==================== block 1
block_1/metal_stack.png
Two of the layers only.
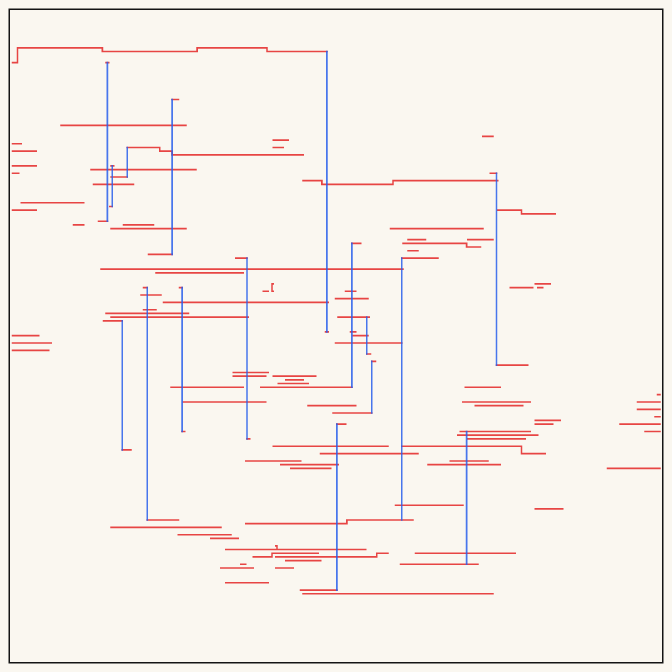

==> src/rtl/id_remap_pkg.sv <==
// Shared types and helpers for the ID remap table.
// Widths here are upper bounds; modules slice down to their parameters.
package id_remap_pkg;

    localparam int MAX_ID_W  = 32;
    localparam int MAX_COLS  = 32;
    localparam int MAX_COL_W = $clog2(MAX_COLS);

    typedef struct packed {
        logic                bound;
        logic [MAX_ID_W-1:0] bound_id;
        logic [MAX_COLS-1:0] occ;
    } row_state_t;

    function automatic int uid_w(input int rows, input int cols);
        return $clog2(rows) + $clog2(cols);
    endfunction

    function automatic int cnt_w(input int rows, input int cols);
        return $clog2(rows * cols + 1);
    endfunction

    function automatic logic [MAX_COL_W-1:0] lowest_clear(
        input logic [MAX_COLS-1:0] v
    );
        lowest_clear = '0;
        for (int i = MAX_COLS - 1; i >= 0; i--) begin
            if (!v[i]) lowest_clear = MAX_COL_W'(i);
        end
    endfunction

endpackage

==> src/rtl/id_remap_row.sv <==
// One bindable row: binding, slot bitmap, per-slot tags,
// hit compare and lowest free column.
module id_remap_row
    import id_remap_pkg::*;
#(
    parameter int ID_W     = 4,
    parameter int NUM_COLS = 4,
    parameter int COL_W    = $clog2(NUM_COLS)
) (
    input  logic             clk,
    input  logic             rst,
    input  logic             i_alloc_en,
    input  logic [ID_W-1:0]  i_alloc_id,
    input  logic             i_free_en,
    input  logic [COL_W-1:0] i_free_col,
    output logic             o_hit,
    output logic             o_bound,
    output logic             o_has_free,
    output logic [COL_W-1:0] o_col,
    output logic             o_free_occ,
    output logic [ID_W-1:0]  o_free_tag
);

    localparam logic [MAX_COLS-1:0] COL_MASK =
        {MAX_COLS{1'b1}} >> (MAX_COLS - NUM_COLS);

    row_state_t          r_st;
    logic [ID_W-1:0]     r_tag [NUM_COLS];

    logic [MAX_COLS-1:0]  w_occ_eff;
    logic [MAX_COLS-1:0]  w_set;
    logic [MAX_COLS-1:0]  w_clr;
    logic [MAX_COLS-1:0]  w_occ_nxt;
    logic [MAX_COL_W-1:0] w_col_x;
    logic [MAX_COL_W-1:0] w_fcol_x;

    // Columns beyond NUM_COLS look permanently occupied
    assign w_occ_eff  = r_st.occ | ~COL_MASK;
    assign w_col_x    = lowest_clear(w_occ_eff);
    assign o_col      = COL_W'(w_col_x);
    assign o_has_free = ~&w_occ_eff;
    assign o_bound    = r_st.bound;
    assign o_hit      = r_st.bound &&
        (r_st.bound_id == MAX_ID_W'(i_alloc_id));

    assign w_fcol_x   = MAX_COL_W'(i_free_col);
    assign o_free_occ = r_st.occ[w_fcol_x];
    assign o_free_tag = r_tag[i_free_col];

    always_comb begin
        w_set = '0;
        w_clr = '0;
        w_set[w_col_x]  = i_alloc_en;
        w_clr[w_fcol_x] = i_free_en;
        w_occ_nxt = ((r_st.occ & ~w_clr) | w_set) & COL_MASK;
    end

    always_ff @(posedge clk) begin
        if (rst) begin
            r_st <= '0;
            for (int c = 0; c < NUM_COLS; c++) r_tag[c] <= '0;
        end else begin
            r_st.occ <= w_occ_nxt;
            if (i_alloc_en) begin
                r_tag[o_col] <= i_alloc_id;
                r_st.bound   <= 1'b1;
                if (!r_st.bound)
                    r_st.bound_id <= MAX_ID_W'(i_alloc_id);
            end else if (i_free_en && w_occ_nxt == '0) begin
                r_st.bound <= 1'b0;
            end
        end
    end

endmodule

==> src/rtl/id_remap_table.sv <==
// Remaps original IDs onto unique {row,col} IDs for the ROB.
// Optional illegal-free detection: ID_REMAP_ERR_CHECK_EN.
module id_remap_table
    import id_remap_pkg::*;
#(
    parameter int ID_W     = 4,
    parameter int NUM_ROWS = 4,
    parameter int NUM_COLS = 4,
    localparam int CNT_W   = cnt_w(NUM_ROWS, NUM_COLS)
) (
    input  logic             clk,
    input  logic             rst,
    input  logic             alloc_valid,
    input  logic [ID_W-1:0]  alloc_orig_id,
    output logic             alloc_ready,
    output logic [ID_W-1:0]  alloc_uid,
    input  logic             free_valid,
    input  logic [ID_W-1:0]  free_uid,
    output logic             free_ready,
    output logic             rsp_valid,
    output logic [ID_W-1:0]  rsp_orig_id,
    output logic [ID_W-1:0]  rsp_uid,
    output logic [CNT_W-1:0] outstanding,
    output logic             full,
    output logic             err_free_unalloc
);

    localparam int ROW_W = $clog2(NUM_ROWS);
    localparam int COL_W = $clog2(NUM_COLS);
    localparam int UID_W = ROW_W + COL_W;
    localparam int TOTAL = NUM_ROWS * NUM_COLS;

    if (UID_W > ID_W) begin : g_bad_uid
        $error("UID_W exceeds ID_W");
    end
    if (NUM_COLS > MAX_COLS || ID_W > MAX_ID_W) begin : g_bad_max
        $error("parameters exceed package limits");
    end

    logic [NUM_ROWS-1:0] w_hit, w_bound, w_has_free;
    logic [NUM_ROWS-1:0] w_alloc_en, w_free_en, w_free_occ;
    logic [COL_W-1:0]    w_col      [NUM_ROWS];
    logic [ID_W-1:0]     w_free_tag [NUM_ROWS];

    logic             w_any_hit, w_any_unb;
    logic [ROW_W-1:0] w_hit_row, w_unb_row, w_row, w_free_row;
    logic [COL_W-1:0] w_free_col;
    logic             w_alloc_fire, w_free_hit, w_free_do;

    logic [CNT_W-1:0] r_cnt;
    logic             r_rsp_valid;
    logic [ID_W-1:0]  r_rsp_orig, r_rsp_uid;

    assign w_free_row = free_uid[UID_W-1:COL_W];
    assign w_free_col = free_uid[COL_W-1:0];

    always_comb begin
        w_any_hit = 1'b0;
        w_hit_row = '0;
        w_any_unb = 1'b0;
        w_unb_row = '0;
        for (int r = NUM_ROWS - 1; r >= 0; r--) begin
            if (w_hit[r]) begin
                w_any_hit = 1'b1;
                w_hit_row = ROW_W'(r);
            end
            if (!w_bound[r]) begin
                w_any_unb = 1'b1;
                w_unb_row = ROW_W'(r);
            end
        end
    end

    // A full hit row stalls rather than binding a second row
    assign w_row        = w_any_hit ? w_hit_row : w_unb_row;
    assign alloc_ready  = w_any_hit ? w_has_free[w_hit_row]
                                    : w_any_unb;
    assign alloc_uid    = ID_W'({w_row, w_col[w_row]});
    assign w_alloc_fire = alloc_valid & alloc_ready;
    assign w_free_hit   = w_free_occ[w_free_row];

`ifdef ID_REMAP_ERR_CHECK_EN
    assign w_free_do = free_valid & w_free_hit;
`else
    assign w_free_do = free_valid;
`endif

    for (genvar r = 0; r < NUM_ROWS; r++) begin : g_row
        assign w_alloc_en[r] = w_alloc_fire &&
            (w_row == ROW_W'(r));
        assign w_free_en[r]  = w_free_do &&
            (w_free_row == ROW_W'(r));

        id_remap_row #(
            .ID_W     (ID_W),
            .NUM_COLS (NUM_COLS),
            .COL_W    (COL_W)
        ) u_row (
            .clk        (clk),
            .rst        (rst),
            .i_alloc_en (w_alloc_en[r]),
            .i_alloc_id (alloc_orig_id),
            .i_free_en  (w_free_en[r]),
            .i_free_col (w_free_col),
            .o_hit      (w_hit[r]),
            .o_bound    (w_bound[r]),
            .o_has_free (w_has_free[r]),
            .o_col      (w_col[r]),
            .o_free_occ (w_free_occ[r]),
            .o_free_tag (w_free_tag[r])
        );
    end

    always_ff @(posedge clk) begin
        if (rst) begin
            r_cnt       <= '0;
            r_rsp_valid <= 1'b0;
            r_rsp_orig  <= '0;
            r_rsp_uid   <= '0;
        end else begin
            r_cnt <= r_cnt + CNT_W'(w_alloc_fire)
                           - CNT_W'(w_free_do);
            r_rsp_valid <= free_valid;
            if (free_valid) begin
                r_rsp_orig <= w_free_hit ?
                    w_free_tag[w_free_row] : '0;
                r_rsp_uid  <= free_uid;
            end
        end
    end

`ifdef ID_REMAP_ERR_CHECK_EN
    logic r_err;
    always_ff @(posedge clk) begin
        if (rst) r_err <= 1'b0;
        else if (free_valid && !w_free_hit) r_err <= 1'b1;
    end
    assign err_free_unalloc = r_err;
`else
    assign err_free_unalloc = 1'b0;
`endif

    assign free_ready  = 1'b1;
    assign rsp_valid   = r_rsp_valid;
    assign rsp_orig_id = r_rsp_orig;
    assign rsp_uid     = r_rsp_uid;
    assign outstanding = r_cnt;
    assign full        = (r_cnt == CNT_W'(TOTAL));

endmodule

==> config.mk <==
export PLATFORM = sky130hd
export DESIGN_NAME = id_remap_table
export DESIGN_NICKNAME = d
export VERILOG_FILES = /design/src/rtl/id_remap_pkg.sv /design/src/rtl/id_remap_row.sv /design/src/rtl/id_remap_table.sv
export SDC_FILE = /design/constraint.sdc
export NUM_CORES = 1
export LEC_CHECK = 0
export ABC_AREA = 1
export CAP_MARGIN = 0
export CORE_UTILIZATION = 42
export CTS_BUF_LIST = sky130_fd_sc_hd__clkbuf_4 sky130_fd_sc_hd__clkbuf_8
export DETAILED_ROUTE_END_ITERATION = 16
export REMOVE_ABC_BUFFERS = 1
export SLEW_MARGIN = 20
export SYNTH_ARGS = -nofsm -noshare
export SYNTH_HDL_FRONTEND = slang
export SYNTH_SLANG_ARGS = --single-unit
==> constraint.sdc <==
create_clock -name clk -period 3.06 [get_ports clk]
set_clock_uncertainty 0.1 [all_clocks]
set_input_delay 0.612 -clock clk [delete_from_list [all_inputs] [get_ports clk]]
set_output_delay 0.612 -clock clk [all_outputs]
set_load 0.05 [all_outputs]
==================== block 2
--- src/rtl/counter_pkg.sv ---
// Shared constants and types for the mod-12 counter and its downstream tracker.
package counter_pkg;

  localparam logic [3:0] MOD12_MAX = 4'd11;

  typedef enum logic [2:0] {
    STEP_HOLD,
    STEP_INC,
    STEP_DEC,
    STEP_WRAP_UP,
    STEP_WRAP_DN,
    STEP_LOAD,
    STEP_ILLEGAL
  } step_e;

  typedef enum logic {
    ST_INIT,
    ST_TRACK
  } trk_state_e;

endpackage

--- src/rtl/mod12_step_classifier.sv ---
// Combinational classification of one counter step (prev -> dout) given the aligned load flag.
module mod12_step_classifier
  import counter_pkg::*;
#(
  parameter int CNT_W   = 4,
  parameter int MOD_MAX = int'(MOD12_MAX)
) (
  input  logic [CNT_W-1:0] i_prev,
  input  logic [CNT_W-1:0] i_dout,
  input  logic             i_load_q,
  output step_e            o_step
);

  // One extra bit so prev+1 / prev-1 never alias through the top of the range.
  localparam logic [CNT_W:0] MAX_X = (CNT_W+1)'(MOD_MAX);
  localparam logic [CNT_W:0] ONE_X = (CNT_W+1)'(1);

  logic [CNT_W:0] w_prev_x;
  logic [CNT_W:0] w_dout_x;

  assign w_prev_x = {1'b0, i_prev};
  assign w_dout_x = {1'b0, i_dout};

  always_comb begin
    o_step = STEP_ILLEGAL;
    if (i_load_q)
      o_step = STEP_LOAD;
    else if (w_dout_x == w_prev_x)
      o_step = STEP_HOLD;
    else if (w_prev_x == MAX_X && w_dout_x == '0)
      o_step = STEP_WRAP_UP;
    else if (w_prev_x == '0 && w_dout_x == MAX_X)
      o_step = STEP_WRAP_DN;
    else if (w_dout_x == w_prev_x + ONE_X)
      o_step = STEP_INC;
    else if (w_dout_x + ONE_X == w_prev_x)
      o_step = STEP_DEC;
  end

endmodule

--- src/rtl/mod12_wrap_tracker.sv ---
// Watches the mod-12 counter output, pulses on wraps, keeps a signed epoch and half flag,
// and raises sticky flags for out-of-range values and impossible jumps.
module mod12_wrap_tracker
  import counter_pkg::*;
#(
  parameter int CNT_W   = 4,
  parameter int MOD_MAX = int'(MOD12_MAX),
  parameter int EPOCH_W = 8
) (
  input  logic                      clk,
  input  logic                      rst,
  input  logic [CNT_W-1:0]          dout,
  input  logic                      load,
  input  logic                      clr_err,
  output logic                      wrap_up,
  output logic                      wrap_down,
  output logic signed [EPOCH_W-1:0] epoch,
  output logic                      pm,
  output logic                      load_seen,
  output logic                      illegal_val,
  output logic                      illegal_step
);

  localparam logic [CNT_W-1:0]          MAX_V     = CNT_W'(MOD_MAX);
  localparam logic signed [EPOCH_W-1:0] EPOCH_ONE = EPOCH_W'(1);

  trk_state_e                r_state;
  logic [CNT_W-1:0]          r_prev;
  logic                      r_load_q;
  logic                      r_wrap_up;
  logic                      r_wrap_down;
  logic signed [EPOCH_W-1:0] r_epoch;
  logic                      r_pm;
  logic                      r_load_seen;
  logic                      r_illegal_val;
  logic                      r_illegal_step;

  step_e w_step;
  logic  w_dout_bad;

  assign w_dout_bad = (dout > MAX_V);

  mod12_step_classifier #(
    .CNT_W   (CNT_W),
    .MOD_MAX (MOD_MAX)
  ) u_classifier (
    .i_prev   (r_prev),
    .i_dout   (dout),
    .i_load_q (r_load_q),
    .o_step   (w_step)
  );

  always_ff @(posedge clk) begin
    if (!rst) begin
      r_state        <= ST_INIT;
      r_prev         <= '0;
      r_load_q       <= 1'b0;
      r_wrap_up      <= 1'b0;
      r_wrap_down    <= 1'b0;
      r_epoch        <= '0;
      r_pm           <= 1'b0;
      r_load_seen    <= 1'b0;
      r_illegal_val  <= 1'b0;
      r_illegal_step <= 1'b0;
    end else begin
      r_load_q       <= load;
      r_wrap_up      <= 1'b0;
      r_wrap_down    <= 1'b0;
      r_load_seen    <= 1'b0;
      // A clear on the same edge as a fresh error is overridden below.
      r_illegal_val  <= r_illegal_val & ~clr_err;
      r_illegal_step <= r_illegal_step & ~clr_err;

      if (w_dout_bad) begin
        r_illegal_val <= 1'b1;
        r_state       <= ST_INIT;
      end else if (r_state == ST_INIT) begin
        r_prev  <= dout;
        r_state <= ST_TRACK;
      end else begin
        r_prev <= dout;
        case (w_step)
          STEP_LOAD:    r_load_seen <= 1'b1;
          STEP_WRAP_UP: begin
            r_wrap_up <= 1'b1;
            r_epoch   <= r_epoch + EPOCH_ONE;
            r_pm      <= ~r_pm;
          end
          STEP_WRAP_DN: begin
            r_wrap_down <= 1'b1;
            r_epoch     <= r_epoch - EPOCH_ONE;
            r_pm        <= ~r_pm;
          end
          STEP_ILLEGAL: r_illegal_step <= 1'b1;
          default:      ;
        endcase
      end
    end
  end

  assign wrap_up      = r_wrap_up;
  assign wrap_down    = r_wrap_down;
  assign epoch        = r_epoch;
  assign pm           = r_pm;
  assign load_seen    = r_load_seen;
  assign illegal_val  = r_illegal_val;
  assign illegal_step = r_illegal_step;

endmodule

--- config.mk ---
export PLATFORM = sky130hd
export DESIGN_NAME = mod12_wrap_tracker
export DESIGN_NICKNAME = d
export VERILOG_FILES = /design/src/rtl/counter_pkg.sv /design/src/rtl/mod12_step_classifier.sv /design/src/rtl/mod12_wrap_tracker.sv
export SDC_FILE = /design/constraint.sdc
export NUM_CORES = 1
export LEC_CHECK = 0
export ABC_AREA = 1
export CAP_MARGIN = 20
export CORE_ASPECT_RATIO = 0.6
export CORE_MARGIN = 2
export CORE_UTILIZATION = 57
export CTS_CLUSTER_DIAMETER = 120
export DETAILED_ROUTE_END_ITERATION = 8
export GPL_ROUTABILITY_DRIVEN = 0
export PLACE_DENSITY = 0.93
export SLEW_MARGIN = 30
export SYNTH_ARGS = -nofsm -noshare
export SYNTH_HDL_FRONTEND = slang
export SYNTH_HIERARCHICAL = 1
export SYNTH_SLANG_ARGS = --single-unit
export TNS_END_PERCENT = 10
--- constraint.sdc ---
create_clock -name clk -period 8.5 [get_ports clk]
set_clock_uncertainty 0.1 [all_clocks]
set_input_delay 1.7 -clock clk [delete_from_list [all_inputs] [get_ports clk]]
set_output_delay 1.7 -clock clk [all_outputs]
set_load 0.005 [all_outputs]
==================== block 3
[src/rtl/alu_share_arbiter_if.sv]
// Request, ALU-drive and response bundle for alu_share_arbiter.
// With ALU_ARB_LOCK_EN defined, the per-requester Lock inputs are added.
interface alu_share_arbiter_if #(
  parameter int unsigned WIDTH = 32
);
  logic             Req0Valid;
  logic             Req1Valid;
  logic             Req0Ready;
  logic             Req1Ready;
  logic [3:0]       Req0Ctl;
  logic [3:0]       Req1Ctl;
  logic [WIDTH-1:0] Req0A;
  logic [WIDTH-1:0] Req0B;
  logic [WIDTH-1:0] Req1A;
  logic [WIDTH-1:0] Req1B;
`ifdef ALU_ARB_LOCK_EN
  logic             Req0Lock;
  logic             Req1Lock;
`endif
  logic [3:0]       ALUctl;
  logic [WIDTH-1:0] A;
  logic [WIDTH-1:0] B;
  logic [WIDTH-1:0] ALUOut;
  logic             Rsp0Valid;
  logic             Rsp1Valid;
  logic             Rsp0Ready;
  logic             Rsp1Ready;
  logic [WIDTH-1:0] RspData;
  logic             RspLessThan;

  // Arbiter side
  modport slave (
`ifdef ALU_ARB_LOCK_EN
    input  Req0Lock, Req1Lock,
`endif
    input  Req0Valid, Req1Valid, Req0Ctl, Req1Ctl, Req0A, Req0B, Req1A, Req1B,
    output Req0Ready, Req1Ready,
    output ALUctl, A, B,
    input  ALUOut,
    output Rsp0Valid, Rsp1Valid, RspData, RspLessThan,
    input  Rsp0Ready, Rsp1Ready
  );

  // Requester / ALU side
  modport master (
`ifdef ALU_ARB_LOCK_EN
    output Req0Lock, Req1Lock,
`endif
    output Req0Valid, Req1Valid, Req0Ctl, Req1Ctl, Req0A, Req0B, Req1A, Req1B,
    input  Req0Ready, Req1Ready,
    input  ALUctl, A, B,
    output ALUOut,
    input  Rsp0Valid, Rsp1Valid, RspData, RspLessThan,
    output Rsp0Ready, Rsp1Ready
  );
endinterface

[src/rtl/alu_share_arbiter.sv]
// Round-robin sharing of one ALU between two requesters, IDLE -> EXEC -> RESP.
// Optional ALU_ARB_LOCK_EN: a requester may lock the ALU for atomic op sequences.
module alu_share_arbiter #(
  parameter int unsigned WIDTH = 32
) (
  input logic                clock,
  input logic                reset,
  alu_share_arbiter_if.slave bus
);

  typedef enum logic [1:0] {
    IDLE = 2'd0,
    EXEC = 2'd1,
    RESP = 2'd2
  } state_t;

  state_t state;
  state_t state_nxt;
  logic   last;
  logic   owner;
  logic   grant0;
  logic   grant1;
  logic   allow0;
  logic   allow1;
  logic   v0;
  logic   v1;
  logic   rsp_done;
`ifdef ALU_ARB_LOCK_EN
  logic   lock_held;
  logic   lock_owner;
`endif

  assign rsp_done      = owner ? bus.Rsp1Ready : bus.Rsp0Ready;
  assign bus.Req0Ready = grant0;
  assign bus.Req1Ready = grant1;

  // Grant and next-state; a tie goes to the requester that did not win last
  always_comb begin
    state_nxt = state;
    grant0    = 1'b0;
    grant1    = 1'b0;
    allow0    = 1'b1;
    allow1    = 1'b1;
`ifdef ALU_ARB_LOCK_EN
    if (lock_held) begin
      allow0 = ~lock_owner;
      allow1 = lock_owner;
    end
`endif
    v0 = bus.Req0Valid & allow0;
    v1 = bus.Req1Valid & allow1;
    case (state)
      IDLE: begin
        grant0 = v0 & (~v1 | last);
        grant1 = v1 & (~v0 | ~last);
        if (grant0 | grant1) state_nxt = EXEC;
      end
      EXEC:    state_nxt = RESP;
      RESP:    if (rsp_done) state_nxt = IDLE;
      default: state_nxt = IDLE;
    endcase
  end

  // State, ALU drive and response registers
  always_ff @(posedge clock or posedge reset) begin
    if (reset) begin
      state           <= IDLE;
      last            <= 1'b1;
      owner           <= 1'b0;
      bus.ALUctl      <= 4'd0;
      bus.A           <= '0;
      bus.B           <= '0;
      bus.RspData     <= '0;
      bus.RspLessThan <= 1'b0;
      bus.Rsp0Valid   <= 1'b0;
      bus.Rsp1Valid   <= 1'b0;
`ifdef ALU_ARB_LOCK_EN
      lock_held       <= 1'b0;
      lock_owner      <= 1'b0;
`endif
    end else begin
      state <= state_nxt;
      case (state)
        IDLE: begin
          if (grant0) begin
            bus.ALUctl <= bus.Req0Ctl;
            bus.A      <= bus.Req0A;
            bus.B      <= bus.Req0B;
            owner      <= 1'b0;
            last       <= 1'b0;
`ifdef ALU_ARB_LOCK_EN
            lock_held  <= bus.Req0Lock;
            lock_owner <= 1'b0;
`endif
          end else if (grant1) begin
            bus.ALUctl <= bus.Req1Ctl;
            bus.A      <= bus.Req1A;
            bus.B      <= bus.Req1B;
            owner      <= 1'b1;
            last       <= 1'b1;
`ifdef ALU_ARB_LOCK_EN
            lock_held  <= bus.Req1Lock;
            lock_owner <= 1'b1;
`endif
          end
        end
        EXEC: begin
          bus.RspData     <= bus.ALUOut;
          bus.RspLessThan <= (bus.ALUOut == WIDTH'(1));
          bus.Rsp0Valid   <= ~owner;
          bus.Rsp1Valid   <= owner;
        end
        RESP: begin
          if (rsp_done) begin
            bus.Rsp0Valid <= 1'b0;
            bus.Rsp1Valid <= 1'b0;
          end
        end
        default: ;
      endcase
    end
  end

endmodule
[src/flat_wrapper.sv]
// flat-port wrapper written by rule: the top's interface ports become plain ports
module alu_share_arbiter_flat 
#(
  parameter int unsigned WIDTH = 32
)
  (clock, reset, bus_Req0Valid, bus_Req1Valid, bus_Req0Ctl, bus_Req1Ctl, bus_Req0A, bus_Req0B, bus_Req1A, bus_Req1B, bus_Req0Ready, bus_Req1Ready, bus_ALUctl, bus_A, bus_B, bus_ALUOut, bus_Rsp0Valid, bus_Rsp1Valid, bus_RspData, bus_RspLessThan, bus_Rsp0Ready, bus_Rsp1Ready);
  alu_share_arbiter_if #(.WIDTH(WIDTH)) bus_i ();
  input logic clock;
  input logic reset;
  input wire logic [$bits(bus_i.Req0Valid)-1:0] bus_Req0Valid;
  input wire logic [$bits(bus_i.Req1Valid)-1:0] bus_Req1Valid;
  input wire logic [$bits(bus_i.Req0Ctl)-1:0] bus_Req0Ctl;
  input wire logic [$bits(bus_i.Req1Ctl)-1:0] bus_Req1Ctl;
  input wire logic [$bits(bus_i.Req0A)-1:0] bus_Req0A;
  input wire logic [$bits(bus_i.Req0B)-1:0] bus_Req0B;
  input wire logic [$bits(bus_i.Req1A)-1:0] bus_Req1A;
  input wire logic [$bits(bus_i.Req1B)-1:0] bus_Req1B;
  output wire logic [$bits(bus_i.Req0Ready)-1:0] bus_Req0Ready;
  output wire logic [$bits(bus_i.Req1Ready)-1:0] bus_Req1Ready;
  output wire logic [$bits(bus_i.ALUctl)-1:0] bus_ALUctl;
  output wire logic [$bits(bus_i.A)-1:0] bus_A;
  output wire logic [$bits(bus_i.B)-1:0] bus_B;
  input wire logic [$bits(bus_i.ALUOut)-1:0] bus_ALUOut;
  output wire logic [$bits(bus_i.Rsp0Valid)-1:0] bus_Rsp0Valid;
  output wire logic [$bits(bus_i.Rsp1Valid)-1:0] bus_Rsp1Valid;
  output wire logic [$bits(bus_i.RspData)-1:0] bus_RspData;
  output wire logic [$bits(bus_i.RspLessThan)-1:0] bus_RspLessThan;
  input wire logic [$bits(bus_i.Rsp0Ready)-1:0] bus_Rsp0Ready;
  input wire logic [$bits(bus_i.Rsp1Ready)-1:0] bus_Rsp1Ready;
  assign bus_i.Req0Valid = bus_Req0Valid;
  assign bus_i.Req1Valid = bus_Req1Valid;
  assign bus_i.Req0Ctl = bus_Req0Ctl;
  assign bus_i.Req1Ctl = bus_Req1Ctl;
  assign bus_i.Req0A = bus_Req0A;
  assign bus_i.Req0B = bus_Req0B;
  assign bus_i.Req1A = bus_Req1A;
  assign bus_i.Req1B = bus_Req1B;
  assign bus_Req0Ready = bus_i.Req0Ready;
  assign bus_Req1Ready = bus_i.Req1Ready;
  assign bus_ALUctl = bus_i.ALUctl;
  assign bus_A = bus_i.A;
  assign bus_B = bus_i.B;
  assign bus_i.ALUOut = bus_ALUOut;
  assign bus_Rsp0Valid = bus_i.Rsp0Valid;
  assign bus_Rsp1Valid = bus_i.Rsp1Valid;
  assign bus_RspData = bus_i.RspData;
  assign bus_RspLessThan = bus_i.RspLessThan;
  assign bus_i.Rsp0Ready = bus_Rsp0Ready;
  assign bus_i.Rsp1Ready = bus_Rsp1Ready;
  alu_share_arbiter #(.WIDTH(WIDTH)) u_core (.clock(clock), .reset(reset), .bus(bus_i));
endmodule
[config.mk]
export PLATFORM = sky130hd
export DESIGN_NAME = alu_share_arbiter_flat
export DESIGN_NICKNAME = d
export VERILOG_FILES = /design/src/rtl/alu_share_arbiter_if.sv /design/src/rtl/alu_share_arbiter.sv /design/src/flat_wrapper.sv
export SDC_FILE = /design/constraint.sdc
export NUM_CORES = 1
export LEC_CHECK = 0
export CAP_MARGIN = 20
export CORE_MARGIN = 4
export CORE_UTILIZATION = 40
export DETAILED_ROUTE_END_ITERATION = 12
export DONT_BUFFER_PORTS = 1
export GPL_TIMING_DRIVEN = 1
export PLACE_DENSITY_LB_ADDON = 0.05
export SYNTH_ARGS = -nofsm -noshare
export SYNTH_HDL_FRONTEND = slang
export SYNTH_SLANG_ARGS = --single-unit
export TNS_END_PERCENT = 10
[constraint.sdc]
create_clock -name clock -period 5.3 [get_ports clock]
set_input_delay 1.06 -clock clock [delete_from_list [all_inputs] [get_ports clock]]
set_output_delay 1.06 -clock clock [all_outputs]
set_load 0.01 [all_outputs]
==================== block 4
==> config.mk <==
export PLATFORM = sky130hd
export DESIGN_NAME = dead_time_gen
export DESIGN_NICKNAME = d
export VERILOG_FILES = /design/src/rtl/dead_time_gen.sv
export SDC_FILE = /design/constraint.sdc
export NUM_CORES = 1
export LEC_CHECK = 0
export CAP_MARGIN = 10
export CORE_AREA = 2 2 49 51
export CTS_CLUSTER_DIAMETER = 200
export CTS_CLUSTER_SIZE = 28
export DETAILED_ROUTE_END_ITERATION = 6
export DIE_AREA = 0 0 51 53
export GPL_TIMING_DRIVEN = 0
export HOLD_SLACK_MARGIN = 0.1
export SKIP_CTS_REPAIR_TIMING = 1
export SYNTH_ARGS = -nofsm -noshare
export SYNTH_HDL_FRONTEND = slang
export SYNTH_SLANG_ARGS = --single-unit
==> constraint.sdc <==
create_clock -name clk -period 2.4 [get_ports clk]
set_input_delay 0.48 -clock clk [delete_from_list [all_inputs] [get_ports clk]]
set_output_delay 0.48 -clock clk [all_outputs]
set_load 0.05 [all_outputs]
==> src/rtl/dead_time_gen.sv <==
// Dead-time generator: turns a single PWM stream into non-overlapping high/low gate commands.
// Optional fault latch is enabled by defining DEAD_TIME_FAULT_EN.
module dead_time_gen #(
    parameter int DW       = 8,
    parameter int MIN_DEAD = 2
) (
    input  logic          clk,
    input  logic          rst,
    input  logic          ena,
    input  logic          pwm_in,
    input  logic [DW-1:0] dead,
`ifdef DEAD_TIME_FAULT_EN
    input  logic          fault,
    output logic          fault_latched,
`endif
    output logic          hi_out,
    output logic          lo_out,
    output logic          dead_active
);

    // state | meaning
    // OFF   | disabled, both outputs low, counter cleared
    // DEAD  | dead interval running, both outputs low, dead_active high
    // HI    | high-side command on
    // LO    | low-side command on
    // FAULT | latched fault, both outputs low (fault build only)
    localparam logic [2:0] ST_OFF   = 3'd0;
    localparam logic [2:0] ST_DEAD  = 3'd1;
    localparam logic [2:0] ST_HI    = 3'd2;
    localparam logic [2:0] ST_LO    = 3'd3;
    localparam logic [2:0] ST_FAULT = 3'd4;

    localparam logic [DW-1:0] MIN_DEAD_W = DW'(MIN_DEAD);

    logic [2:0]    state_q, state_d;
    logic [DW-1:0] cnt_q, cnt_d;
    logic          hi_q, hi_d;
    logic          lo_q, lo_d;
    logic          dead_active_q, dead_active_d;
    logic [DW-1:0] eff_dead;
    logic          cnt_tc;
    logic          fault_now;

    assign eff_dead = (dead < MIN_DEAD_W) ? MIN_DEAD_W : dead;
    assign cnt_tc   = (cnt_q == DW'(1));

`ifdef DEAD_TIME_FAULT_EN
    logic fault_latched_q, fault_latched_d;
    assign fault_now = fault;
`else
    assign fault_now = 1'b0;
`endif

    always_comb begin
        state_d = state_q;
        cnt_d   = cnt_q;

        case (state_q)
            ST_OFF: begin
                state_d = ST_DEAD;
                cnt_d   = eff_dead;
            end
            ST_DEAD: begin
                // Target side is whatever pwm_in says on the last dead cycle.
                if (cnt_tc) begin
                    state_d = pwm_in ? ST_HI : ST_LO;
                    cnt_d   = '0;
                end else begin
                    cnt_d = cnt_q - DW'(1);
                end
            end
            ST_HI: begin
                if (!pwm_in) begin
                    state_d = ST_DEAD;
                    cnt_d   = eff_dead;
                end
            end
            ST_LO: begin
                if (pwm_in) begin
                    state_d = ST_DEAD;
                    cnt_d   = eff_dead;
                end
            end
            ST_FAULT: begin
                state_d = ST_FAULT;
                cnt_d   = '0;
            end
            default: begin
                state_d = ST_OFF;
                cnt_d   = '0;
            end
        endcase

        // Dropping ena also releases FAULT, provided fault itself is low.
        if (!ena) begin
            state_d = ST_OFF;
            cnt_d   = '0;
        end

        if (fault_now) begin
            state_d = ST_FAULT;
            cnt_d   = '0;
        end
    end

    always_comb begin
        hi_d          = (state_d == ST_HI);
        lo_d          = (state_d == ST_LO);
        dead_active_d = (state_d == ST_DEAD);
    end

    always_ff @(posedge clk) begin
        if (rst) begin
            state_q       <= ST_OFF;
            cnt_q         <= '0;
            hi_q          <= 1'b0;
            lo_q          <= 1'b0;
            dead_active_q <= 1'b0;
        end else begin
            state_q       <= state_d;
            cnt_q         <= cnt_d;
            hi_q          <= hi_d;
            lo_q          <= lo_d;
            dead_active_q <= dead_active_d;
        end
    end

    assign hi_out      = hi_q;
    assign lo_out      = lo_q;
    assign dead_active = dead_active_q;

`ifdef DEAD_TIME_FAULT_EN
    always_comb begin
        fault_latched_d = (state_d == ST_FAULT);
    end

    always_ff @(posedge clk) begin
        if (rst) begin
            fault_latched_q <= 1'b0;
        end else begin
            fault_latched_q <= fault_latched_d;
        end
    end

    assign fault_latched = fault_latched_q;
`endif

endmodule

block_3/metal_stack.png
Two of the layers only.
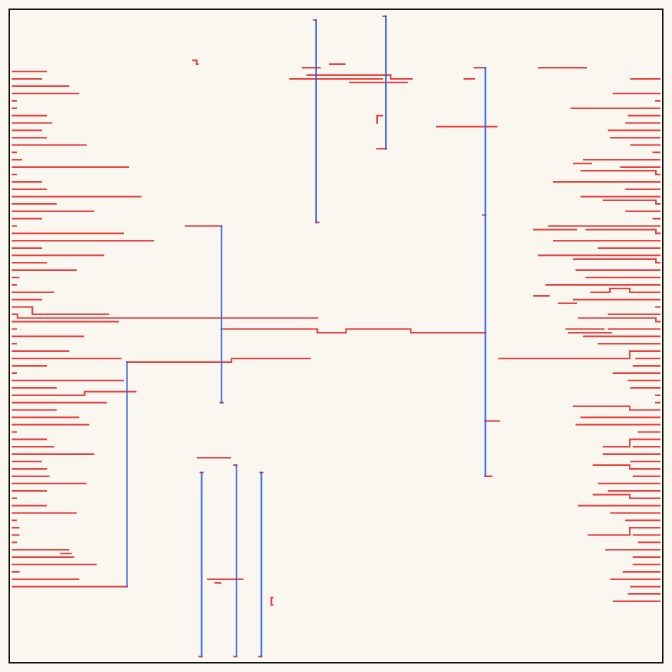
legend:
  met3:
    colour: red
    wire_length: 1620 um
  met4:
    colour: blue
    wire_length: 315 um
final wirelength: 15500 um
via count: 4052
gr usage total: 20.6%
WL per Instance: 24.0 um

==> run summary, block 3 <==
yosys + openroad results -> met1 GRT Util 25.7%, crit path buf inv count 0, I/O pin cnt 279, Worst Hold End u_core.last, max-cap violations 0, Vias/cell about 6.3, TNS Setup 0 ns, clk latency late pin 0.35 ns, AND-OR/OR-AND Cells, Area Fraction 22.9%, vias in the first global route about 4.1k, metal1 wirelength 6010 um, most used flip-flop cell dfrtp_1, Max clock buf depth 2, status completed, TritonCTS clock tree yes, Root Buffer clkbuf_16, P_seq 0.00177 W, Top power group registers, Dominant comb cell AND-OR/OR-AND gates, synthesis-to-finish area growth 4.84%, Unique cell types 35, Iteration-0 DRC Markers 263, first-pass GRT wire length ~24000 um, tool warnings 26, Crit path required time 4.24 ns, Die W ~120 um, Post CTS Setup Buffer Count 0, Die Size 14500 sq um, WHS 0.573 ns, post-synthesis cell count from yosys 512, met3 GRT Util 7.06%, RSZ-0062 raised after global routing no, Final Skew 0.00899 ns, met2 GRT Util 33.3%, Flop pwr share 49.4%, clk slew on worst S/H paths about 0.07 ns, Slew Viols, Final 0, Switching Share 43.4%, cell taking the most area after synthesis dfrtp_1
-- block 3: area by class of cell --
cell class / instances / area (sq um)
inverter: 2 / 10.0
timing repair buffer: 7 / 52.6
clock buffer: 11 / 233
fill: 1250 / 6900
sequential: 107 / 2680
multi-input combinational: 345 / 2090
clock inverter: 5 / 37.5
tap: 168 / 210
-- block 3: layout by cell type (no fill, tap or decap), types with 2 or more instances in the layout --
| cell | instances |
|---|---|
| dfrtp_1 | 106 |
| a21oi_1 | 72 |
| nand3_1 | 69 |
| a31oi_1 | 69 |
| o21ai_0 | 58 |
| mux2_2 | 32 |
| o21ai_1 | 10 |
| clkbuf_16 | 9 |
| nor4_1 | 7 |
| buf_4 | 7 |
| nand2_1 | 5 |
| nand3b_1 | 3 |
| nand2b_1 | 2 |
| nand4_1 | 2 |
| clkbuf_1 | 2 |
| inv_6 | 2 |
| clkinvlp_4 | 2 |
-- block 3: flip-flops by register name (all words and copies together), names as in the netlist --
register	flops
u_core.bus.ALUctl	4
u_core.bus.RspData	32
u_core.bus.RspLessThan	1
u_core.bus.Rsp1Valid	1
u_core.state	2
u_core.last	1
u_core.owner	1
u_core.bus.Rsp0Valid	1
u_core.bus.B	32
u_core.bus.A	32
block_2/registers.png
Other sequential cells in the stronger grey, the rest of the logic in the fainter grey.
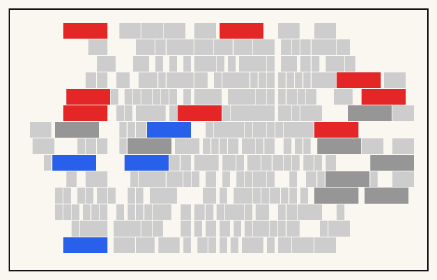
legend:
  `r_prev`:
    colour: blue
    sequential_cells: 4
  `epoch`:
    colour: red
    sequential_cells: 8
post-layout util: 69.4%
flop share of the area: 23.5%

==> run summary, block 2 <==
yosys + openroad results -> CP top delay family simple AND/OR/NAND/NOR gates, minimum clock period between 4 and 5 ns, RSZ-0062 raised after global routing no, tool warnings 28, Top power group registers, Post-synth regs 20, hold path start illegal_val, Clk pwr share 24.8%, Post CTS Setup Buffer Count 0, Logic area 868 sq um, Setup crit start dout[0], clk slew on worst S/H paths 0.07 ns, P_seq 0.000104 W, top post-synthesis cells by count nand2_1 (46), inv_1 (30), dfxtp_1 (20), nor2_1 (20), nand3_1 (16), asr flop ratio synth 0%, Commonest Layout Cell nand2_1, Logic power comb 0.0000721 W, Unique cell types 31, vias in the first global route 1185, number of synthesized flops with an enable pin 0, Worst Hold End illegal_val, Clock net power 0.0000584 W, status completed, Mapped Area 1440 sq um, FILL cells 201, Post-Place Cells 259, achievable frequency roughly 220 MHz, TritonRoute pass-1 iters 4, TritonCTS clock tree yes, Synth Area per Inst 6.90 sq um, Multiplexer share 0%, Layout Cells excl Fill 262, I/O pin cnt 22, Dominant comb cell simple AND/OR/NAND/NOR gates, crit-path max cell delay roughly 0.57 ns, Switching Share a little under a third, Worst path depth 19, input/output buffers 21, final setup fails 0, Synth Warn # 6, CP Cell Sequence clkdlybuf4s50_1 > inv_1 > ha_1 > xnor2_1 > nand3_1 > nor2_1 > nor2_1 > nand2_1 > nand2_1 > nand2_2 > inv_1 > ha_1 > or2_1 > nand3_1 > nand2_1 > nand2_1 > nand3_2 > nand2_1 > inv_1, logic gate share of total power 30.7%, adder share ~10%
block 2: area by class of cell:
class | instances | area share (%)
flip-flops and latches | 20 | 23.5
clock buffers | 3 | 2.43
inverters | 37 | 8.31
repair buffers | 21 | 12.4
well taps | 32 | 2.35
multi-input cells | 149 | 51.0
block 2: state kept, by name, summed over array words and instances, names as in the netlist:
signal / count
wrap_up: 1
r_load_q: 1
r_prev: 4
epoch: 8
wrap_down: 1
load_seen: 1
r_state: 1
pm: 1
illegal_step: 1
illegal_val: 1
block 2: routing by layer:
layer	track usage [%]	vias up	wire, um
li1	-	698	-
met1	38.2	597	1600
met2	32.7	66	1300
met3	7.16	6	298
met4	3.14	0	36
met5	0	-	0
block 2: through the flow:
step / cell area (sq um) / total power (W) / setup WS, ns
global placement: 1660 / 0.000175 / 3.87
floorplan: 1440 / 0.000156 / 4.67
CTS: 1700 / 0.000236 / 4.01
global route: 1700 / 0.000249 / 3.72
finish: 1700 / 0.000235 / 3.98
detailed placement: 1660 / 0.000177 / 3.74
block 2: tightest hold or removal path, cell delays in order (launching register included):
cell and delay [ns]:
dfxtp_1 0.31, nand2_1 0.06, a21oi_1 0.05
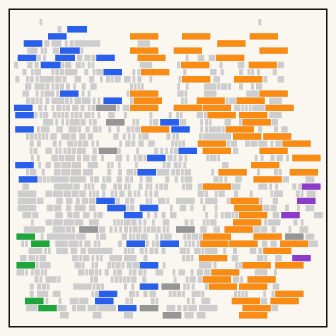
block_1/registers.png
Other sequential cells in the stronger grey, the rest of the logic in the fainter grey.
legend:
  `rsp_orig_id`:
    colour: purple
    sequential_cells: 4
  `outstanding`:
    colour: green
    sequential_cells: 5
    where: lower left
  `g_row.u_row.r_tag`:
    colour: orange
    sequential_cells: 64
  `g_row.u_row.r_st`:
    colour: blue
    sequential_cells: 32
not coloured: 9
P_seq: 0.00179 W
Storage cell area: 2930 sq um
flop share of the area: 38.7%

Notes on block_1/metal_stack.png above:
legend:
  met4:
    colour: blue
    wire_length: 430 um
  met3:
    colour: red
    wire_length: 1090 um
WL per Instance: 16.7 um
final wirelength: 17000 um

==> run summary, block 1 <==
yosys + openroad results -> status completed, Slew Viols, Final 0, Die Size 14400 sq um, grt ovf 0, r2r endpoint outstanding[4], Layout Cells excl Fill roughly 1.0k, ant diodes 0, metal1 wirelength 7370 um, synthesis-to-finish area growth 29.0%, detailed placement HPWL 12600 um, Yosys top cell by instances nand2_1, final hold viol count 0, post-route cell area 7570 sq um, TritonRoute pass-1 iters 6, worst IR drop on VDD 0.000477 V, most used flip-flop cell edfxtp_1, Final WS setup between 0.07 and 0.08 ns, Switch Pwr 0.00128 W, max-cap violations 0, reg2reg path depth 20, Die W about 120 um, Flop pwr share between 40% and 50%, slew margin rel. 66.8%, Worst Hold End rsp_orig_id[3], cell taking the most area after synthesis edfxtp_1, minimum clock period 2.99 ns, Static Leak 3.27 nW, Seq share, synth ~50%, asr flop ratio synth 0%, Crit path required time ~2.4 ns, crit path max fanout 6, hold path cells 2, Critical Path AT 2.27 ns, P_int 0.00291 W, Core Region between 10000 and 15000 sq um, Routability Congestion between 0.9 and 1, GRT busiest layer met2, hold path start rsp_orig_id[3], clock sinks 114, Post CTS Setup Buffer Count 8, clk slew on worst S/H paths 0.07 ns, via count 5435, Switching Share 30.6%, most numerous logic cells after layout nand2_1 (114), nor2_1 (112), inv_1 (95)
## block 1: logic make-up after synthesis
kind of cell               count (synthesis)  share of synthesized area (%)
other                                      2                          0.128
buffers and inverters                    134                           9.17
adders and majority gates                  7                           1.62
AOI/OAI and AO/OA                        131                           13.6
xor gates and xnor gates                   4                          0.597
and+or+nand+nor                          328                           25.1
DFF                                      114                           49.8
## block 1: area by class of cell
class / instances / area [sq um]
Clock inverter: 9 / 104
Sequential cell: 114 / 2930
Multi-Input combinational cell: 472 / 2560
Inverter: 110 / 425
Clock buffer: 23 / 304
Tap cell: 176 / 220
Fill cell: 1271 / 5880
Timing Repair Buffer: 117 / 1020
## block 1: critical path: stages
cell     delay, ns
buf_2         0.12
buf_6         0.14
nand2_2       0.07
nand2_2       0.06
nor2_2        0.12
nand3_2       0.15
nand2_4       0.14
buf_6         0.10
inv_2         0.03
nand2_4       0.10
inv_6         0.05
buf_4         0.14
nand4_1       0.09
nand4_1       0.16
buf_12        0.20
## block 1: sequential cells by signal, summed over array words and instances, names as in the netlist
name / cells
outstanding: 5
rsp_valid: 1
g_row.u_row.o_bound: 4
g_row.u_row.r_st: 32
rsp_orig_id: 4
g_row.u_row.r_tag: 64
rsp_uid: 4
block_4/metal_stack.png
Two of the layers only.
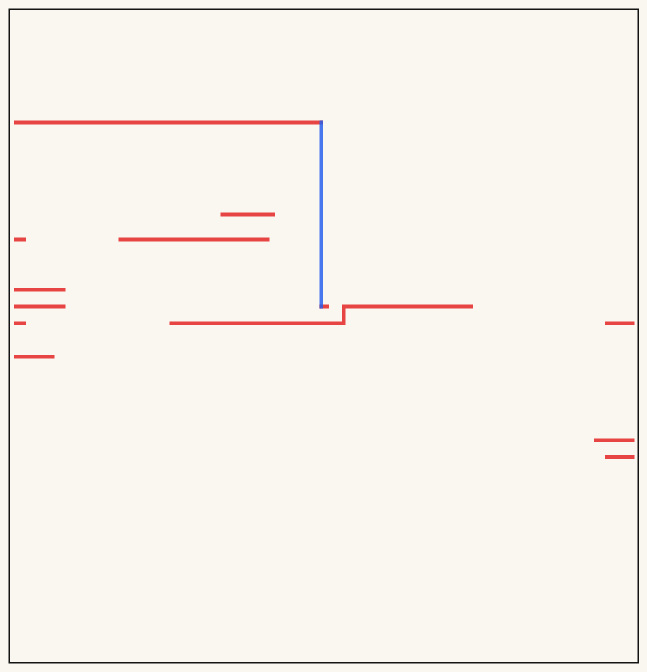
legend:
  met3:
    colour: red
    wire_length: 86.2 um
  met4:
    colour: blue
    wire_length: 15.0 um
final wirelength: 1990 um
via count: 826
gr usage total: 16.8%
WL per Instance: 13.5 um

==> run summary, block 4 <==
yosys + openroad results -> worst IR drop on VDD 0.000495 V, initial antenna violation count 0, Post-Place Cells 144, Dominant comb cell simple AND/OR/NAND/NOR gates, P_int 0.000394 W, Static Leak 0.377 nW, Crit path required time 2.55 ns, top post-synthesis cells by count dfxtp_1 (14), nand2_1 (8), nor2_1 (7), CP top delay family buffers and inverters, mi-comb count 81, Root Buffer clkbuf_4, pre-CTS WS 0.127 ns, Final Skew 0.00242 ns, Logic power comb 0.000116 W, P_seq between 0.0002 and 0.0003 W, power consumption around 0.00054 W, input/output buffers 14, final hold viol count 0, flop count 14, Storage cell area 280 sq um, hold path start cnt_q[4], status completed, Worst R2R Start cnt_q[3], flop share of the area 26.2%, Die Size 2700 sq um, TritonCTS clock tree yes, actual slew at the worst max-slew pin between 0.4 and 0.5 ns, clock sinks 14, P per Cell Area 503 nW/um^2, Top power group registers, slowest CP cell clkdlybuf4s50_1, Layout Cells excl Fill 148, layout cells sized above 1 10.8%, crit path max fanout 10, die height roughly 53 um, TritonRoute pass-1 iters 4, detailed placement HPWL approximately 1500 um, WHS 0.520 ns, DRT antenna net count 0, minimum clock period 1.96 ns, Startpoint Class primary input, Init Core Util 40.0%, Worst R2R Setup Slack between 0.4 and 0.5 ns, post-route cell area 1070 sq um, RSZ-0062 raised after global routing no, Yosys top cell by instances dfxtp_1, Top area cell types dfxtp_1 (33%), nor2b_1 (3.6%), nand2_1 (3.5%), post-layout util 49.8%, FILL cells 224, tool warnings 27, Slew Viols, Final 0, Worst Hold End cnt_q[4], pin count of the biggest net entering global routing 11, first-pass GRT wire length 3330 um, CTS buffer count 3, adder share under 10%, Seq share, synth between 30 and 40%, Vias/cell between 5 and 6, Switch Pwr approximately 0.00014 W, yosys simple share between 30 and 40%, CP endpoint kind flip-flop, number of synthesized flops with an enable pin 0
-- block 4: worst reg2reg max path, cell delays in order (launching register included) --
cell	delay [ns]
dfxtp_1	0.38
or4_4	0.58
or4b_4	0.55
o21ai_2	0.17
and4bb_1	0.20
-- block 4: worst max-delay path by stage --
stage | endpoint | cells past startpoint | slack (ns) | startpoint
after detailed placement | cnt_q[3] | 6 | 0.13 | pwm_in
final | cnt_q[3] | 6 | 0.44 | pwm_in
after CTS | cnt_q[3] | 6 | 0.43 | pwm_in
after floorplan | lo_out | 4 | 0.57 | cnt_q[3]
after global routing | cnt_q[3] | 6 | 0.28 | pwm_in
after global placement | cnt_q[3] | 6 | 0.13 | pwm_in
-- block 4: flip-flops by register name, indices dropped and copies added, names as in the netlist --
| register | cells |
|---|---|
| cnt_q | 8 |
| state_q | 3 |
| dead_active | 1 |
| hi_out | 1 |
| lo_out | 1 |
-- block 4: layer usage --
metal  vias up  track usage [%]  wire length (um)
li1        420                -                 -
met1       388             19.2               930
met2        16             29.7               963
met3         2             5.93                86
met4         0             4.05                14
met5         -                0                 0

==================== block 5
block_5/metal_stack.png
Two of the layers only.
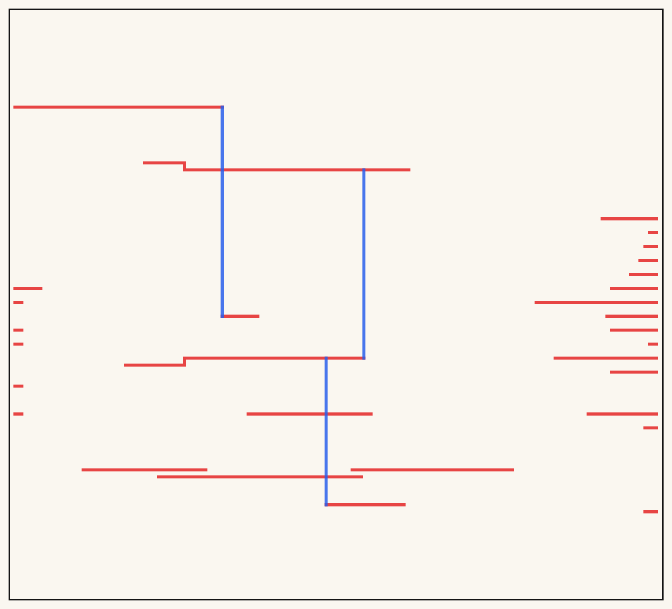

==> config.mk <==
export PLATFORM = sky130hd
export DESIGN_NAME = axicb_slv_wr_order
export DESIGN_NICKNAME = d
export VERILOG_FILES = /design/src/rtl/axicb_slv_wr_order.sv
export SDC_FILE = /design/constraint.sdc
export NUM_CORES = 1
export LEC_CHECK = 0
export CAP_MARGIN = 25
export CORE_ASPECT_RATIO = 0.9
export CORE_UTILIZATION = 55
export DETAILED_ROUTE_END_ITERATION = 16
export GPL_ROUTABILITY_DRIVEN = 0
export PLACE_DENSITY = 0.85
export SLEW_MARGIN = 20
export SYNTH_ARGS = -nofsm -noshare
export SYNTH_HDL_FRONTEND = slang
export SYNTH_SLANG_ARGS = --single-unit
export TNS_END_PERCENT = 100
==> constraint.sdc <==
create_clock -name aclk -period 12 [get_ports aclk]
set_input_delay 3.6 -clock aclk [delete_from_list [all_inputs] [get_ports aclk]]
set_output_delay 3.6 -clock aclk [all_outputs]
set_load 0.05 [all_outputs]
==> src/rtl/axicb_slv_wr_order.sv <==
// ---------------------------------------------------------------------------
// axicb_slv_wr_order
//
// Write-data scheduler for one slave port of the crossbar. Every accepted AW
// pushes the index of its master into an order FIFO. The W channel is granted
// to the master at the FIFO head until that burst's WLAST is accepted. This
// keeps W data in AW order. wch_grant drives the W mux in the slave switch.
//
// Optional feature macro: AXICB_WR_ORDER_BYPASS_EN
//   Defined   : when the FIFO is empty, an AW handshake grants W in the same
//               cycle (wch_grant = aw_grant). If that burst also completes in
//               the same cycle, nothing is pushed.
//   Undefined : wch_grant is decoded from registers only. AW->W latency is
//               1 cycle, and there is no combinational path from aw_grant.
//
// Handshake semantics: a W beat is taken when the granted master has wvalid
// set and the slave has wready set (whs). A burst retires (pop) on a whs
// cycle in which the granted master's wlast is also set. An AW entry is
// pushed on aw_hshake, unless the FIFO is registered-full.
//
// Ports
//   aclk, areset  clock, asynchronous active-high reset
//   aw_grant      one-hot grant of the AW arbiter
//   aw_hshake     AW handshake at the slave side (push strobe)
//   aw_full       order FIFO full; the switch masks AW while it is set
//   i_wvalid      wvalid from each master
//   i_wlast       wlast from each master
//   o_wready      wready from the slave
//   wch_grant     one-hot W owner; 0 = no owner
//   wr_pending    FIFO occupancy
//   w_beats       beats accepted in the current burst, saturates at 255
//   w_state       0 IDLE, 1 WAIT, 2 BURST
// ---------------------------------------------------------------------------
module axicb_slv_wr_order #(
  parameter int MST_NB      = 4,
  parameter int ORDER_DEPTH = 8
) (
  input  logic                         aclk,
  input  logic                         areset,
  input  logic [MST_NB-1:0]            aw_grant,
  input  logic                         aw_hshake,
  output logic                         aw_full,
  input  logic [MST_NB-1:0]            i_wvalid,
  input  logic [MST_NB-1:0]            i_wlast,
  input  logic                         o_wready,
  output logic [MST_NB-1:0]            wch_grant,
  output logic [$clog2(ORDER_DEPTH):0] wr_pending,
  output logic [7:0]                   w_beats,
  output logic [1:0]                   w_state
);

  localparam int IDX_W = (MST_NB > 1) ? $clog2(MST_NB) : 1;
  localparam int PTR_W = $clog2(ORDER_DEPTH);
  localparam int CNT_W = PTR_W + 1;

  localparam logic [1:0] ST_IDLE  = 2'd0;
  localparam logic [1:0] ST_WAIT  = 2'd1;
  localparam logic [1:0] ST_BURST = 2'd2;

  logic [IDX_W-1:0]  fifo_q [ORDER_DEPTH];
  logic [PTR_W-1:0]  rd_ptr_q, rd_ptr_d;
  logic [PTR_W-1:0]  wr_ptr_q, wr_ptr_d;
  logic [CNT_W-1:0]  count_q, count_d;
  logic [1:0]        state_q, state_d;
  logic [7:0]        beats_q, beats_d;

  logic [IDX_W-1:0]  aw_idx;
  logic [IDX_W-1:0]  head_idx;
  logic [MST_NB-1:0] head_grant;
  logic              fifo_empty;
  logic              whs;
  logic              wlast_g;
  logic              pop;
  logic              pop_fifo;
  logic              bypass_pop;
  logic              push;

  assign fifo_empty = (count_q == '0);
  assign aw_full    = (count_q == CNT_W'(ORDER_DEPTH));
  assign head_idx   = fifo_q[rd_ptr_q];

  always_comb begin
    aw_idx = '0;
    for (int i = 0; i < MST_NB; i++) begin
      if (aw_grant[i]) aw_idx = aw_idx | IDX_W'(i);
    end
  end

  always_comb begin
    head_grant = '0;
    for (int i = 0; i < MST_NB; i++) begin
      head_grant[i] = !fifo_empty && (head_idx == IDX_W'(i));
    end
  end

`ifdef AXICB_WR_ORDER_BYPASS_EN
  assign wch_grant = (fifo_empty && aw_hshake) ? aw_grant : head_grant;
`else
  assign wch_grant = head_grant;
`endif

  assign whs     = (|(wch_grant & i_wvalid)) & o_wready;
  assign wlast_g = |(wch_grant & i_wlast);
  assign pop     = whs & wlast_g;

  // A pop with an empty FIFO can only be a bypassed burst finishing in its
  // own AW cycle: it consumes the AW entry instead of the FIFO head.
  assign pop_fifo   = pop & !fifo_empty;
  assign bypass_pop = pop & fifo_empty;

  // Full is judged on the registered count, so a pop in the full cycle does
  // not make room for a same-cycle push.
  assign push = aw_hshake & !aw_full & !bypass_pop;

  always_comb begin
    rd_ptr_d = pop_fifo ? rd_ptr_q + PTR_W'(1) : rd_ptr_q;
    wr_ptr_d = push     ? wr_ptr_q + PTR_W'(1) : wr_ptr_q;
    count_d  = count_q + CNT_W'(push) - CNT_W'(pop_fifo);
  end

  always_comb begin
    state_d = state_q;
    beats_d = beats_q;
    if (pop) begin
      beats_d = '0;
      state_d = (count_d != '0) ? ST_WAIT : ST_IDLE;
    end else if (whs) begin
      if (beats_q != 8'hFF) beats_d = beats_q + 8'd1;
      state_d = ST_BURST;
    end else if ((state_q == ST_IDLE) && (count_d != '0)) begin
      state_d = ST_WAIT;
    end
  end

  always_ff @(posedge aclk or posedge areset) begin
    if (areset) begin
      rd_ptr_q <= '0;
      wr_ptr_q <= '0;
      count_q  <= '0;
      state_q  <= ST_IDLE;
      beats_q  <= '0;
    end else begin
      rd_ptr_q <= rd_ptr_d;
      wr_ptr_q <= wr_ptr_d;
      count_q  <= count_d;
      state_q  <= state_d;
      beats_q  <= beats_d;
    end
  end

  // Storage needs no reset: an entry is only read while count covers it.
  always_ff @(posedge aclk) begin
    if (push) fifo_q[wr_ptr_q] <= aw_idx;
  end

  assign wr_pending = count_q;
  assign w_beats    = beats_q;
  assign w_state    = state_q;

  a_aw_onehot: assert property (@(posedge aclk) disable iff (areset)
    aw_hshake |-> $onehot(aw_grant))
    else $error("aw_grant is not one-hot on aw_hshake");

  // The dropped-entry behaviour is defined, so this one only warns.
  a_no_push_full: assert property (@(posedge aclk) disable iff (areset)
    aw_hshake |-> !aw_full)
    else $warning("aw_hshake while order FIFO is full; entry dropped");

endmodule

==================== block 6
===== config.mk =====
export PLATFORM = sky130hd
export DESIGN_NAME = writeback_arbiter_flat
export DESIGN_NICKNAME = d
export VERILOG_FILES = /design/src/rtl/wb_pkg.sv /design/src/rtl/writeback_arbiter_if.sv /design/src/rtl/wb_pending_fifo.sv /design/src/rtl/writeback_arbiter.sv /design/src/flat_wrapper.sv
export SDC_FILE = /design/constraint.sdc
export NUM_CORES = 1
export LEC_CHECK = 0
export ABC_CLOCK_PERIOD_IN_PS = 10340
export CAP_MARGIN = 10
export CORE_AREA = 2 2 107 186
export CTS_CLUSTER_DIAMETER = 50
export DETAILED_ROUTE_END_ITERATION = 10
export DIE_AREA = 0 0 109 188
export MAX_ROUTING_LAYER = met4
export PLACE_DENSITY = 0.91
export SYNTH_ARGS = -nofsm -noshare
export SYNTH_HDL_FRONTEND = slang
export SYNTH_SLANG_ARGS = --single-unit
export TNS_END_PERCENT = 20

===== constraint.sdc =====
create_clock -name clk -period 10.34 [get_ports clk]
set_input_delay 1.551 -clock clk [delete_from_list [all_inputs] [get_ports clk]]
set_output_delay 1.551 -clock clk [all_outputs]
set_load 0.02 [all_outputs]

===== src/rtl/wb_pkg.sv =====
// Shared widths, default sizing and the pending-buffer entry record for the
// writeback arbiter.
package wb_pkg;

    localparam int unsigned DATA_W               = 32;
    localparam int unsigned REG_ADDR_W           = 5;
    localparam int unsigned NUM_REGS             = 32;
    localparam int unsigned DEFAULT_DEPTH        = 4;
    localparam int unsigned DEFAULT_STARVE_LIMIT = 8;

    // live=0 marks an entry overwritten by a younger pipeline write.
    typedef struct packed {
        logic                  live;
        logic [REG_ADDR_W-1:0] rd;
        logic [DATA_W-1:0]     data;
    } entry_t;

endpackage


===== src/rtl/writeback_arbiter_if.sv =====
// Pipeline, long-latency and register-file signals of the writeback arbiter.
interface writeback_arbiter_if;
    import wb_pkg::*;

    logic                  wb_we;
    logic [REG_ADDR_W-1:0] wb_rd;
    logic [DATA_W-1:0]     wb_data;

    logic                  ll_valid;
    logic                  ll_ready;
    logic [REG_ADDR_W-1:0] ll_rd;
    logic [DATA_W-1:0]     ll_data;

    logic                  rf_we;
    logic [REG_ADDR_W-1:0] rf_wr;
    logic [DATA_W-1:0]     rf_wdata;
    logic [NUM_REGS-1:0]   pending_mask;
    logic                  stall_req;

    modport master (
        output wb_we, wb_rd, wb_data, ll_valid, ll_rd, ll_data,
        input  ll_ready, rf_we, rf_wr, rf_wdata, pending_mask, stall_req
    );

    modport slave (
        input  wb_we, wb_rd, wb_data, ll_valid, ll_rd, ll_data,
        output ll_ready, rf_we, rf_wr, rf_wdata, pending_mask, stall_req
    );

endinterface


===== src/rtl/wb_pending_fifo.sv =====
// In-order buffer of long-latency results with squash-by-rd and a registered
// mask of the registers still owed a write by a live entry.
module wb_pending_fifo
    import wb_pkg::*;
#(
    parameter int unsigned DEPTH = DEFAULT_DEPTH
) (
    input  logic                      clk,
    input  logic                      rst,
    input  logic                      push_i,
    input  logic [REG_ADDR_W-1:0]     push_rd_i,
    input  logic [DATA_W-1:0]         push_data_i,
    input  logic                      pop_i,
    input  logic                      squash_i,
    input  logic [REG_ADDR_W-1:0]     squash_rd_i,
    output entry_t                    head_o,
    output logic [$clog2(DEPTH+1)-1:0] count_o,
    output logic [NUM_REGS-1:0]       pending_mask_o
);

    localparam int unsigned PtrW = $clog2(DEPTH);
    localparam int unsigned CntW = $clog2(DEPTH + 1);

    entry_t [DEPTH-1:0]  mem_q, mem_d;
    logic [PtrW-1:0]     head_q, head_d;
    logic [PtrW-1:0]     tail_q, tail_d;
    logic [CntW-1:0]     cnt_q, cnt_d;
    logic [NUM_REGS-1:0] mask_q, mask_d;

    always_comb begin
        mem_d  = mem_q;
        head_d = head_q;
        tail_d = tail_q;
        mask_d = '0;

        // Squash only touches entries already present; the push below is exempt.
        if (squash_i) begin
            for (int unsigned i = 0; i < DEPTH; i++) begin
                if (mem_q[i].rd == squash_rd_i) begin
                    mem_d[i].live = 1'b0;
                end
            end
        end

        if (pop_i) begin
            head_d = head_q + PtrW'(1);
        end

        if (push_i) begin
            mem_d[tail_q] = '{live: 1'b1, rd: push_rd_i, data: push_data_i};
            tail_d        = tail_q + PtrW'(1);
        end

        cnt_d = cnt_q + CntW'(push_i) - CntW'(pop_i);

        // A slot counts only if it sits between the next head and next tail.
        for (int unsigned i = 0; i < DEPTH; i++) begin
            logic [PtrW-1:0] off;
            off = PtrW'(i) - head_d;
            if (mem_d[i].live && (CntW'(off) < cnt_d)) begin
                mask_d[mem_d[i].rd] = 1'b1;
            end
        end
    end

    always_ff @(posedge clk) begin
        if (rst) begin
            mem_q  <= '0;
            head_q <= '0;
            tail_q <= '0;
            cnt_q  <= '0;
            mask_q <= '0;
        end else begin
            mem_q  <= mem_d;
            head_q <= head_d;
            tail_q <= tail_d;
            cnt_q  <= cnt_d;
            mask_q <= mask_d;
        end
    end

    assign head_o         = mem_q[head_q];
    assign count_o        = cnt_q;
    assign pending_mask_o = mask_q;

endmodule


===== src/rtl/writeback_arbiter.sv =====
// Single-port register-file writeback arbiter: the pipeline has priority,
// long-latency results wait in a buffer and raise stall_req if starved.
module writeback_arbiter
    import wb_pkg::*;
#(
    parameter int unsigned DEPTH        = DEFAULT_DEPTH,
    parameter int unsigned STARVE_LIMIT = DEFAULT_STARVE_LIMIT
) (
    input logic                clk,
    input logic                rst,
    writeback_arbiter_if.slave bus
);

    localparam int unsigned CntW  = $clog2(DEPTH + 1);
    localparam int unsigned WaitW = $clog2(STARVE_LIMIT + 1);

    entry_t                head;
    logic [CntW-1:0]       count;
    logic [NUM_REGS-1:0]   pending_mask;
    logic                  pipe_pick;
    logic                  buf_pick;
    logic                  push;

    logic                  rf_we_q, rf_we_d;
    logic [REG_ADDR_W-1:0] rf_wr_q, rf_wr_d;
    logic [DATA_W-1:0]     rf_wdata_q, rf_wdata_d;
    logic [WaitW-1:0]      wait_q, wait_d;
    logic                  stall_q, stall_d;

    assign bus.ll_ready = !rst && (count < CntW'(DEPTH));

    assign pipe_pick = bus.wb_we && (bus.wb_rd != '0);
    assign buf_pick  = !pipe_pick && (count != '0);
    // rd=0 results are accepted but never stored.
    assign push      = bus.ll_valid && bus.ll_ready && (bus.ll_rd != '0);

    wb_pending_fifo #(
        .DEPTH (DEPTH)
    ) u_fifo (
        .clk            (clk),
        .rst            (rst),
        .push_i         (push),
        .push_rd_i      (bus.ll_rd),
        .push_data_i    (bus.ll_data),
        .pop_i          (buf_pick),
        .squash_i       (pipe_pick),
        .squash_rd_i    (bus.wb_rd),
        .head_o         (head),
        .count_o        (count),
        .pending_mask_o (pending_mask)
    );

    always_comb begin
        rf_we_d    = 1'b0;
        rf_wr_d    = '0;
        rf_wdata_d = '0;
        if (pipe_pick) begin
            rf_we_d    = 1'b1;
            rf_wr_d    = bus.wb_rd;
            rf_wdata_d = bus.wb_data;
        end else if (buf_pick && head.live) begin
            rf_we_d    = 1'b1;
            rf_wr_d    = head.rd;
            rf_wdata_d = head.data;
        end
    end

    // Saturating wait counter; stall stays up until the buffer gets a pop.
    always_comb begin
        if ((count == '0) || buf_pick) begin
            wait_d = '0;
        end else if (wait_q < WaitW'(STARVE_LIMIT)) begin
            wait_d = wait_q + WaitW'(1);
        end else begin
            wait_d = wait_q;
        end
        stall_d = (wait_d >= WaitW'(STARVE_LIMIT));
    end

    always_ff @(posedge clk) begin
        if (rst) begin
            rf_we_q    <= 1'b0;
            rf_wr_q    <= '0;
            rf_wdata_q <= '0;
            wait_q     <= '0;
            stall_q    <= 1'b0;
        end else begin
            rf_we_q    <= rf_we_d;
            rf_wr_q    <= rf_wr_d;
            rf_wdata_q <= rf_wdata_d;
            wait_q     <= wait_d;
            stall_q    <= stall_d;
        end
    end

    assign bus.rf_we        = rf_we_q;
    assign bus.rf_wr        = rf_wr_q;
    assign bus.rf_wdata     = rf_wdata_q;
    assign bus.pending_mask = pending_mask;
    assign bus.stall_req    = stall_q;

endmodule


===== src/flat_wrapper.sv =====
// flat-port wrapper written by rule: the top's interface ports become plain ports
module writeback_arbiter_flat import wb_pkg::*;
#(
    parameter int unsigned DEPTH        = DEFAULT_DEPTH,
    parameter int unsigned STARVE_LIMIT = DEFAULT_STARVE_LIMIT
)
  (clk, rst, bus_wb_we, bus_wb_rd, bus_wb_data, bus_ll_valid, bus_ll_rd, bus_ll_data, bus_ll_ready, bus_rf_we, bus_rf_wr, bus_rf_wdata, bus_pending_mask, bus_stall_req);
  writeback_arbiter_if bus_i ();
  input logic clk;
  input logic rst;
  input wire logic [$bits(bus_i.wb_we)-1:0] bus_wb_we;
  input wire logic [$bits(bus_i.wb_rd)-1:0] bus_wb_rd;
  input wire logic [$bits(bus_i.wb_data)-1:0] bus_wb_data;
  input wire logic [$bits(bus_i.ll_valid)-1:0] bus_ll_valid;
  input wire logic [$bits(bus_i.ll_rd)-1:0] bus_ll_rd;
  input wire logic [$bits(bus_i.ll_data)-1:0] bus_ll_data;
  output wire logic [$bits(bus_i.ll_ready)-1:0] bus_ll_ready;
  output wire logic [$bits(bus_i.rf_we)-1:0] bus_rf_we;
  output wire logic [$bits(bus_i.rf_wr)-1:0] bus_rf_wr;
  output wire logic [$bits(bus_i.rf_wdata)-1:0] bus_rf_wdata;
  output wire logic [$bits(bus_i.pending_mask)-1:0] bus_pending_mask;
  output wire logic [$bits(bus_i.stall_req)-1:0] bus_stall_req;
  assign bus_i.wb_we = bus_wb_we;
  assign bus_i.wb_rd = bus_wb_rd;
  assign bus_i.wb_data = bus_wb_data;
  assign bus_i.ll_valid = bus_ll_valid;
  assign bus_i.ll_rd = bus_ll_rd;
  assign bus_i.ll_data = bus_ll_data;
  assign bus_ll_ready = bus_i.ll_ready;
  assign bus_rf_we = bus_i.rf_we;
  assign bus_rf_wr = bus_i.rf_wr;
  assign bus_rf_wdata = bus_i.rf_wdata;
  assign bus_pending_mask = bus_i.pending_mask;
  assign bus_stall_req = bus_i.stall_req;
  writeback_arbiter #(.DEPTH(DEPTH), .STARVE_LIMIT(STARVE_LIMIT)) u_core (.clk(clk), .rst(rst), .bus(bus_i));
endmodule

==================== block 7
--- config.mk ---
export PLATFORM = sky130hd
export DESIGN_NAME = updown_bounce_counter_flat
export DESIGN_NICKNAME = d
export VERILOG_FILES = /design/src/rtl/updown_bounce_counter_if.sv /design/src/rtl/updown_bounce_counter.sv /design/src/flat_wrapper.sv
export SDC_FILE = /design/constraint.sdc
export NUM_CORES = 1
export LEC_CHECK = 0
export CAP_MARGIN = 25
export CORE_MARGIN = 5
export CORE_UTILIZATION = 51
export CTS_BUF_LIST = sky130_fd_sc_hd__clkbuf_4 sky130_fd_sc_hd__clkbuf_8
export DETAILED_ROUTE_END_ITERATION = 7
export PLACE_DENSITY = 0.8
export SETUP_SLACK_MARGIN = 0.3
export SYNTH_ARGS = -nofsm -noshare
export SYNTH_HDL_FRONTEND = slang
export SYNTH_SLANG_ARGS = --single-unit
--- constraint.sdc ---
create_clock -name clk -period 3 [get_ports clk]
set_clock_uncertainty 0.05 [all_clocks]
set_input_delay 0.9 -clock clk [delete_from_list [all_inputs] [get_ports clk]]
set_output_delay 0.9 -clock clk [all_outputs]
set_load 0.01 [all_outputs]
--- src/rtl/updown_bounce_counter_if.sv ---
// Bundle of control, limit and status signals for updown_bounce_counter.
// master drives the controls; slave is the counter itself.
interface updown_bounce_counter_if #(
    parameter int WIDTH = 8
);
    logic             en;
    logic [1:0]       mode;
    logic [WIDTH-1:0] lo;
    logic [WIDTH-1:0] hi;
    logic             load;
    logic [WIDTH-1:0] load_val;
    logic [WIDTH-1:0] count;
    logic             dir;
    logic             turn;
    logic             at_lo;
    logic             at_hi;
    logic             cfg_err;

    modport master (
        output en, mode, lo, hi, load, load_val,
        input  count, dir, turn, at_lo, at_hi, cfg_err
    );

    modport slave (
        input  en, mode, lo, hi, load, load_val,
        output count, dir, turn, at_lo, at_hi, cfg_err
    );
endinterface

--- src/rtl/updown_bounce_counter.sv ---
// Up/down counter bounded by [lo, hi] with bounce, wrap and hold modes.
// Steps are computed one bit wider than the count so they never wrap.
module updown_bounce_counter #(
    parameter int          WIDTH = 8,
    parameter int unsigned STEP  = 1
) (
    input  logic                 clk,
    input  logic                 rst,
    updown_bounce_counter_if.slave bus
);
    localparam logic [WIDTH:0] STEP_W = (WIDTH+1)'(STEP);

    typedef enum logic [1:0] {
        M_BOUNCE = 2'b00,
        M_UP     = 2'b01,
        M_DOWN   = 2'b10,
        M_HOLD   = 2'b11
    } mode_e;

    logic [WIDTH-1:0] count_q, count_d;
    logic             dir_q, dir_d;
    logic             turn_q, turn_d;

    logic [WIDTH:0] cnt_x;
    logic [WIDTH:0] hi_x;
    logic [WIDTH:0] up_sum;
    logic [WIDTH:0] dn_diff;
    logic [WIDTH:0] lo_plus;
    logic           cfg_err;
    logic           out_rng;
    mode_e          mode;

    assign mode    = mode_e'(bus.mode);
    assign cnt_x   = {1'b0, count_q};
    assign hi_x    = {1'b0, bus.hi};
    assign up_sum  = cnt_x + STEP_W;
    assign dn_diff = cnt_x - STEP_W;
    // count-STEP <= lo rewritten as count <= lo+STEP avoids borrow handling
    assign lo_plus = {1'b0, bus.lo} + STEP_W;
    assign cfg_err = bus.lo > bus.hi;
    assign out_rng = (count_q < bus.lo) || (count_q > bus.hi);

    assign bus.count   = count_q;
    assign bus.dir     = dir_q;
    assign bus.turn    = turn_q;
    assign bus.at_lo   = count_q == bus.lo;
    assign bus.at_hi   = count_q == bus.hi;
    assign bus.cfg_err = cfg_err;

    // Next-state: load beats bad config beats enabled stepping
    always_comb begin
        count_d = count_q;
        dir_d   = dir_q;
        turn_d  = 1'b0;
        if (bus.load) begin
            count_d = bus.load_val;
            dir_d   = 1'b0;
        end else if (cfg_err) begin
            count_d = count_q;
        end else if (bus.en && mode != M_HOLD) begin
            if (out_rng) begin
                count_d = bus.lo;
                dir_d   = 1'b0;
            end else if (bus.lo == bus.hi) begin
                count_d = bus.lo;
            end else begin
                case (mode)
                    M_BOUNCE: begin
                        if (!dir_q) begin
                            if (up_sum >= hi_x) begin
                                count_d = bus.hi;
                                dir_d   = 1'b1;
                                turn_d  = 1'b1;
                            end else begin
                                count_d = up_sum[WIDTH-1:0];
                            end
                        end else begin
                            if (cnt_x <= lo_plus) begin
                                count_d = bus.lo;
                                dir_d   = 1'b0;
                                turn_d  = 1'b1;
                            end else begin
                                count_d = dn_diff[WIDTH-1:0];
                            end
                        end
                    end
                    M_UP: begin
                        dir_d = 1'b0;
                        if (up_sum > hi_x) begin
                            count_d = bus.lo;
                            turn_d  = 1'b1;
                        end else begin
                            count_d = up_sum[WIDTH-1:0];
                        end
                    end
                    M_DOWN: begin
                        dir_d = 1'b1;
                        if (cnt_x < lo_plus) begin
                            count_d = bus.hi;
                            turn_d  = 1'b1;
                        end else begin
                            count_d = dn_diff[WIDTH-1:0];
                        end
                    end
                    default: begin
                        count_d = count_q;
                    end
                endcase
            end
        end
    end

    // State register with asynchronous reset to count 0, direction up
    always_ff @(posedge clk or posedge rst) begin
        if (rst) begin
            count_q <= '0;
            dir_q   <= 1'b0;
            turn_q  <= 1'b0;
        end else begin
            count_q <= count_d;
            dir_q   <= dir_d;
            turn_q  <= turn_d;
        end
    end
endmodule

--- src/flat_wrapper.sv ---
// flat-port wrapper written by rule: the top's interface ports become plain ports
module updown_bounce_counter_flat 
#(
    parameter int          WIDTH = 8,
    parameter int unsigned STEP  = 1
)
  (clk, rst, bus_en, bus_mode, bus_lo, bus_hi, bus_load, bus_load_val, bus_count, bus_dir, bus_turn, bus_at_lo, bus_at_hi, bus_cfg_err);
  updown_bounce_counter_if #(.WIDTH(WIDTH)) bus_i ();
  input  logic clk;
  input  logic rst;
  input wire logic [$bits(bus_i.en)-1:0] bus_en;
  input wire logic [$bits(bus_i.mode)-1:0] bus_mode;
  input wire logic [$bits(bus_i.lo)-1:0] bus_lo;
  input wire logic [$bits(bus_i.hi)-1:0] bus_hi;
  input wire logic [$bits(bus_i.load)-1:0] bus_load;
  input wire logic [$bits(bus_i.load_val)-1:0] bus_load_val;
  output wire logic [$bits(bus_i.count)-1:0] bus_count;
  output wire logic [$bits(bus_i.dir)-1:0] bus_dir;
  output wire logic [$bits(bus_i.turn)-1:0] bus_turn;
  output wire logic [$bits(bus_i.at_lo)-1:0] bus_at_lo;
  output wire logic [$bits(bus_i.at_hi)-1:0] bus_at_hi;
  output wire logic [$bits(bus_i.cfg_err)-1:0] bus_cfg_err;
  assign bus_i.en = bus_en;
  assign bus_i.mode = bus_mode;
  assign bus_i.lo = bus_lo;
  assign bus_i.hi = bus_hi;
  assign bus_i.load = bus_load;
  assign bus_i.load_val = bus_load_val;
  assign bus_count = bus_i.count;
  assign bus_dir = bus_i.dir;
  assign bus_turn = bus_i.turn;
  assign bus_at_lo = bus_i.at_lo;
  assign bus_at_hi = bus_i.at_hi;
  assign bus_cfg_err = bus_i.cfg_err;
  updown_bounce_counter #(.WIDTH(WIDTH), .STEP(STEP)) u_core (.clk(clk), .rst(rst), .bus(bus_i));
endmodule
==================== block 8
$ cat src/rtl/btn_event_queue.sv
// -----------------------------------------------------------------------------
// btn_event_queue
//
// Turns debounced button presses (0->1 transitions on btn_i) into one-byte
// event codes (CODE_BASE + button index) and queues them in a small FIFO.
// The FIFO drains to a consumer over a valid/ready handshake. Presses that
// arrive together are serialized lowest index first. A press that arrives
// while the same button still has an unqueued press waiting is lost and sets
// a sticky overflow flag.
//
// Ports:
//   clk         in   1  clock, all state on the rising edge
//   rst_n       in   1  asynchronous active-low reset
//   btn_i       in   5  debounced button levels, synchronous to clk
//   data_o      out  8  event code at FIFO head, meaningful while valid_o=1
//   valid_o     out  1  FIFO non-empty
//   ready_i     in   1  consumer takes the head this cycle
//   overflow_o  out  1  sticky, a press was lost
// -----------------------------------------------------------------------------
module btn_event_queue #(
   parameter int          DEPTH_LOG2 = 3,
   parameter logic [7:0]  CODE_BASE  = 8'h30
) (
   input  logic        clk,
   input  logic        rst_n,
   input  logic [4:0]  btn_i,
   output logic [7:0]  data_o,
   output logic        valid_o,
   input  logic        ready_i,
   output logic        overflow_o
);

   localparam int DEPTH = 1 << DEPTH_LOG2;
   // Count value meaning "full": the single MSB of the count register set.
   localparam logic [DEPTH_LOG2:0]   FULL_CNT = {1'b1, {DEPTH_LOG2{1'b0}}};
   localparam logic [DEPTH_LOG2-1:0] PTR_ONE  = DEPTH_LOG2'(1);

   logic [4:0]            prev_q,     prev_d;
   logic [4:0]            pending_q,  pending_d;
   logic [DEPTH_LOG2-1:0] rd_ptr_q,   rd_ptr_d;
   logic [DEPTH_LOG2-1:0] wr_ptr_q,   wr_ptr_d;
   logic [DEPTH_LOG2:0]   count_q,    count_d;
   logic                  overflow_q, overflow_d;
   logic [7:0]            mem_q [DEPTH];

   logic [4:0]            rise;
   logic [4:0]            sel_onehot;
   logic [4:0]            push_mask;
   logic [2:0]            sel;
   logic [7:0]            code;
   logic                  push;
   logic                  pop;

   // Lowest pending button wins; the loop runs high to low so the last
   // assignment is the lowest set index.
   always_comb begin
      sel = 3'd0;
      for (int i = 4; i >= 0; i--) begin
         if (pending_q[i]) begin
            sel = 3'(i);
         end
      end
   end

   always_comb begin
      rise       = btn_i & ~prev_q;
      // Isolate the lowest set bit of pending (two's-complement trick).
      sel_onehot = pending_q & (~pending_q + 5'd1);
      // Push is blocked on a full FIFO even if a pop happens this cycle.
      push       = (pending_q != 5'd0) && (count_q != FULL_CNT);
      pop        = valid_o && ready_i;
      push_mask  = push ? sel_onehot : 5'd0;
      code       = CODE_BASE + {5'd0, sel};

      prev_d     = btn_i;
      // A rise on the bit being pushed re-sets it: it is a new event.
      pending_d  = (pending_q & ~push_mask) | rise;
      // A rise is lost only if its bit is still pending after this cycle's push.
      overflow_d = overflow_q | (|(rise & pending_q & ~push_mask));
      wr_ptr_d   = push ? (wr_ptr_q + PTR_ONE) : wr_ptr_q;
      rd_ptr_d   = pop  ? (rd_ptr_q + PTR_ONE) : rd_ptr_q;
      count_d    = count_q + (DEPTH_LOG2 + 1)'(push) - (DEPTH_LOG2 + 1)'(pop);
   end

   always_ff @(posedge clk or negedge rst_n) begin
      if (!rst_n) begin
         // All ones: a button held through reset exit must not fire.
         prev_q     <= 5'b11111;
         pending_q  <= 5'd0;
         rd_ptr_q   <= '0;
         wr_ptr_q   <= '0;
         count_q    <= '0;
         overflow_q <= 1'b0;
      end else begin
         prev_q     <= prev_d;
         pending_q  <= pending_d;
         rd_ptr_q   <= rd_ptr_d;
         wr_ptr_q   <= wr_ptr_d;
         count_q    <= count_d;
         overflow_q <= overflow_d;
      end
   end

   // Storage entries are cleared by reset so data_o reads 8'h00 out of reset.
   genvar gi;
   generate
      for (gi = 0; gi < DEPTH; gi++) begin : g_mem
         always_ff @(posedge clk or negedge rst_n) begin
            if (!rst_n) begin
               mem_q[gi] <= 8'h00;
            end else if (push && (wr_ptr_q == DEPTH_LOG2'(gi))) begin
               mem_q[gi] <= code;
            end
         end
      end
   endgenerate

   assign data_o     = mem_q[rd_ptr_q];
   assign valid_o    = (count_q != '0);
   assign overflow_o = overflow_q;

endmodule
$ cat config.mk
export PLATFORM = sky130hd
export DESIGN_NAME = btn_event_queue
export DESIGN_NICKNAME = d
export VERILOG_FILES = /design/src/rtl/btn_event_queue.sv
export SDC_FILE = /design/constraint.sdc
export NUM_CORES = 1
export LEC_CHECK = 0
export CAP_MARGIN = 20
export CORE_MARGIN = 2
export CORE_UTILIZATION = 53
export DETAILED_ROUTE_END_ITERATION = 6
export HOLD_SLACK_MARGIN = 0.12
export PLACE_DENSITY = 0.81
export SYNTH_ARGS = -nofsm -noshare
export SYNTH_HDL_FRONTEND = slang
export SYNTH_SLANG_ARGS = --single-unit
$ cat constraint.sdc
create_clock -name clk -period 2.3 [get_ports clk]
set_input_delay 0.575 -clock clk [delete_from_list [all_inputs] [get_ports clk]]
set_output_delay 0.575 -clock clk [all_outputs]
set_load 0.02 [all_outputs]

==> layout pictures side by side <==
Met3 routing.
shot_01.png
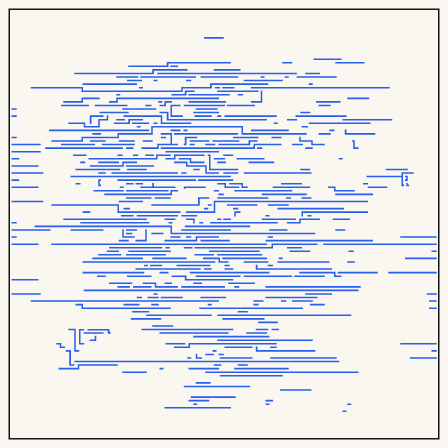
shot_02.png
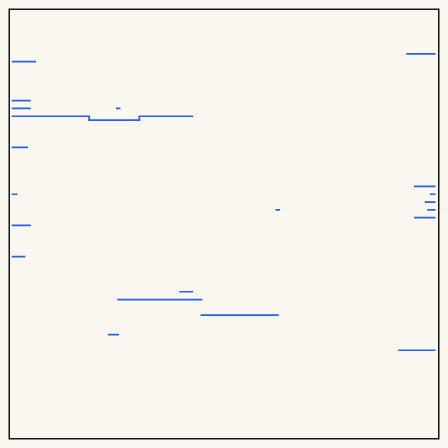
shot_03.png
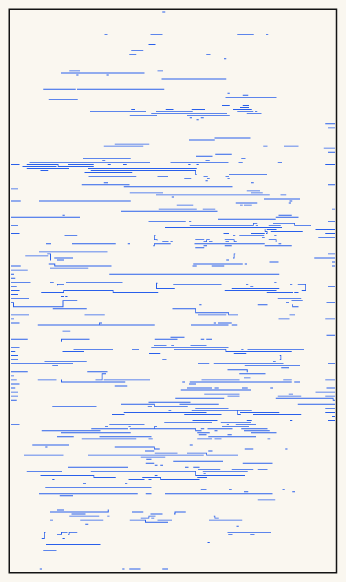
shot_04.png
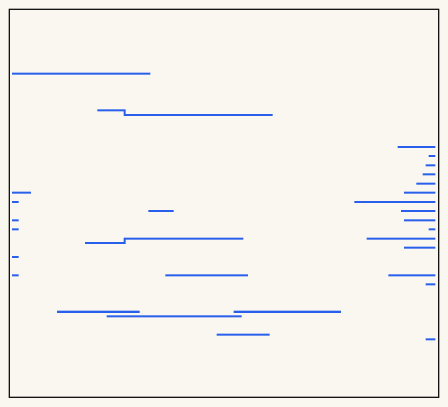
shot_04.png: block 5
shot_01.png: block 7
shot_02.png: block 8
shot_03.png: block 6

Key to shot_02.png:
main direction: horizontal
longest straight run: 14.5 um

block_8/pins.png
Pins as bars across the die edge, other pins in grey.
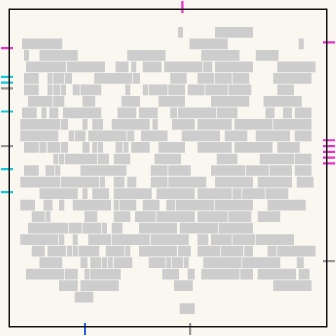
legend:
  `btn_i`:
    colour: cyan
    pins: 5
    direction: input
    edge: left
  `valid_o`:
    colour: blue
    pins: 1
    direction: output
    edge: bottom
  `data_o`:
    colour: magenta
    pins: 8
    direction: output
    edge: 6 right, 1 top, 1 left
input/output buffers: 14
Die W: 74.6 um
die height: 74.6 um

==> run summary, block 8 <==
yosys + openroad results -> status complete, but fails checks, failing checks setup timing, crit path max fanout 8, Startpoint Class flip-flop, final setup fails 5, crit share post-route 103%, via count about 1.5k, WL per Instance around 15 um, top post-synthesis cells by count dfrtp_1 (48), inv_1 (18), mux2_2 (17), Worst path depth 4, Final WS setup -0.0673 ns, clk slew on worst S/H paths 0.10 ns, slew margin rel. between 50% and 60%, Critical Path Sink data_o[4], pin count of the biggest net entering global routing 54, first-pass GRT wire length 7740 um, post-synthesis cell count from yosys about 190, Unique cell types 38, GRT busiest layer met2, initial antenna violation count 0, clock network area share 3.96%, Synth Warn # 0, power consumption 0.00398 W, Vias/cell around 5.2, flop count 53, CTS buffer count 5, clock sinks ~53, Worst R2R Setup Slack 0.17 ns, Static Leak 1.37 nW, Mapped Area 2640 sq um, Die Size 5570 sq um, TritonRoute pass-1 iters 4, post-layout util 63.9%, clock buffer count 6, ant diodes 0, Yosys top cell by instances dfrtp_1, drc violations 0, achievable frequency around 420 MHz, Routed met3 length 104 um, NumNets Final around 240, Worst R2R Start count_q[2], Init Core Util 55.6%, Slew Viols, Final 0, actual slew at the worst max-slew pin 0.648 ns, Post-Place Cells 275
-- block 8: where the power goes --
group,internal [W],switching (W)
Clock,0.000354,0.000306
Combinational,0.00101,0.000765
Sequential,0.00126,0.000295
Total,0.00262,0.00137
-- block 8: sequential cells by signal (all words and copies together) (netlist names) --
signal / cells
rd_ptr_q: 3
count_q: 4
prev_q: 5
pending_q: 5
mem_q: 32
overflow_o: 1
wr_ptr_q: 3
-- block 8: cell families (layout without fill, tap and decap cells) --
group / count (synthesis) / count (layout) / synth area share, %
AOI/OAI and AO/OA: 15 / 15 / 3.93
xor gates and xnor gates: 5 / 5 / 1.66
adders and majority gates: 14 / 14 / 6.91
buffers and inverters: 26 / 46 / 4.59
DFF: 53 / 53 / 50.4
muxes: 37 / 37 / 20.9
other: 1 / 3 / 0.142
and+or+nand+nor: 43 / 43 / 11.5
-- block 8: worst register-to-register path: stages, from the launching register on --
cell     delay (ns)
dfrtp_1        0.34
inv_1          0.07
ha_2           0.19
nor3b_2        0.15
a21oi_2        0.14
inv_2          0.06
ha_1           0.28
inv_1          0.06
ha_2           0.16
inv_1          0.05
fa_1           0.37
xnor2_1        0.18
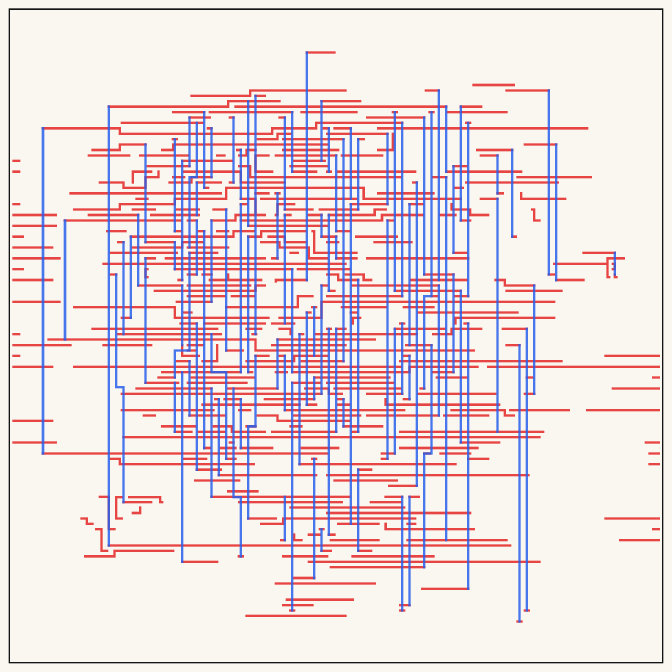
block_7/metal_stack.png
Two of the layers only.
legend:
  met4:
    colour: blue
    wire_length: 1650 um
  met3:
    colour: red
    wire_length: 2370 um
final wirelength: 16500 um
gr usage total: 38.2%
via count: 4200
WL per Instance: 29.8 um

block_7/pins.png
Pins as bars across the die edge, other pins in grey.
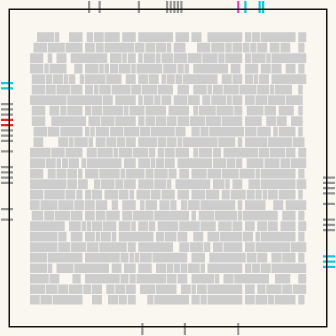
legend:
  `bus_count`:
    colour: cyan
    pins: 8
    direction: output
    edge: 3 top, 3 right, 2 left
  `bus_at_lo`:
    colour: magenta
    pins: 1
    direction: output
    edge: top
  `bus_mode`:
    colour: red
    pins: 2
    direction: input
    edge: left
all pins by edge: 17 left, 12 top, 11 right, 3 bottom
die height: 81.8 um
Die W: 81.8 um
input/output buffers: 42

==> run summary, block 7 <==
yosys + openroad results -> Critical Path Sink u_core.bus.count[2], crit share post-route 114%, syn nets 413, Dominant comb cell AND-OR/OR-AND gates, tool warnings 35, Max clock buf depth 2, initial antenna violation count 0, hold path start u_core.bus.count[0], Storage cell area around 250 sq um, Vias/cell 7.57, final setup fails 11, Multiplexer share 5.94%, slew margin rel. 61.7%, P per Cell Area 508 nW/um^2, Synth Area per Inst 7.83 sq um, grt ovf 0, clock sinks 10, actual slew at the worst max-slew pin around 0.57 ns, yosys stat chip area 2630 sq um, Worst R2R Setup Slack -0.34 ns, CP Cell Sequence buf_8 > buf_4 > buf_4 > nand3_1 > xnor2_1 > ha_1 > o21ai_0 > o22ai_2 > o211a_4 > buf_6 > nand2_2 > o211ai_1 > a311o_1 > o311a_1 > o31ai_2, Routability Congestion 0.999, pin count of the biggest net entering global routing 18, vias in the first global route ~3.7k, failing checks DRC, setup timing, detailed placement HPWL 8990 um, asr flop ratio synth 100%, H-tree Lvls 1, Yosys top cell by instances ha_1, ant diodes 0, achievable frequency 291 MHz, Unique cell types 62, drc violations roughly 250, Core Region 5070 sq um, reg2reg path depth 15, post-synthesis cell count from yosys 336, Final WS setup -0.432 ns, FILL cells between 100 and 150, Seq share, synth 9.51%, status complete, but fails checks, Comb/total area 59.4%, XOR/XNOR Area Share 5.99%, minimum clock period approximately 3.4 ns, crit path buf inv count 4, flop count 10, TNS Setup -3.61 ns, Top-area cell share 22.3%, Commonest Layout Cell buf_4, Worst path depth 15
[block 7: layer usage]
metal,part of all wire (%),track usage (%),vias to the layer above
met1,33,46.2,1867
met5,0,0,-
li1,-,-,1567
met4,10,21.1,0
met2,42,62.8,538
met3,14,7.79,228
[block 7: per-stage QoR]
stage	total power [W]	utilization, %	hold slack, ns	cell area, sq um
after global routing	0.00247	94.4	0.781	4790
after detailed placement	0.00165	79.1	0.687	4020
after floorplan	0.00102	-	0.586	2870
after CTS	0.00200	88.4	0.706	4490
final	0.00243	94.4	0.749	4790
after global placement	0.00161	79.1	0.689	4020
[block 7: what timing repair did]
| item | in CTS | in global routing |
|---|---|---|
| buffers inserted | 12 | 8 |
| gates resized | 158 | 57 |
| setup endpoints to repair | 13 | 13 |
| hold buffers | 0 | 0 |
| pin swaps | 46 | 38 |
[block 7: sequential cells by signal, indices dropped and copies added (netlist names)]
register,flops
u_core.bus.count,8
u_core.bus.dir,1
u_core.bus.turn,1
[block 7: where the power goes]
part / internal, W / switching (W) / total [W]
Sequential: 0.000160 / 0.0000515 / 0.000212
Combinational: 0.000967 / 0.00109 / 0.00205
Clock: 0.0000893 / 0.0000758 / 0.000165
Total: 0.00122 / 0.00121 / 0.00243
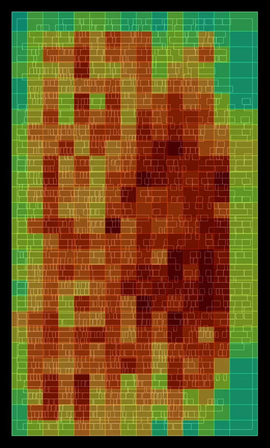
block_6/final_congestion.png
post-layout util: 70.0%
GRT busiest layer: met2

==> run summary, block 6 <==
yosys + openroad results -> DRT antenna net count 0, worst IR drop on VDD 0.000157 V, TritonCTS clock tree yes, FILL cells 1398, layout cells sized above 1 9.51%, met1 GRT Util 37.2%, vias in the first global route 10.7k, clock sinks between 200 and 250, drc violations 0, CP top delay family simple AND/OR/NAND/NOR gates, final setup fails 0, status completed, CP Class primary input to flip-flop, NumNets Final 1464, Post CTS Setup Buffer Count 0, Routed met3 length 3150 um, ant diodes 3
-- block 6: kinds of logic (layout without fill, tap and decap cells) --
group	Yosys count	count (layout)	share of synthesized area [%]
compound gates	329	329	20.4
fa+ha+maj	11	11	1.30
mux	47	47	8.46
buf+inv	124	215	4.95
simple gates	524	524	20.7
other cells	0	3	0
flops	234	234	41.9
xor+xnor	28	28	2.33
-- block 6: power groups by stage --
stage,combinational [W],sequential [W],clock (W)
after floorplan,0.000443,0.000995,0
after global placement,0.000612,0.00101,0
after detailed placement,0.000616,0.00101,0
after CTS,0.000624,0.000991,0.000771
after global routing,0.000676,0.000998,0.000811
final,0.000633,0.000994,0.000768
-- block 6: worst max path at each step --
stage	slack (ns)	end	cells after the start	start
floorplan	5.53	u_core.u_fifo.pending_mask_o[24]	16	bus_wb_rd[3]
global placement	4.20	u_core.u_fifo.pending_mask_o[24]	15	bus_ll_rd[1]
detailed placement	4.16	u_core.u_fifo.pending_mask_o[5]	15	bus_ll_rd[1]
CTS	4.62	u_core.u_fifo.pending_mask_o[5]	15	bus_ll_rd[1]
global route	4.34	u_core.u_fifo.pending_mask_o[16]	15	bus_ll_rd[1]
finish	4.52	u_core.u_fifo.pending_mask_o[24]	15	bus_ll_rd[1]
block_5/registers.png
Other sequential cells in the stronger grey, the rest of the logic in the fainter grey.
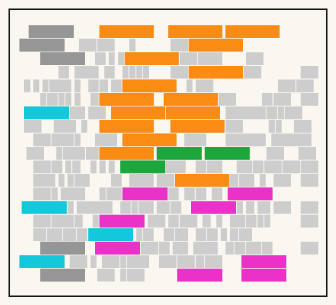
legend:
  `w_beats`:
    colour: magenta
    sequential_cells: 8
  `wr_pending`:
    colour: cyan
    sequential_cells: 4
  `fifo_q`:
    colour: orange
    sequential_cells: 16
  `rd_ptr_q`:
    colour: green
    sequential_cells: 3
not coloured: 5
P_seq: 0.000201 W
Storage cell area: 981 sq um
flop share of the area: 42.5%
post-layout util: 73.6%

About block_5/metal_stack.png:
legend:
  met3:
    colour: red
    wire_length: 207 um
  met4:
    colour: blue
    wire_length: 53.0 um
gr usage total: 23.4%
via count: 1335
WL per Instance: 15.1 um
final wirelength: 3660 um

==> run summary, block 5 <==
yosys + openroad results -> status completed, Max clock buf depth 2, reg2reg path depth 15, final hold viol count 0, Critical Path AT 7.07 ns, RSZ-0062 raised after global routing no, Worst path depth 14, Unique cell types 36, number of synthesized flops with an enable pin 16, layout cells sized above 1 7.50%, H-tree Lvls 2, Die W about 64 um, first-pass GRT wire length 6320 um, NumNets Final 225, initial antenna violation count 0, Synth Area per Inst 11.5 sq um, Critical Path Sink w_state[0], power consumption 0.000650 W, ant diodes 0, syn nets 189, vias in the first global route 1429, Crit path required time 12.17 ns, Top area cell types dfrtp_1 (27%), edfxtp_1 (26%), ha_1 (6.0%), pin count of the biggest net entering global routing 21, P_int 0.000349 W, FILL cells 240, grt ovf 0, I/O pin cnt 35, logic gate share of total power between 50% and 60%, row cnt 19, CP Cell Sequence clkdlybuf4s50_1 > mux2i_1 > mux2i_1 > nand3_2 > inv_1 > ha_1 > inv_1 > ha_1 > inv_1 > fa_1 > inv_1 > or4_1 > a21oi_1 > o22ai_1, slew margin rel. 41.2%
==> block 5: area by class of cell <==
| cell class | count | area (sq um) | share of cell area [%] |
|---|---|---|---|
| Sequential cell | 36 | 981 | 42.5 |
| Multi-Input combinational cell | 108 | 808 | 35.0 |
| Timing Repair Buffer | 33 | 330 | 14.3 |
| Clock buffer | 7 | 76.3 | 3.30 |
| Inverter | 15 | 56.3 | 2.44 |
| Tap cell | 42 | 52.6 | 2.28 |
| Clock inverter | 1 | 5.00 | 0.217 |
==> block 5: metal layers <==
metal  up-vias  part of all wire [%]  GRT usage (%)
met2        37                    50           39.8
li1        647                     -              -
met5         -                     0              0
met1       645                    43           28.1
met4         0                   1.4           7.79
met3         6                   5.7           7.60
==> block 5: cells by family after synthesis <==
kind of cell / after synthesis / share of synthesized area, %
compound gates: 22 / 8.27
simple gates: 56 / 15.3
flops: 36 / 52.3
mux: 15 / 10.1
fa+ha+maj: 10 / 7.07
buf+inv: 19 / 4.60
xor+xnor: 5 / 2.33
==> block 5: state kept, by name, indices dropped and copies added, names as in the netlist <==
| name | flops |
|---|---|
| fifo_q | 16 |
| rd_ptr_q | 3 |
| wr_ptr_q | 3 |
| w_state | 2 |
| wr_pending | 4 |
| w_beats | 8 |

==================== block 9
block_9/final_congestion.png
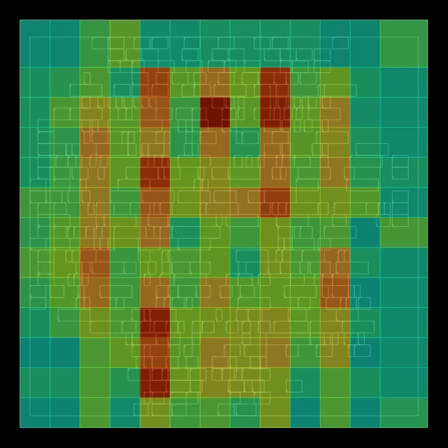

## src/rtl/bram_arbiter.sv

```systemverilog
// rtl/bram_arbiter.sv - round-robin arbiter with lock/timeout and registered access pipe for the shared frame BRAM
module bram_arbiter #(
  parameter int AW           = 10,
  parameter int DW           = 8,
  parameter int LOCK_TIMEOUT = 64
) (
  input  logic          i_clk,
  input  logic          i_rst,
  input  logic [2:0]    i_req,
  input  logic [2:0]    i_we,
  input  logic [2:0]    i_lock,
  input  logic [AW-1:0] i_addr0,
  input  logic [AW-1:0] i_addr1,
  input  logic [AW-1:0] i_addr2,
  input  logic [DW-1:0] i_wdata0,
  input  logic [DW-1:0] i_wdata1,
  input  logic [DW-1:0] i_wdata2,
  output logic [2:0]    o_gnt,
  output logic [2:0]    o_rvalid,
  output logic [DW-1:0] o_rdata,
  output logic          o_timeout,
  output logic          o_mem_en,
  output logic          o_mem_we,
  output logic [AW-1:0] o_mem_addr,
  output logic [DW-1:0] o_mem_wdata,
  input  logic [DW-1:0] i_mem_rdata
);

  localparam int CW = $clog2(LOCK_TIMEOUT + 1);

  typedef enum logic {ST_IDLE, ST_OWNED} state_t;

  state_t        state_q, state_d;
  logic [1:0]    owner_q, owner_d;
  logic [1:0]    rr_last_q, rr_last_d;
  logic [CW-1:0] cnt_q, cnt_d;

  logic          mem_en_q, mem_we_q;
  logic [AW-1:0] mem_addr_q;
  logic [DW-1:0] mem_wdata_q;
  logic          p1_rd_q, p2_rd_q;
  logic [1:0]    p1_port_q, p2_port_q;

  logic [2:0]    gnt;
  logic [1:0]    gnt_idx;
  logic          timeout;
  logic          accept;
  logic          sel_we;
  logic [AW-1:0] sel_addr;
  logic [DW-1:0] sel_wdata;
  logic [1:0]    p1, p2, p3;

  function automatic logic [1:0] inc3(input logic [1:0] x);
    return (x == 2'd2) ? 2'd0 : x + 2'd1;
  endfunction

  // Search order for the idle round-robin, starting after the last granted port
  assign p1 = inc3(rr_last_q);
  assign p2 = inc3(p1);
  assign p3 = inc3(p2);

  always_comb begin
    gnt       = 3'b000;
    gnt_idx   = 2'd0;
    timeout   = 1'b0;
    state_d   = state_q;
    owner_d   = owner_q;
    rr_last_d = rr_last_q;
    cnt_d     = cnt_q;
    case (state_q)
      ST_IDLE: begin
        if (i_req[p1])      begin gnt_idx = p1; gnt = 3'b001 << p1; end
        else if (i_req[p2]) begin gnt_idx = p2; gnt = 3'b001 << p2; end
        else if (i_req[p3]) begin gnt_idx = p3; gnt = 3'b001 << p3; end
        if (gnt != 3'b000) begin
          rr_last_d = gnt_idx;
          if (i_lock[gnt_idx]) begin
            state_d = ST_OWNED;
            owner_d = gnt_idx;
            cnt_d   = '0;
          end
        end
      end
      ST_OWNED: begin
        gnt_idx = owner_q;
        // The timeout cycle grants nobody; waiting ports win from the next cycle
        if (cnt_q == CW'(LOCK_TIMEOUT)) begin
          timeout = 1'b1;
          state_d = ST_IDLE;
          cnt_d   = '0;
        end else if (i_req[owner_q]) begin
          gnt       = 3'b001 << owner_q;
          rr_last_d = owner_q;
          cnt_d     = '0;
          if (!i_lock[owner_q]) state_d = ST_IDLE;
        end else if (!i_lock[owner_q]) begin
          state_d = ST_IDLE;
          cnt_d   = '0;
        end else begin
          cnt_d = cnt_q + CW'(1);
        end
      end
      default: state_d = ST_IDLE;
    endcase
  end

  assign accept = |gnt;

  always_comb begin
    sel_we    = i_we[0];
    sel_addr  = i_addr0;
    sel_wdata = i_wdata0;
    case (gnt_idx)
      2'd1: begin sel_we = i_we[1]; sel_addr = i_addr1; sel_wdata = i_wdata1; end
      2'd2: begin sel_we = i_we[2]; sel_addr = i_addr2; sel_wdata = i_wdata2; end
      default: ;
    endcase
  end

  always_ff @(posedge i_clk) begin
    if (i_rst) begin
      state_q   <= ST_IDLE;
      owner_q   <= 2'd0;
      rr_last_q <= 2'd2;
      cnt_q     <= '0;
    end else begin
      state_q   <= state_d;
      owner_q   <= owner_d;
      rr_last_q <= rr_last_d;
      cnt_q     <= cnt_d;
    end
  end

  // Two-stage {read, port} pipe lines o_rvalid up with the BRAM read latency
  always_ff @(posedge i_clk) begin
    if (i_rst) begin
      mem_en_q    <= 1'b0;
      mem_we_q    <= 1'b0;
      mem_addr_q  <= '0;
      mem_wdata_q <= '0;
      p1_rd_q     <= 1'b0;
      p1_port_q   <= 2'd0;
      p2_rd_q     <= 1'b0;
      p2_port_q   <= 2'd0;
    end else begin
      mem_en_q  <= accept;
      mem_we_q  <= accept & sel_we;
      if (accept) begin
        mem_addr_q  <= sel_addr;
        mem_wdata_q <= sel_wdata;
      end
      p1_rd_q   <= accept & ~sel_we;
      p1_port_q <= gnt_idx;
      p2_rd_q   <= p1_rd_q;
      p2_port_q <= p1_port_q;
    end
  end

  assign o_gnt       = gnt;
  assign o_timeout   = timeout;
  assign o_mem_en    = mem_en_q;
  assign o_mem_we    = mem_we_q;
  assign o_mem_addr  = mem_addr_q;
  assign o_mem_wdata = mem_wdata_q;
  assign o_rvalid    = p2_rd_q ? (3'b001 << p2_port_q) : 3'b000;
  assign o_rdata     = i_mem_rdata;

endmodule
```

## config.mk

```make
export PLATFORM = sky130hd
export DESIGN_NAME = bram_arbiter
export DESIGN_NICKNAME = d
export VERILOG_FILES = /design/src/rtl/bram_arbiter.sv
export SDC_FILE = /design/constraint.sdc
export NUM_CORES = 1
export LEC_CHECK = 0
export CORE_MARGIN = 2
export CORE_UTILIZATION = 28
export DETAILED_ROUTE_END_ITERATION = 6
export PLACE_DENSITY = 0.6
export SYNTH_ARGS = -nofsm -noshare
export SYNTH_HDL_FRONTEND = slang
export SYNTH_SLANG_ARGS = --single-unit
```

## constraint.sdc

```tcl
create_clock -name i_clk -period 2.3 [get_ports i_clk]
set_input_delay 0.345 -clock i_clk [delete_from_list [all_inputs] [get_ports i_clk]]
set_output_delay 0.345 -clock i_clk [all_outputs]
set_load 0.01 [all_outputs]
```

==================== block 10
--- config.mk ---
export PLATFORM = sky130hd
export DESIGN_NAME = fetch_unit
export DESIGN_NICKNAME = d
export VERILOG_FILES = /design/src/rtl/fetch_unit_pkg.sv /design/src/rtl/fetch_unit_pc_counter.sv /design/src/rtl/fetch_unit.sv
export SDC_FILE = /design/constraint.sdc
export NUM_CORES = 1
export LEC_CHECK = 0
export ABC_AREA = 1
export CAP_MARGIN = 0
export CORE_ASPECT_RATIO = 0.75
export CORE_MARGIN = 8
export CORE_UTILIZATION = 42
export DETAILED_ROUTE_END_ITERATION = 16
export PLACE_DENSITY = 0.75
export SYNTH_ARGS = -nofsm -noshare
export SYNTH_HDL_FRONTEND = slang
export SYNTH_SLANG_ARGS = --single-unit
--- constraint.sdc ---
create_clock -name clk -period 1.3 [get_ports clk]
set_input_delay 0.26 -clock clk [delete_from_list [all_inputs] [get_ports clk]]
set_output_delay 0.26 -clock clk [all_outputs]
set_load 0.03 [all_outputs]
--- src/rtl/fetch_unit_pkg.sv ---
// Shared definitions for the accumulator-CPU fetch path: default widths
// (also used by the controller and memory model), opcode constants and the
// fetch phase encoding.
package fetch_unit_pkg;

    localparam int unsigned FU_AW   = 12;
    localparam int unsigned FU_DW   = 8;
    localparam int unsigned FU_CNTW = 16;

    localparam logic [3:0] OP_LDA = 4'b0000;
    localparam logic [3:0] OP_STA = 4'b0001;
    localparam logic [3:0] OP_ADA = 4'b0010;
    localparam logic [3:0] OP_ANA = 4'b0011;

    // Position within the two-word instruction fetch.
    typedef enum logic [1:0] {
        PH_IDLE      = 2'b00,
        PH_HAVE_OP   = 2'b01,
        PH_HAVE_ADDR = 2'b10
    } phase_e;

endpackage

--- src/rtl/fetch_unit_pc_counter.sv ---
// Program counter: AW-bit register that increments (mod 2^AW) when enabled.
//   clk   in  system clock, rising edge
//   rst   in  asynchronous active-high reset, clears the count
//   en_i  in  increment at the next rising edge
//   pc_o  out current program counter
module pc_counter #(
    parameter int unsigned AW = 12
) (
    input  logic          clk,
    input  logic          rst,
    input  logic          en_i,
    output logic [AW-1:0] pc_o
);

    logic [AW-1:0] pc_q;
    logic [AW-1:0] pc_d;

    always_comb begin
        pc_d = pc_q;
        if (en_i) begin
            pc_d = pc_q + AW'(1);
        end
    end

    always_ff @(posedge clk or posedge rst) begin
        if (rst) begin
            pc_q <= '0;
        end else begin
            pc_q <= pc_d;
        end
    end

    assign pc_o = pc_q;

endmodule

--- src/rtl/fetch_unit.sv ---
// Instruction-fetch datapath: holds the PC and the two-word IR, drives the
// memory address mux, tracks the two-word fetch sequence, counts completed
// fetches and flags out-of-order IR writes.
//   clk, rst       clock (rising edge) and asynchronous active-high reset
//   mem_rdata      combinational memory read data at mem_addr
//   pcWrite        increment PC
//   IRwritePart1   capture word1 = {opcode, high address bits}
//   IRwritePart2   capture word2 = low address byte
//   memAddressSel  0: mem_addr = pc, 1: mem_addr = ir_addr
//   upcode         opcode field of IR
//   ir_addr        operand address {hi, lo}
//   pc             program counter
//   mem_addr       memory address (combinational)
//   addr_valid     both words of the current instruction held
//   seq_err        sticky fetch-sequence error
//   instr_count    completed two-word fetches (wraps)
module fetch_unit
    import fetch_unit_pkg::*;
#(
    parameter int unsigned AW   = FU_AW,
    parameter int unsigned DW   = FU_DW,
    parameter int unsigned CNTW = FU_CNTW
) (
    input  logic            clk,
    input  logic            rst,
    input  logic [DW-1:0]   mem_rdata,
    input  logic            pcWrite,
    input  logic            IRwritePart1,
    input  logic            IRwritePart2,
    input  logic            memAddressSel,
    output logic [3:0]      upcode,
    output logic [AW-1:0]   ir_addr,
    output logic [AW-1:0]   pc,
    output logic [AW-1:0]   mem_addr,
    output logic            addr_valid,
    output logic            seq_err,
    output logic [CNTW-1:0] instr_count
);

    phase_e          phase_q, phase_d;
    logic [3:0]      upcode_q, upcode_d;
    logic [AW-DW-1:0] ir_hi_q, ir_hi_d;
    logic [DW-1:0]   ir_lo_q, ir_lo_d;
    logic            valid_q, valid_d;
    logic            err_q, err_d;
    logic [CNTW-1:0] cnt_q, cnt_d;

    pc_counter #(
        .AW(AW)
    ) u_pc (
        .clk (clk),
        .rst (rst),
        .en_i(pcWrite),
        .pc_o(pc)
    );

    always_comb begin
        phase_d  = phase_q;
        upcode_d = upcode_q;
        ir_hi_d  = ir_hi_q;
        ir_lo_d  = ir_lo_q;
        valid_d  = valid_q;
        err_d    = err_q;
        cnt_d    = cnt_q;

        if (IRwritePart1) begin
            // Part1 wins from any phase; a simultaneous Part2 is dropped and flagged.
            upcode_d = mem_rdata[DW-1:DW-4];
            ir_hi_d  = mem_rdata[DW-5:0];
            phase_d  = PH_HAVE_OP;
            valid_d  = 1'b0;
            if (IRwritePart2) begin
                err_d = 1'b1;
            end
        end else if (IRwritePart2) begin
            // The low byte is captured even when out of sequence.
            ir_lo_d = mem_rdata;
            if (phase_q == PH_HAVE_OP) begin
                phase_d = PH_HAVE_ADDR;
                valid_d = 1'b1;
                cnt_d   = cnt_q + CNTW'(1);
            end else begin
                err_d = 1'b1;
            end
        end
    end

    always_ff @(posedge clk or posedge rst) begin
        if (rst) begin
            phase_q  <= PH_IDLE;
            upcode_q <= '0;
            ir_hi_q  <= '0;
            ir_lo_q  <= '0;
            valid_q  <= 1'b0;
            err_q    <= 1'b0;
            cnt_q    <= '0;
        end else begin
            phase_q  <= phase_d;
            upcode_q <= upcode_d;
            ir_hi_q  <= ir_hi_d;
            ir_lo_q  <= ir_lo_d;
            valid_q  <= valid_d;
            err_q    <= err_d;
            cnt_q    <= cnt_d;
        end
    end

    always_comb begin
        mem_addr = memAddressSel ? {ir_hi_q, ir_lo_q} : pc;
    end

    assign upcode      = upcode_q;
    assign ir_addr     = {ir_hi_q, ir_lo_q};
    assign addr_valid  = valid_q;
    assign seq_err     = err_q;
    assign instr_count = cnt_q;

endmodule

==================== block 11
==> src/rtl/panda_data_mem_arbiter.sv <==
// panda_data_mem_arbiter
// Shares one req/gnt/rvalid memory port between the load store unit (port 0)
// and instruction fetch (port 1). At most one transaction is outstanding.
//
// state    | meaning
// ---------+------------------------------------------------------------
// IDLE     | no transaction; pick a winner and present its address phase
// WAIT_GNT | address phase presented, memory has not granted; owner locked
// RESP     | address phase accepted; waiting for the memory response
module panda_data_mem_arbiter #(
  parameter int ADDR_WIDTH  = 32,
  parameter int DATA_WIDTH  = 32,
  parameter int ROUND_ROBIN = 0
) (
  input  logic                                clk_i,
  input  logic                                rst_i,
  input  logic [1:0]                          req_i,
  input  logic [1:0][ADDR_WIDTH-1:0]          addr_i,
  input  logic [1:0]                          we_i,
  input  logic [1:0][DATA_WIDTH/8-1:0]        be_i,
  input  logic [1:0][DATA_WIDTH-1:0]          wdata_i,
  output logic [1:0]                          gnt_o,
  output logic [1:0]                          rvalid_o,
  output logic [DATA_WIDTH-1:0]               rdata_o,
  output logic                                err_o,
  output logic                                mem_req_o,
  output logic [ADDR_WIDTH-1:0]               mem_addr_o,
  output logic                                mem_we_o,
  output logic [DATA_WIDTH/8-1:0]             mem_be_o,
  output logic [DATA_WIDTH-1:0]               mem_wdata_o,
  input  logic                                mem_gnt_i,
  input  logic                                mem_rvalid_i,
  input  logic [DATA_WIDTH-1:0]               mem_rdata_i,
  input  logic                                mem_err_i
);

  typedef enum logic [1:0] {
    IDLE     = 2'd0,
    WAIT_GNT = 2'd1,
    RESP     = 2'd2
  } state_t;

  state_t state_q, state_d;
  logic   owner_q, owner_d;
  logic   last_grant_q, last_grant_d;
  logic   winner;
  logic   sel;

  // Winner selection: a lone requester always wins; ties go to port 0, or to
  // the port that did not win last time when round robin is enabled.
  always_comb begin
    if (req_i == 2'b11) begin
      winner = (ROUND_ROBIN != 0) ? ~last_grant_q : 1'b0;
    end else begin
      winner = req_i[1] & ~req_i[0];
    end
  end

  // State, owner and round-robin history registers.
  always_ff @(posedge clk_i or posedge rst_i) begin
    if (rst_i) begin
      state_q      <= IDLE;
      owner_q      <= 1'b0;
      last_grant_q <= 1'b1;
    end else begin
      state_q      <= state_d;
      owner_q      <= owner_d;
      last_grant_q <= last_grant_d;
    end
  end

  // Next-state and handshake outputs.
  always_comb begin
    state_d      = state_q;
    owner_d      = owner_q;
    last_grant_d = last_grant_q;
    sel          = owner_q;
    gnt_o        = 2'b00;
    rvalid_o     = 2'b00;
    rdata_o      = '0;
    err_o        = 1'b0;
    mem_req_o    = 1'b0;
    case (state_q)
      IDLE: begin
        if (|req_i) begin
          mem_req_o = 1'b1;
          sel       = winner;
          owner_d   = winner;
          if (mem_gnt_i) begin
            gnt_o[winner] = 1'b1;
            last_grant_d  = winner;
            state_d       = RESP;
          end else begin
            state_d = WAIT_GNT;
          end
        end
      end
      WAIT_GNT: begin
        // The other port is never considered here; the owner either gets
        // its grant or withdraws and the transaction is dropped silently.
        if (req_i[owner_q]) begin
          mem_req_o = 1'b1;
          if (mem_gnt_i) begin
            gnt_o[owner_q] = 1'b1;
            last_grant_d   = owner_q;
            state_d        = RESP;
          end
        end else begin
          state_d = IDLE;
        end
      end
      RESP: begin
        if (mem_rvalid_i) begin
          rvalid_o[owner_q] = 1'b1;
          rdata_o           = mem_rdata_i;
          err_o             = mem_err_i;
          state_d           = IDLE;
        end
      end
      default: begin
        state_d = IDLE;
      end
    endcase
  end

  // Address-phase mux; fields are forced to zero when no request is issued.
  always_comb begin
    mem_addr_o  = '0;
    mem_we_o    = 1'b0;
    mem_be_o    = '0;
    mem_wdata_o = '0;
    if (mem_req_o) begin
      mem_addr_o  = addr_i[sel];
      mem_we_o    = we_i[sel];
      mem_be_o    = be_i[sel];
      mem_wdata_o = wdata_i[sel];
    end
  end

endmodule
==> config.mk <==
export PLATFORM = sky130hd
export DESIGN_NAME = panda_data_mem_arbiter
export DESIGN_NICKNAME = d
export VERILOG_FILES = /design/src/rtl/panda_data_mem_arbiter.sv
export SDC_FILE = /design/constraint.sdc
export NUM_CORES = 1
export LEC_CHECK = 0
export ABC_AREA = 1
export CAP_MARGIN = 20
export CORE_AREA = 2 2 110 112
export CTS_CLUSTER_DIAMETER = 100
export DETAILED_ROUTE_END_ITERATION = 7
export DIE_AREA = 0 0 112 114
export PLACE_DENSITY = 0.65
export SYNTH_ARGS = -nofsm -noshare
export SYNTH_HDL_FRONTEND = slang
export SYNTH_SLANG_ARGS = --single-unit
==> constraint.sdc <==
create_clock -name clk_i -period 1.89 [get_ports clk_i]
set_clock_uncertainty 0.1 [all_clocks]
set_input_delay 0.189 -clock clk_i [delete_from_list [all_inputs] [get_ports clk_i]]
set_output_delay 0.189 -clock clk_i [all_outputs]
set_load 0.05 [all_outputs]
block_9/met3.png
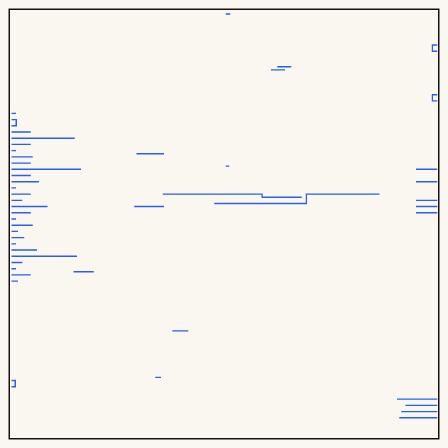
main direction: horizontal
longest straight run: 21.6 um
final wirelength: 6470 um
met3 GRT Util: 3.21%
via count: 2315

block_9/registers.png
Other sequential cells in the stronger grey, the rest of the logic in the fainter grey.
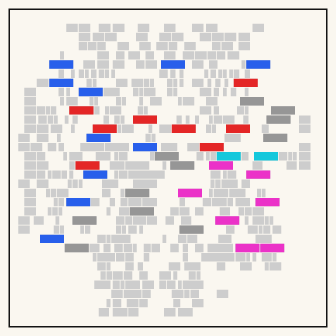
legend:
  `o_mem_addr`:
    colour: blue
    sequential_cells: 10
  `cnt_q`:
    colour: magenta
    sequential_cells: 7
    where: middle right
  `p2_port_q`:
    colour: cyan
    sequential_cells: 2
  `o_mem_wdata`:
    colour: red
    sequential_cells: 8
not coloured: 11
Storage cell area: 761 sq um
flop share of the area: 21.4%
P_seq: 0.000774 W
post-layout util: 45.8%

## Picture notes: block_9/final_congestion.png
gr usage total: 14.2%
WL per Instance: 13.1 um
met2 GRT Util: 24.2%
met1 GRT Util: 17.6%
GRT busiest layer: met2

==> run summary, block 9 <==
yosys + openroad results -> clock buffer count 5, Dominant comb cell simple AND/OR/NAND/NOR gates, Die W about 94 um, CTS buffer count 5, crit share post-route 96.5%, Final WS setup between 0.08 and 0.09 ns, yosys simple share 26.6%, Mapped Area roughly 2300 sq um, Setup crit start i_req[0], crit-path max cell delay 0.46 ns, most used flip-flop cell dfxtp_1, ant diodes 0, Synth Warn # 0, minimum clock period 2.22 ns, Logic area around 1300 sq um, Synth Area per Inst between 7 and 8 sq um, Final Skew around 0.0087 ns, Post-CTS Hold Buffers 0, P_int 0.00149 W, Switch Pwr ~0.00065 W, Layout Cells excl Fill 493, slowest CP cell clkdlybuf4s50_1, initial antenna violation count 0, grt ovf 0, Flop pwr share 36.3%, XOR/XNOR Area Share 0%, hold path start p1_rd_q, Top Layer Used met4, Logic power comb approximately 0.00080 W, final hold viol count 0, logic gate share of total power 37.5%, layout cells sized above 1 15.1%, NumNets Final approximately 470, Critical Path AT 1.87 ns, Worst R2R Start rr_last_q[1], DRT antenna net count 0, TritonCTS clock tree yes, metal1 wirelength 2830 um, pre-CTS WS -0.337 ns, die height 93.7 um, CTS resizes 5, flop count 38, Non-clk bufs 121, Crit path required time 1.96 ns, status completed, drc violations 0, Post CTS Setup Buffer Count 0, clk latency late pin around 0.29 ns
==> block 9: cells in the final DEF (no fill, tap or decap), types with 2 or more instances in the layout <==
cell / synthesis / layout
nor2_1: 20 / 20
clkbuf_8: 0 / 5
nand2_1: 63 / 63
mux2i_1: 2 / 2
or2_2: 2 / 2
nor2b_1: 6 / 6
a21oi_1: 25 / 24
nor3b_1: 2 / 2
dlymetal6s2s_1: 0 / 2
nand3_1: 3 / 3
o21ai_0: 21 / 14
nor3_2: 4 / 4
nor3_1: 2 / 2
a211o_1: 7 / 7
dfxtp_1: 38 / 38
nand2b_1: 3 / 2
o21ai_1: 1 / 8
nand2b_4: 1 / 2
nand3b_1: 3 / 3
and2_1: 3 / 3
mux2_1: 2 / 2
a22oi_1: 20 / 19
buf_12: 0 / 4
inv_1: 6 / 6
clkdlybuf4s50_1: 0 / 86
a22o_1: 2 / 2
buf_4: 10 / 25
clkinv_2: 0 / 2
dlygate4sd2_1: 0 / 3
ha_1: 4 / 4
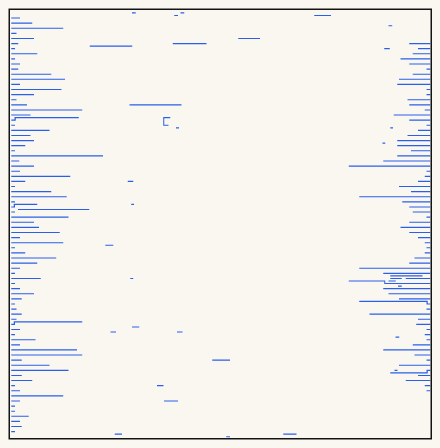
block_11/met3.png
main direction: horizontal
wire length on this layer: 1010 um
nets with wire on the layer: 172
final wirelength: 14500 um
via count: 4293

==> run summary, block 11 <==
yosys + openroad results -> status complete, but fails checks, failing checks setup timing, FILL cells 906, Worst path depth 8, Core Region approximately 12000 sq um, Met2 Wirelength 8010 um, Critical Path Sink mem_addr_o[21], met3 GRT Util 4.04%, final setup fails 70, Routed met3 length 1010 um, Final WS setup -0.164 ns, Post-synth regs 3, Mapped Area 2260 sq um, Critical Path AT 1.76 ns, Synth Area per Inst 4.58 sq um, asr flop ratio synth 100%, post-synthesis cell count from yosys 493, Synth Warn # 0, Top-area cell share 17.9%, CP Class flip-flop to primary output, Die W 112 um, worst IR drop on VDD 0.00136 V
[block 11: cell usage in the layout (no fill, tap or decap), drive strengths merged]
cell type / instances
dfrtp: 3
nand3: 70
inv: 110
dlygate4sd2: 2
and2: 1
nand4: 1
a21oi: 69
o21ai: 4
clkbuf: 10
nand3b: 1
nand2: 85
buf: 142
o211ai: 1
nor3: 1
clkdlybuf4s50: 174
nor2: 108
[block 11: worst reg2reg max path: cells and delay by family (launching register included)]
kind	cells	cell delay (ns)
flip-flops	1	0.43
buffers and inverters	2	0.36
AND/OR/NAND/NOR	2	0.27
AND-OR/OR-AND	1	0.14
[block 11: area by class of cell]
cell class / count / area share [%]
clock buffers: 4 / 1.03
inverters: 110 / 5.37
multi-input cells: 341 / 30.6
flip-flops and latches: 3 / 1.01
well taps: 147 / 2.39
repair buffers: 324 / 59.6
[block 11: logic make-up after synthesis]
| kind of cell | after synthesis | share of synthesized area, % |
|---|---|---|
| compound gates | 74 | 17.0 |
| buf+inv | 150 | 29.3 |
| flops | 3 | 3.32 |
| simple gates | 266 | 50.4 |
[block 11: flip-flops by register name, indices dropped and copies added, names as in the netlist]
register	flops
owner_q	1
state_q	2
block_10/met3.png
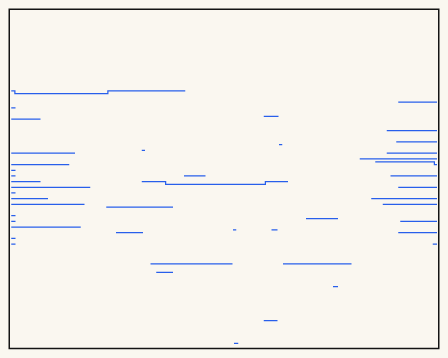
nets with wire on the layer: 40
longest straight run: 23.9 um
met3 GRT Util: 4.70%
final wirelength: 6710 um
via count: 2179

block_10/final_congestion.png
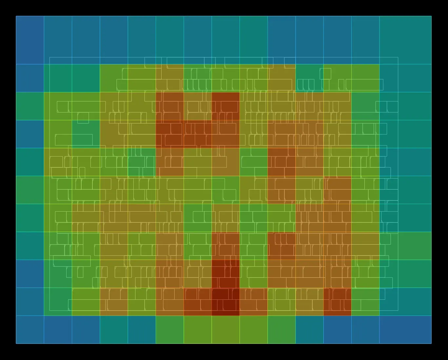
WL per Instance: 14.1 um
met1 GRT Util: 20.8%
gr usage total: 16.5%
met2 GRT Util: 27.0%

==> run summary, block 10 <==
yosys + openroad results -> status complete, but fails checks, failing checks setup timing, Core Region 5380 sq um, CTS resizes 39, ant diodes 0, CTS buffer count 5, top cell category flip-flops and latches, top post-synthesis cells by count nand2_1 (107), dfrtp_1 (47), inv_1 (34), asr flop ratio synth 100%, Iteration-0 DRC Markers about 57, yosys stat chip area about 2400 sq um, Flop pwr share 31.3%, P_int between 0.003 and 0.004 W, worst IR drop on VDD 0.000770 V, crit-path max cell delay 0.44 ns, Slew Viols, Final 0, adder share 1.06%, Top-area cell share 49.9%, Comb/total area between 30% and 40%, Setup crit start u_pc.pc_o[0], max-cap violations 0, actual slew at the worst max-slew pin roughly 0.31 ns, Worst R2R Start u_pc.pc_o[0], Switch Pwr 0.00276 W, Gate Count Post-Synth 279, drc violations 0, final setup fails 8, Switching Share 41.0%, initial antenna violation count 0, Final WS setup -0.118 ns, Seq share, synth about half, Top Layer Used met4, Final Skew between 0.008 and 0.009 ns, Die W ~100 um, r2r endpoint u_pc.pc_o[10]
block 10: stage by stage:
step | area [sq um] | worst slack, ns | hold WS (ns) | TNS, ns | power, W
finish | 3750 | -0.118 | 0.261 | -0.509 | 0.00672
global placement | 3310 | -0.686 | 0.461 | -10.57 | 0.00490
CTS | 3540 | -0.116 | 0.258 | -0.477 | 0.00637
detailed placement | 3310 | -0.727 | 0.464 | -11.94 | 0.00497
floorplan | 2420 | -0.0958 | 0.283 | -0.273 | 0.00368
global route | 3750 | -0.149 | 0.282 | -0.977 | 0.00706
block 10: critical path, delay by kind of cell, from the launching register on:
| kind | cells | cell delay (ns) |
|---|---|---|
| buf+inv | 1 | 0.14 |
| flops | 1 | 0.44 |
| mux | 1 | 0.28 |
block 10: registers in the layout, summed over array words and instances (netlist names):
signal / cells
instr_count: 16
upcode: 4
seq_err: 1
u_pc.pc_o: 12
phase_q: 2
ir_lo_q: 8
ir_hi_q: 4
block 10: power groups by stage:
stage                     clock network (W)  registers, W  logic, W
after global placement                    0       0.00215   0.00275
after CTS                           0.00114       0.00207   0.00315
after floorplan                           0       0.00270  0.000984
final                               0.00111       0.00210   0.00350
after global routing                0.00121       0.00213   0.00373
after detailed placement                  0       0.00215   0.00283

==> screenshots <==
Wiring by layer.
Two of the layers only.
(a)
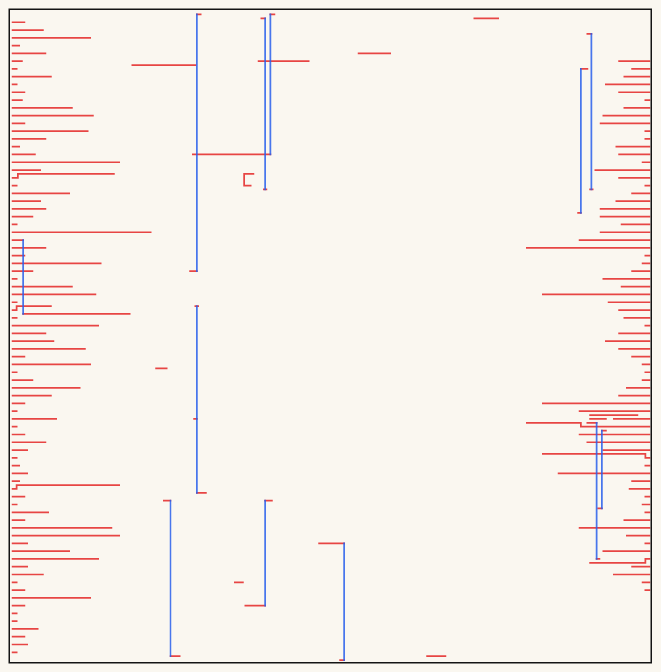
(b)
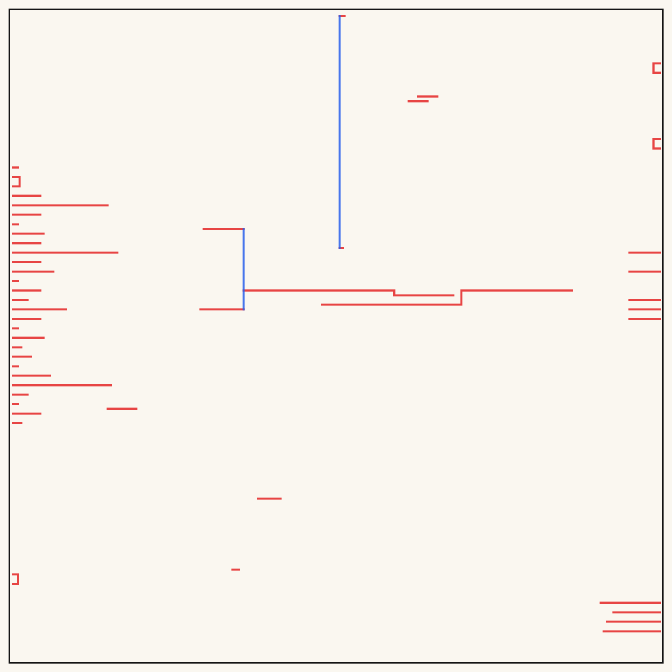
(c)
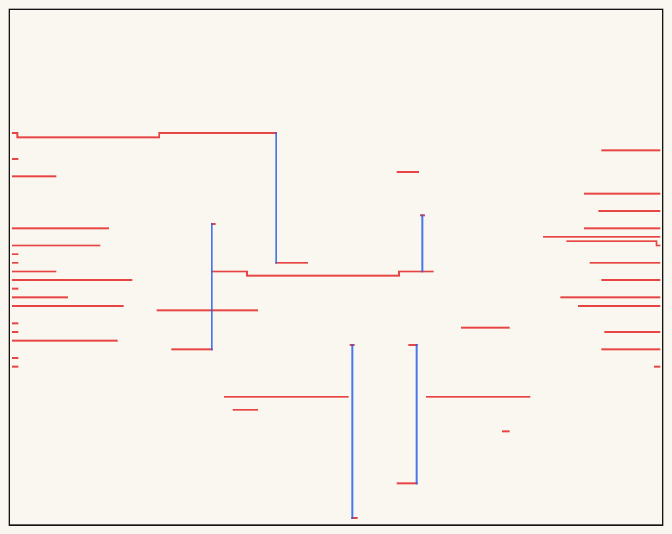
Of these, most wire: (a)
- block 10 = (c)
- block 9 = (b)
- block 11 = (a)

Key to (b):
legend:
  met3:
    colour: red
    wire_length: 271 um
  met4:
    colour: blue
    wire_length: 44.9 um



==> notes/layouts.md <==
Pictures saved along the way, in no particular order.

Met3 routing.
panel A
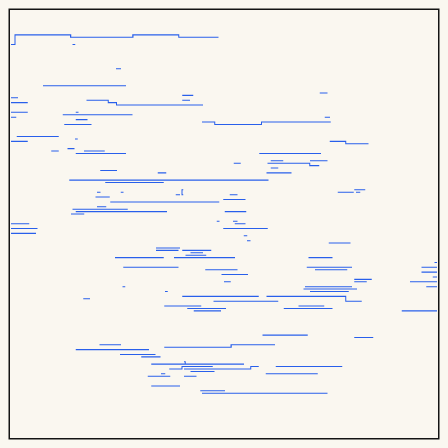
panel B
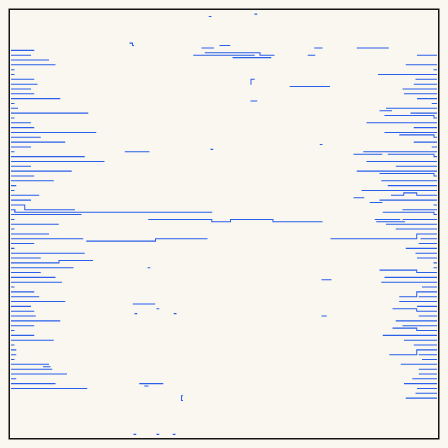
panel C
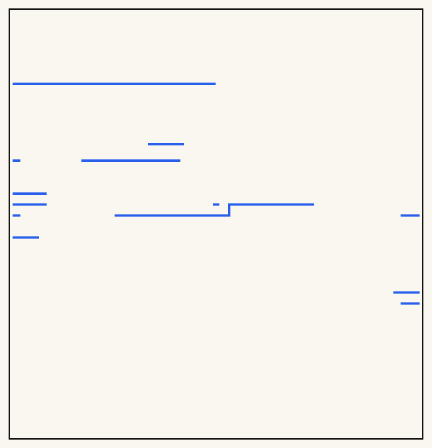
panel D
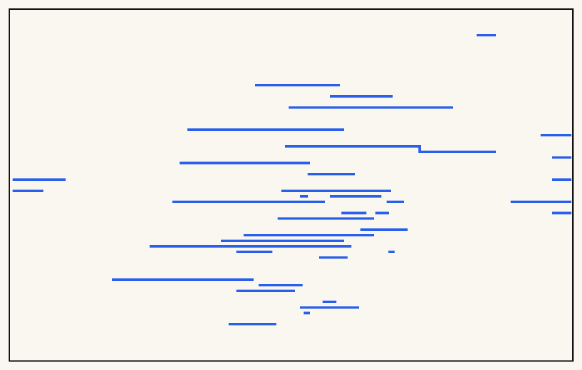
Panel D comes from block 2.
Panel B comes from block 3.
Panel A comes from block 1.
Panel C comes from block 4.

Key to panel B:
longest straight run: 55.4 um
wire length on this layer: 1620 um
nets with wire on the layer: 159
share of all routed wire: 10%
main direction: horizontal


==> gallery <==
Wiring by layer.
Two of the layers only.
Plate I
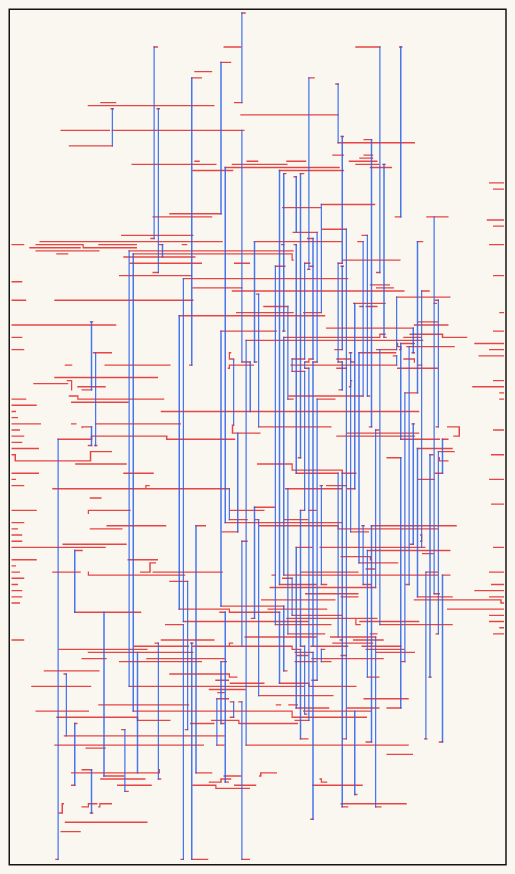
Plate II
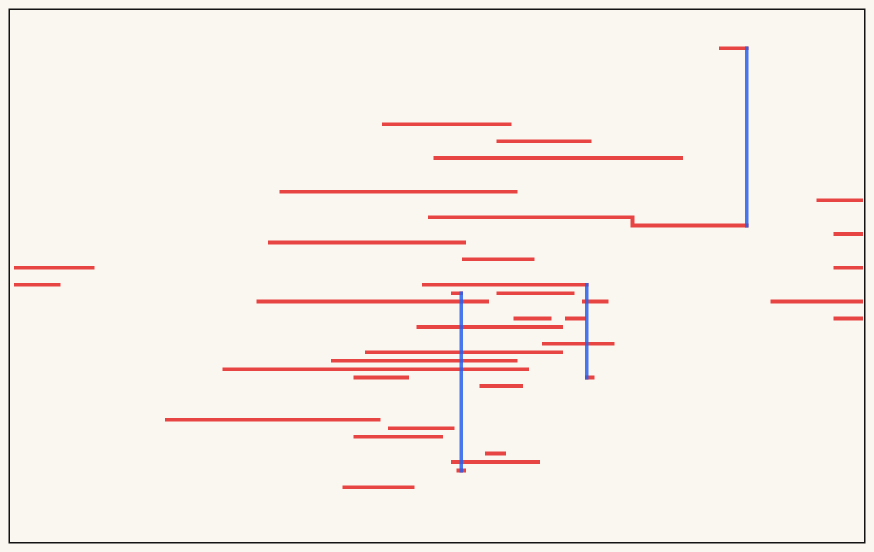
Plate III
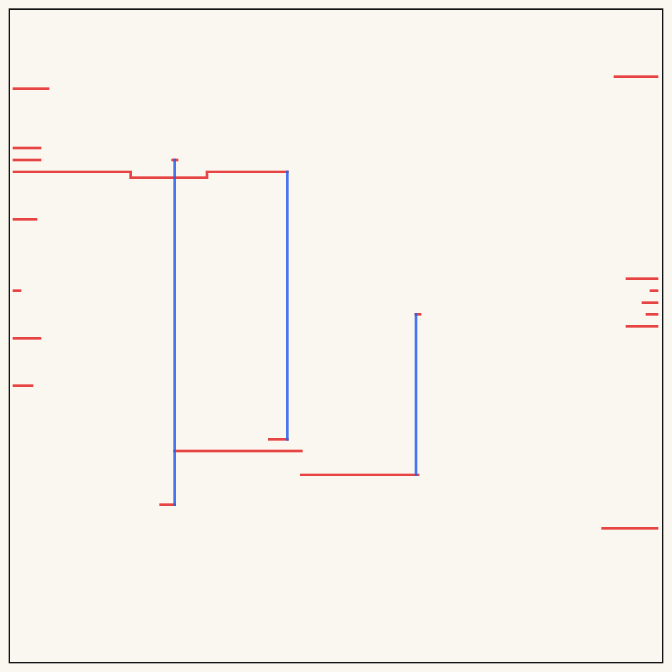
| picture | from |
|---|---|
| Plate II | block 2 |
| Plate I | block 6 |
| Plate III | block 8 |
Of these, most wire: Plate I
Of these, least wire: Plate II

Key to Plate III:
legend:
  met3:
    colour: red
    wire_length: 104 um
  met4:
    colour: blue
    wire_length: 88.4 um

Power and IR drop assume default switching activity.
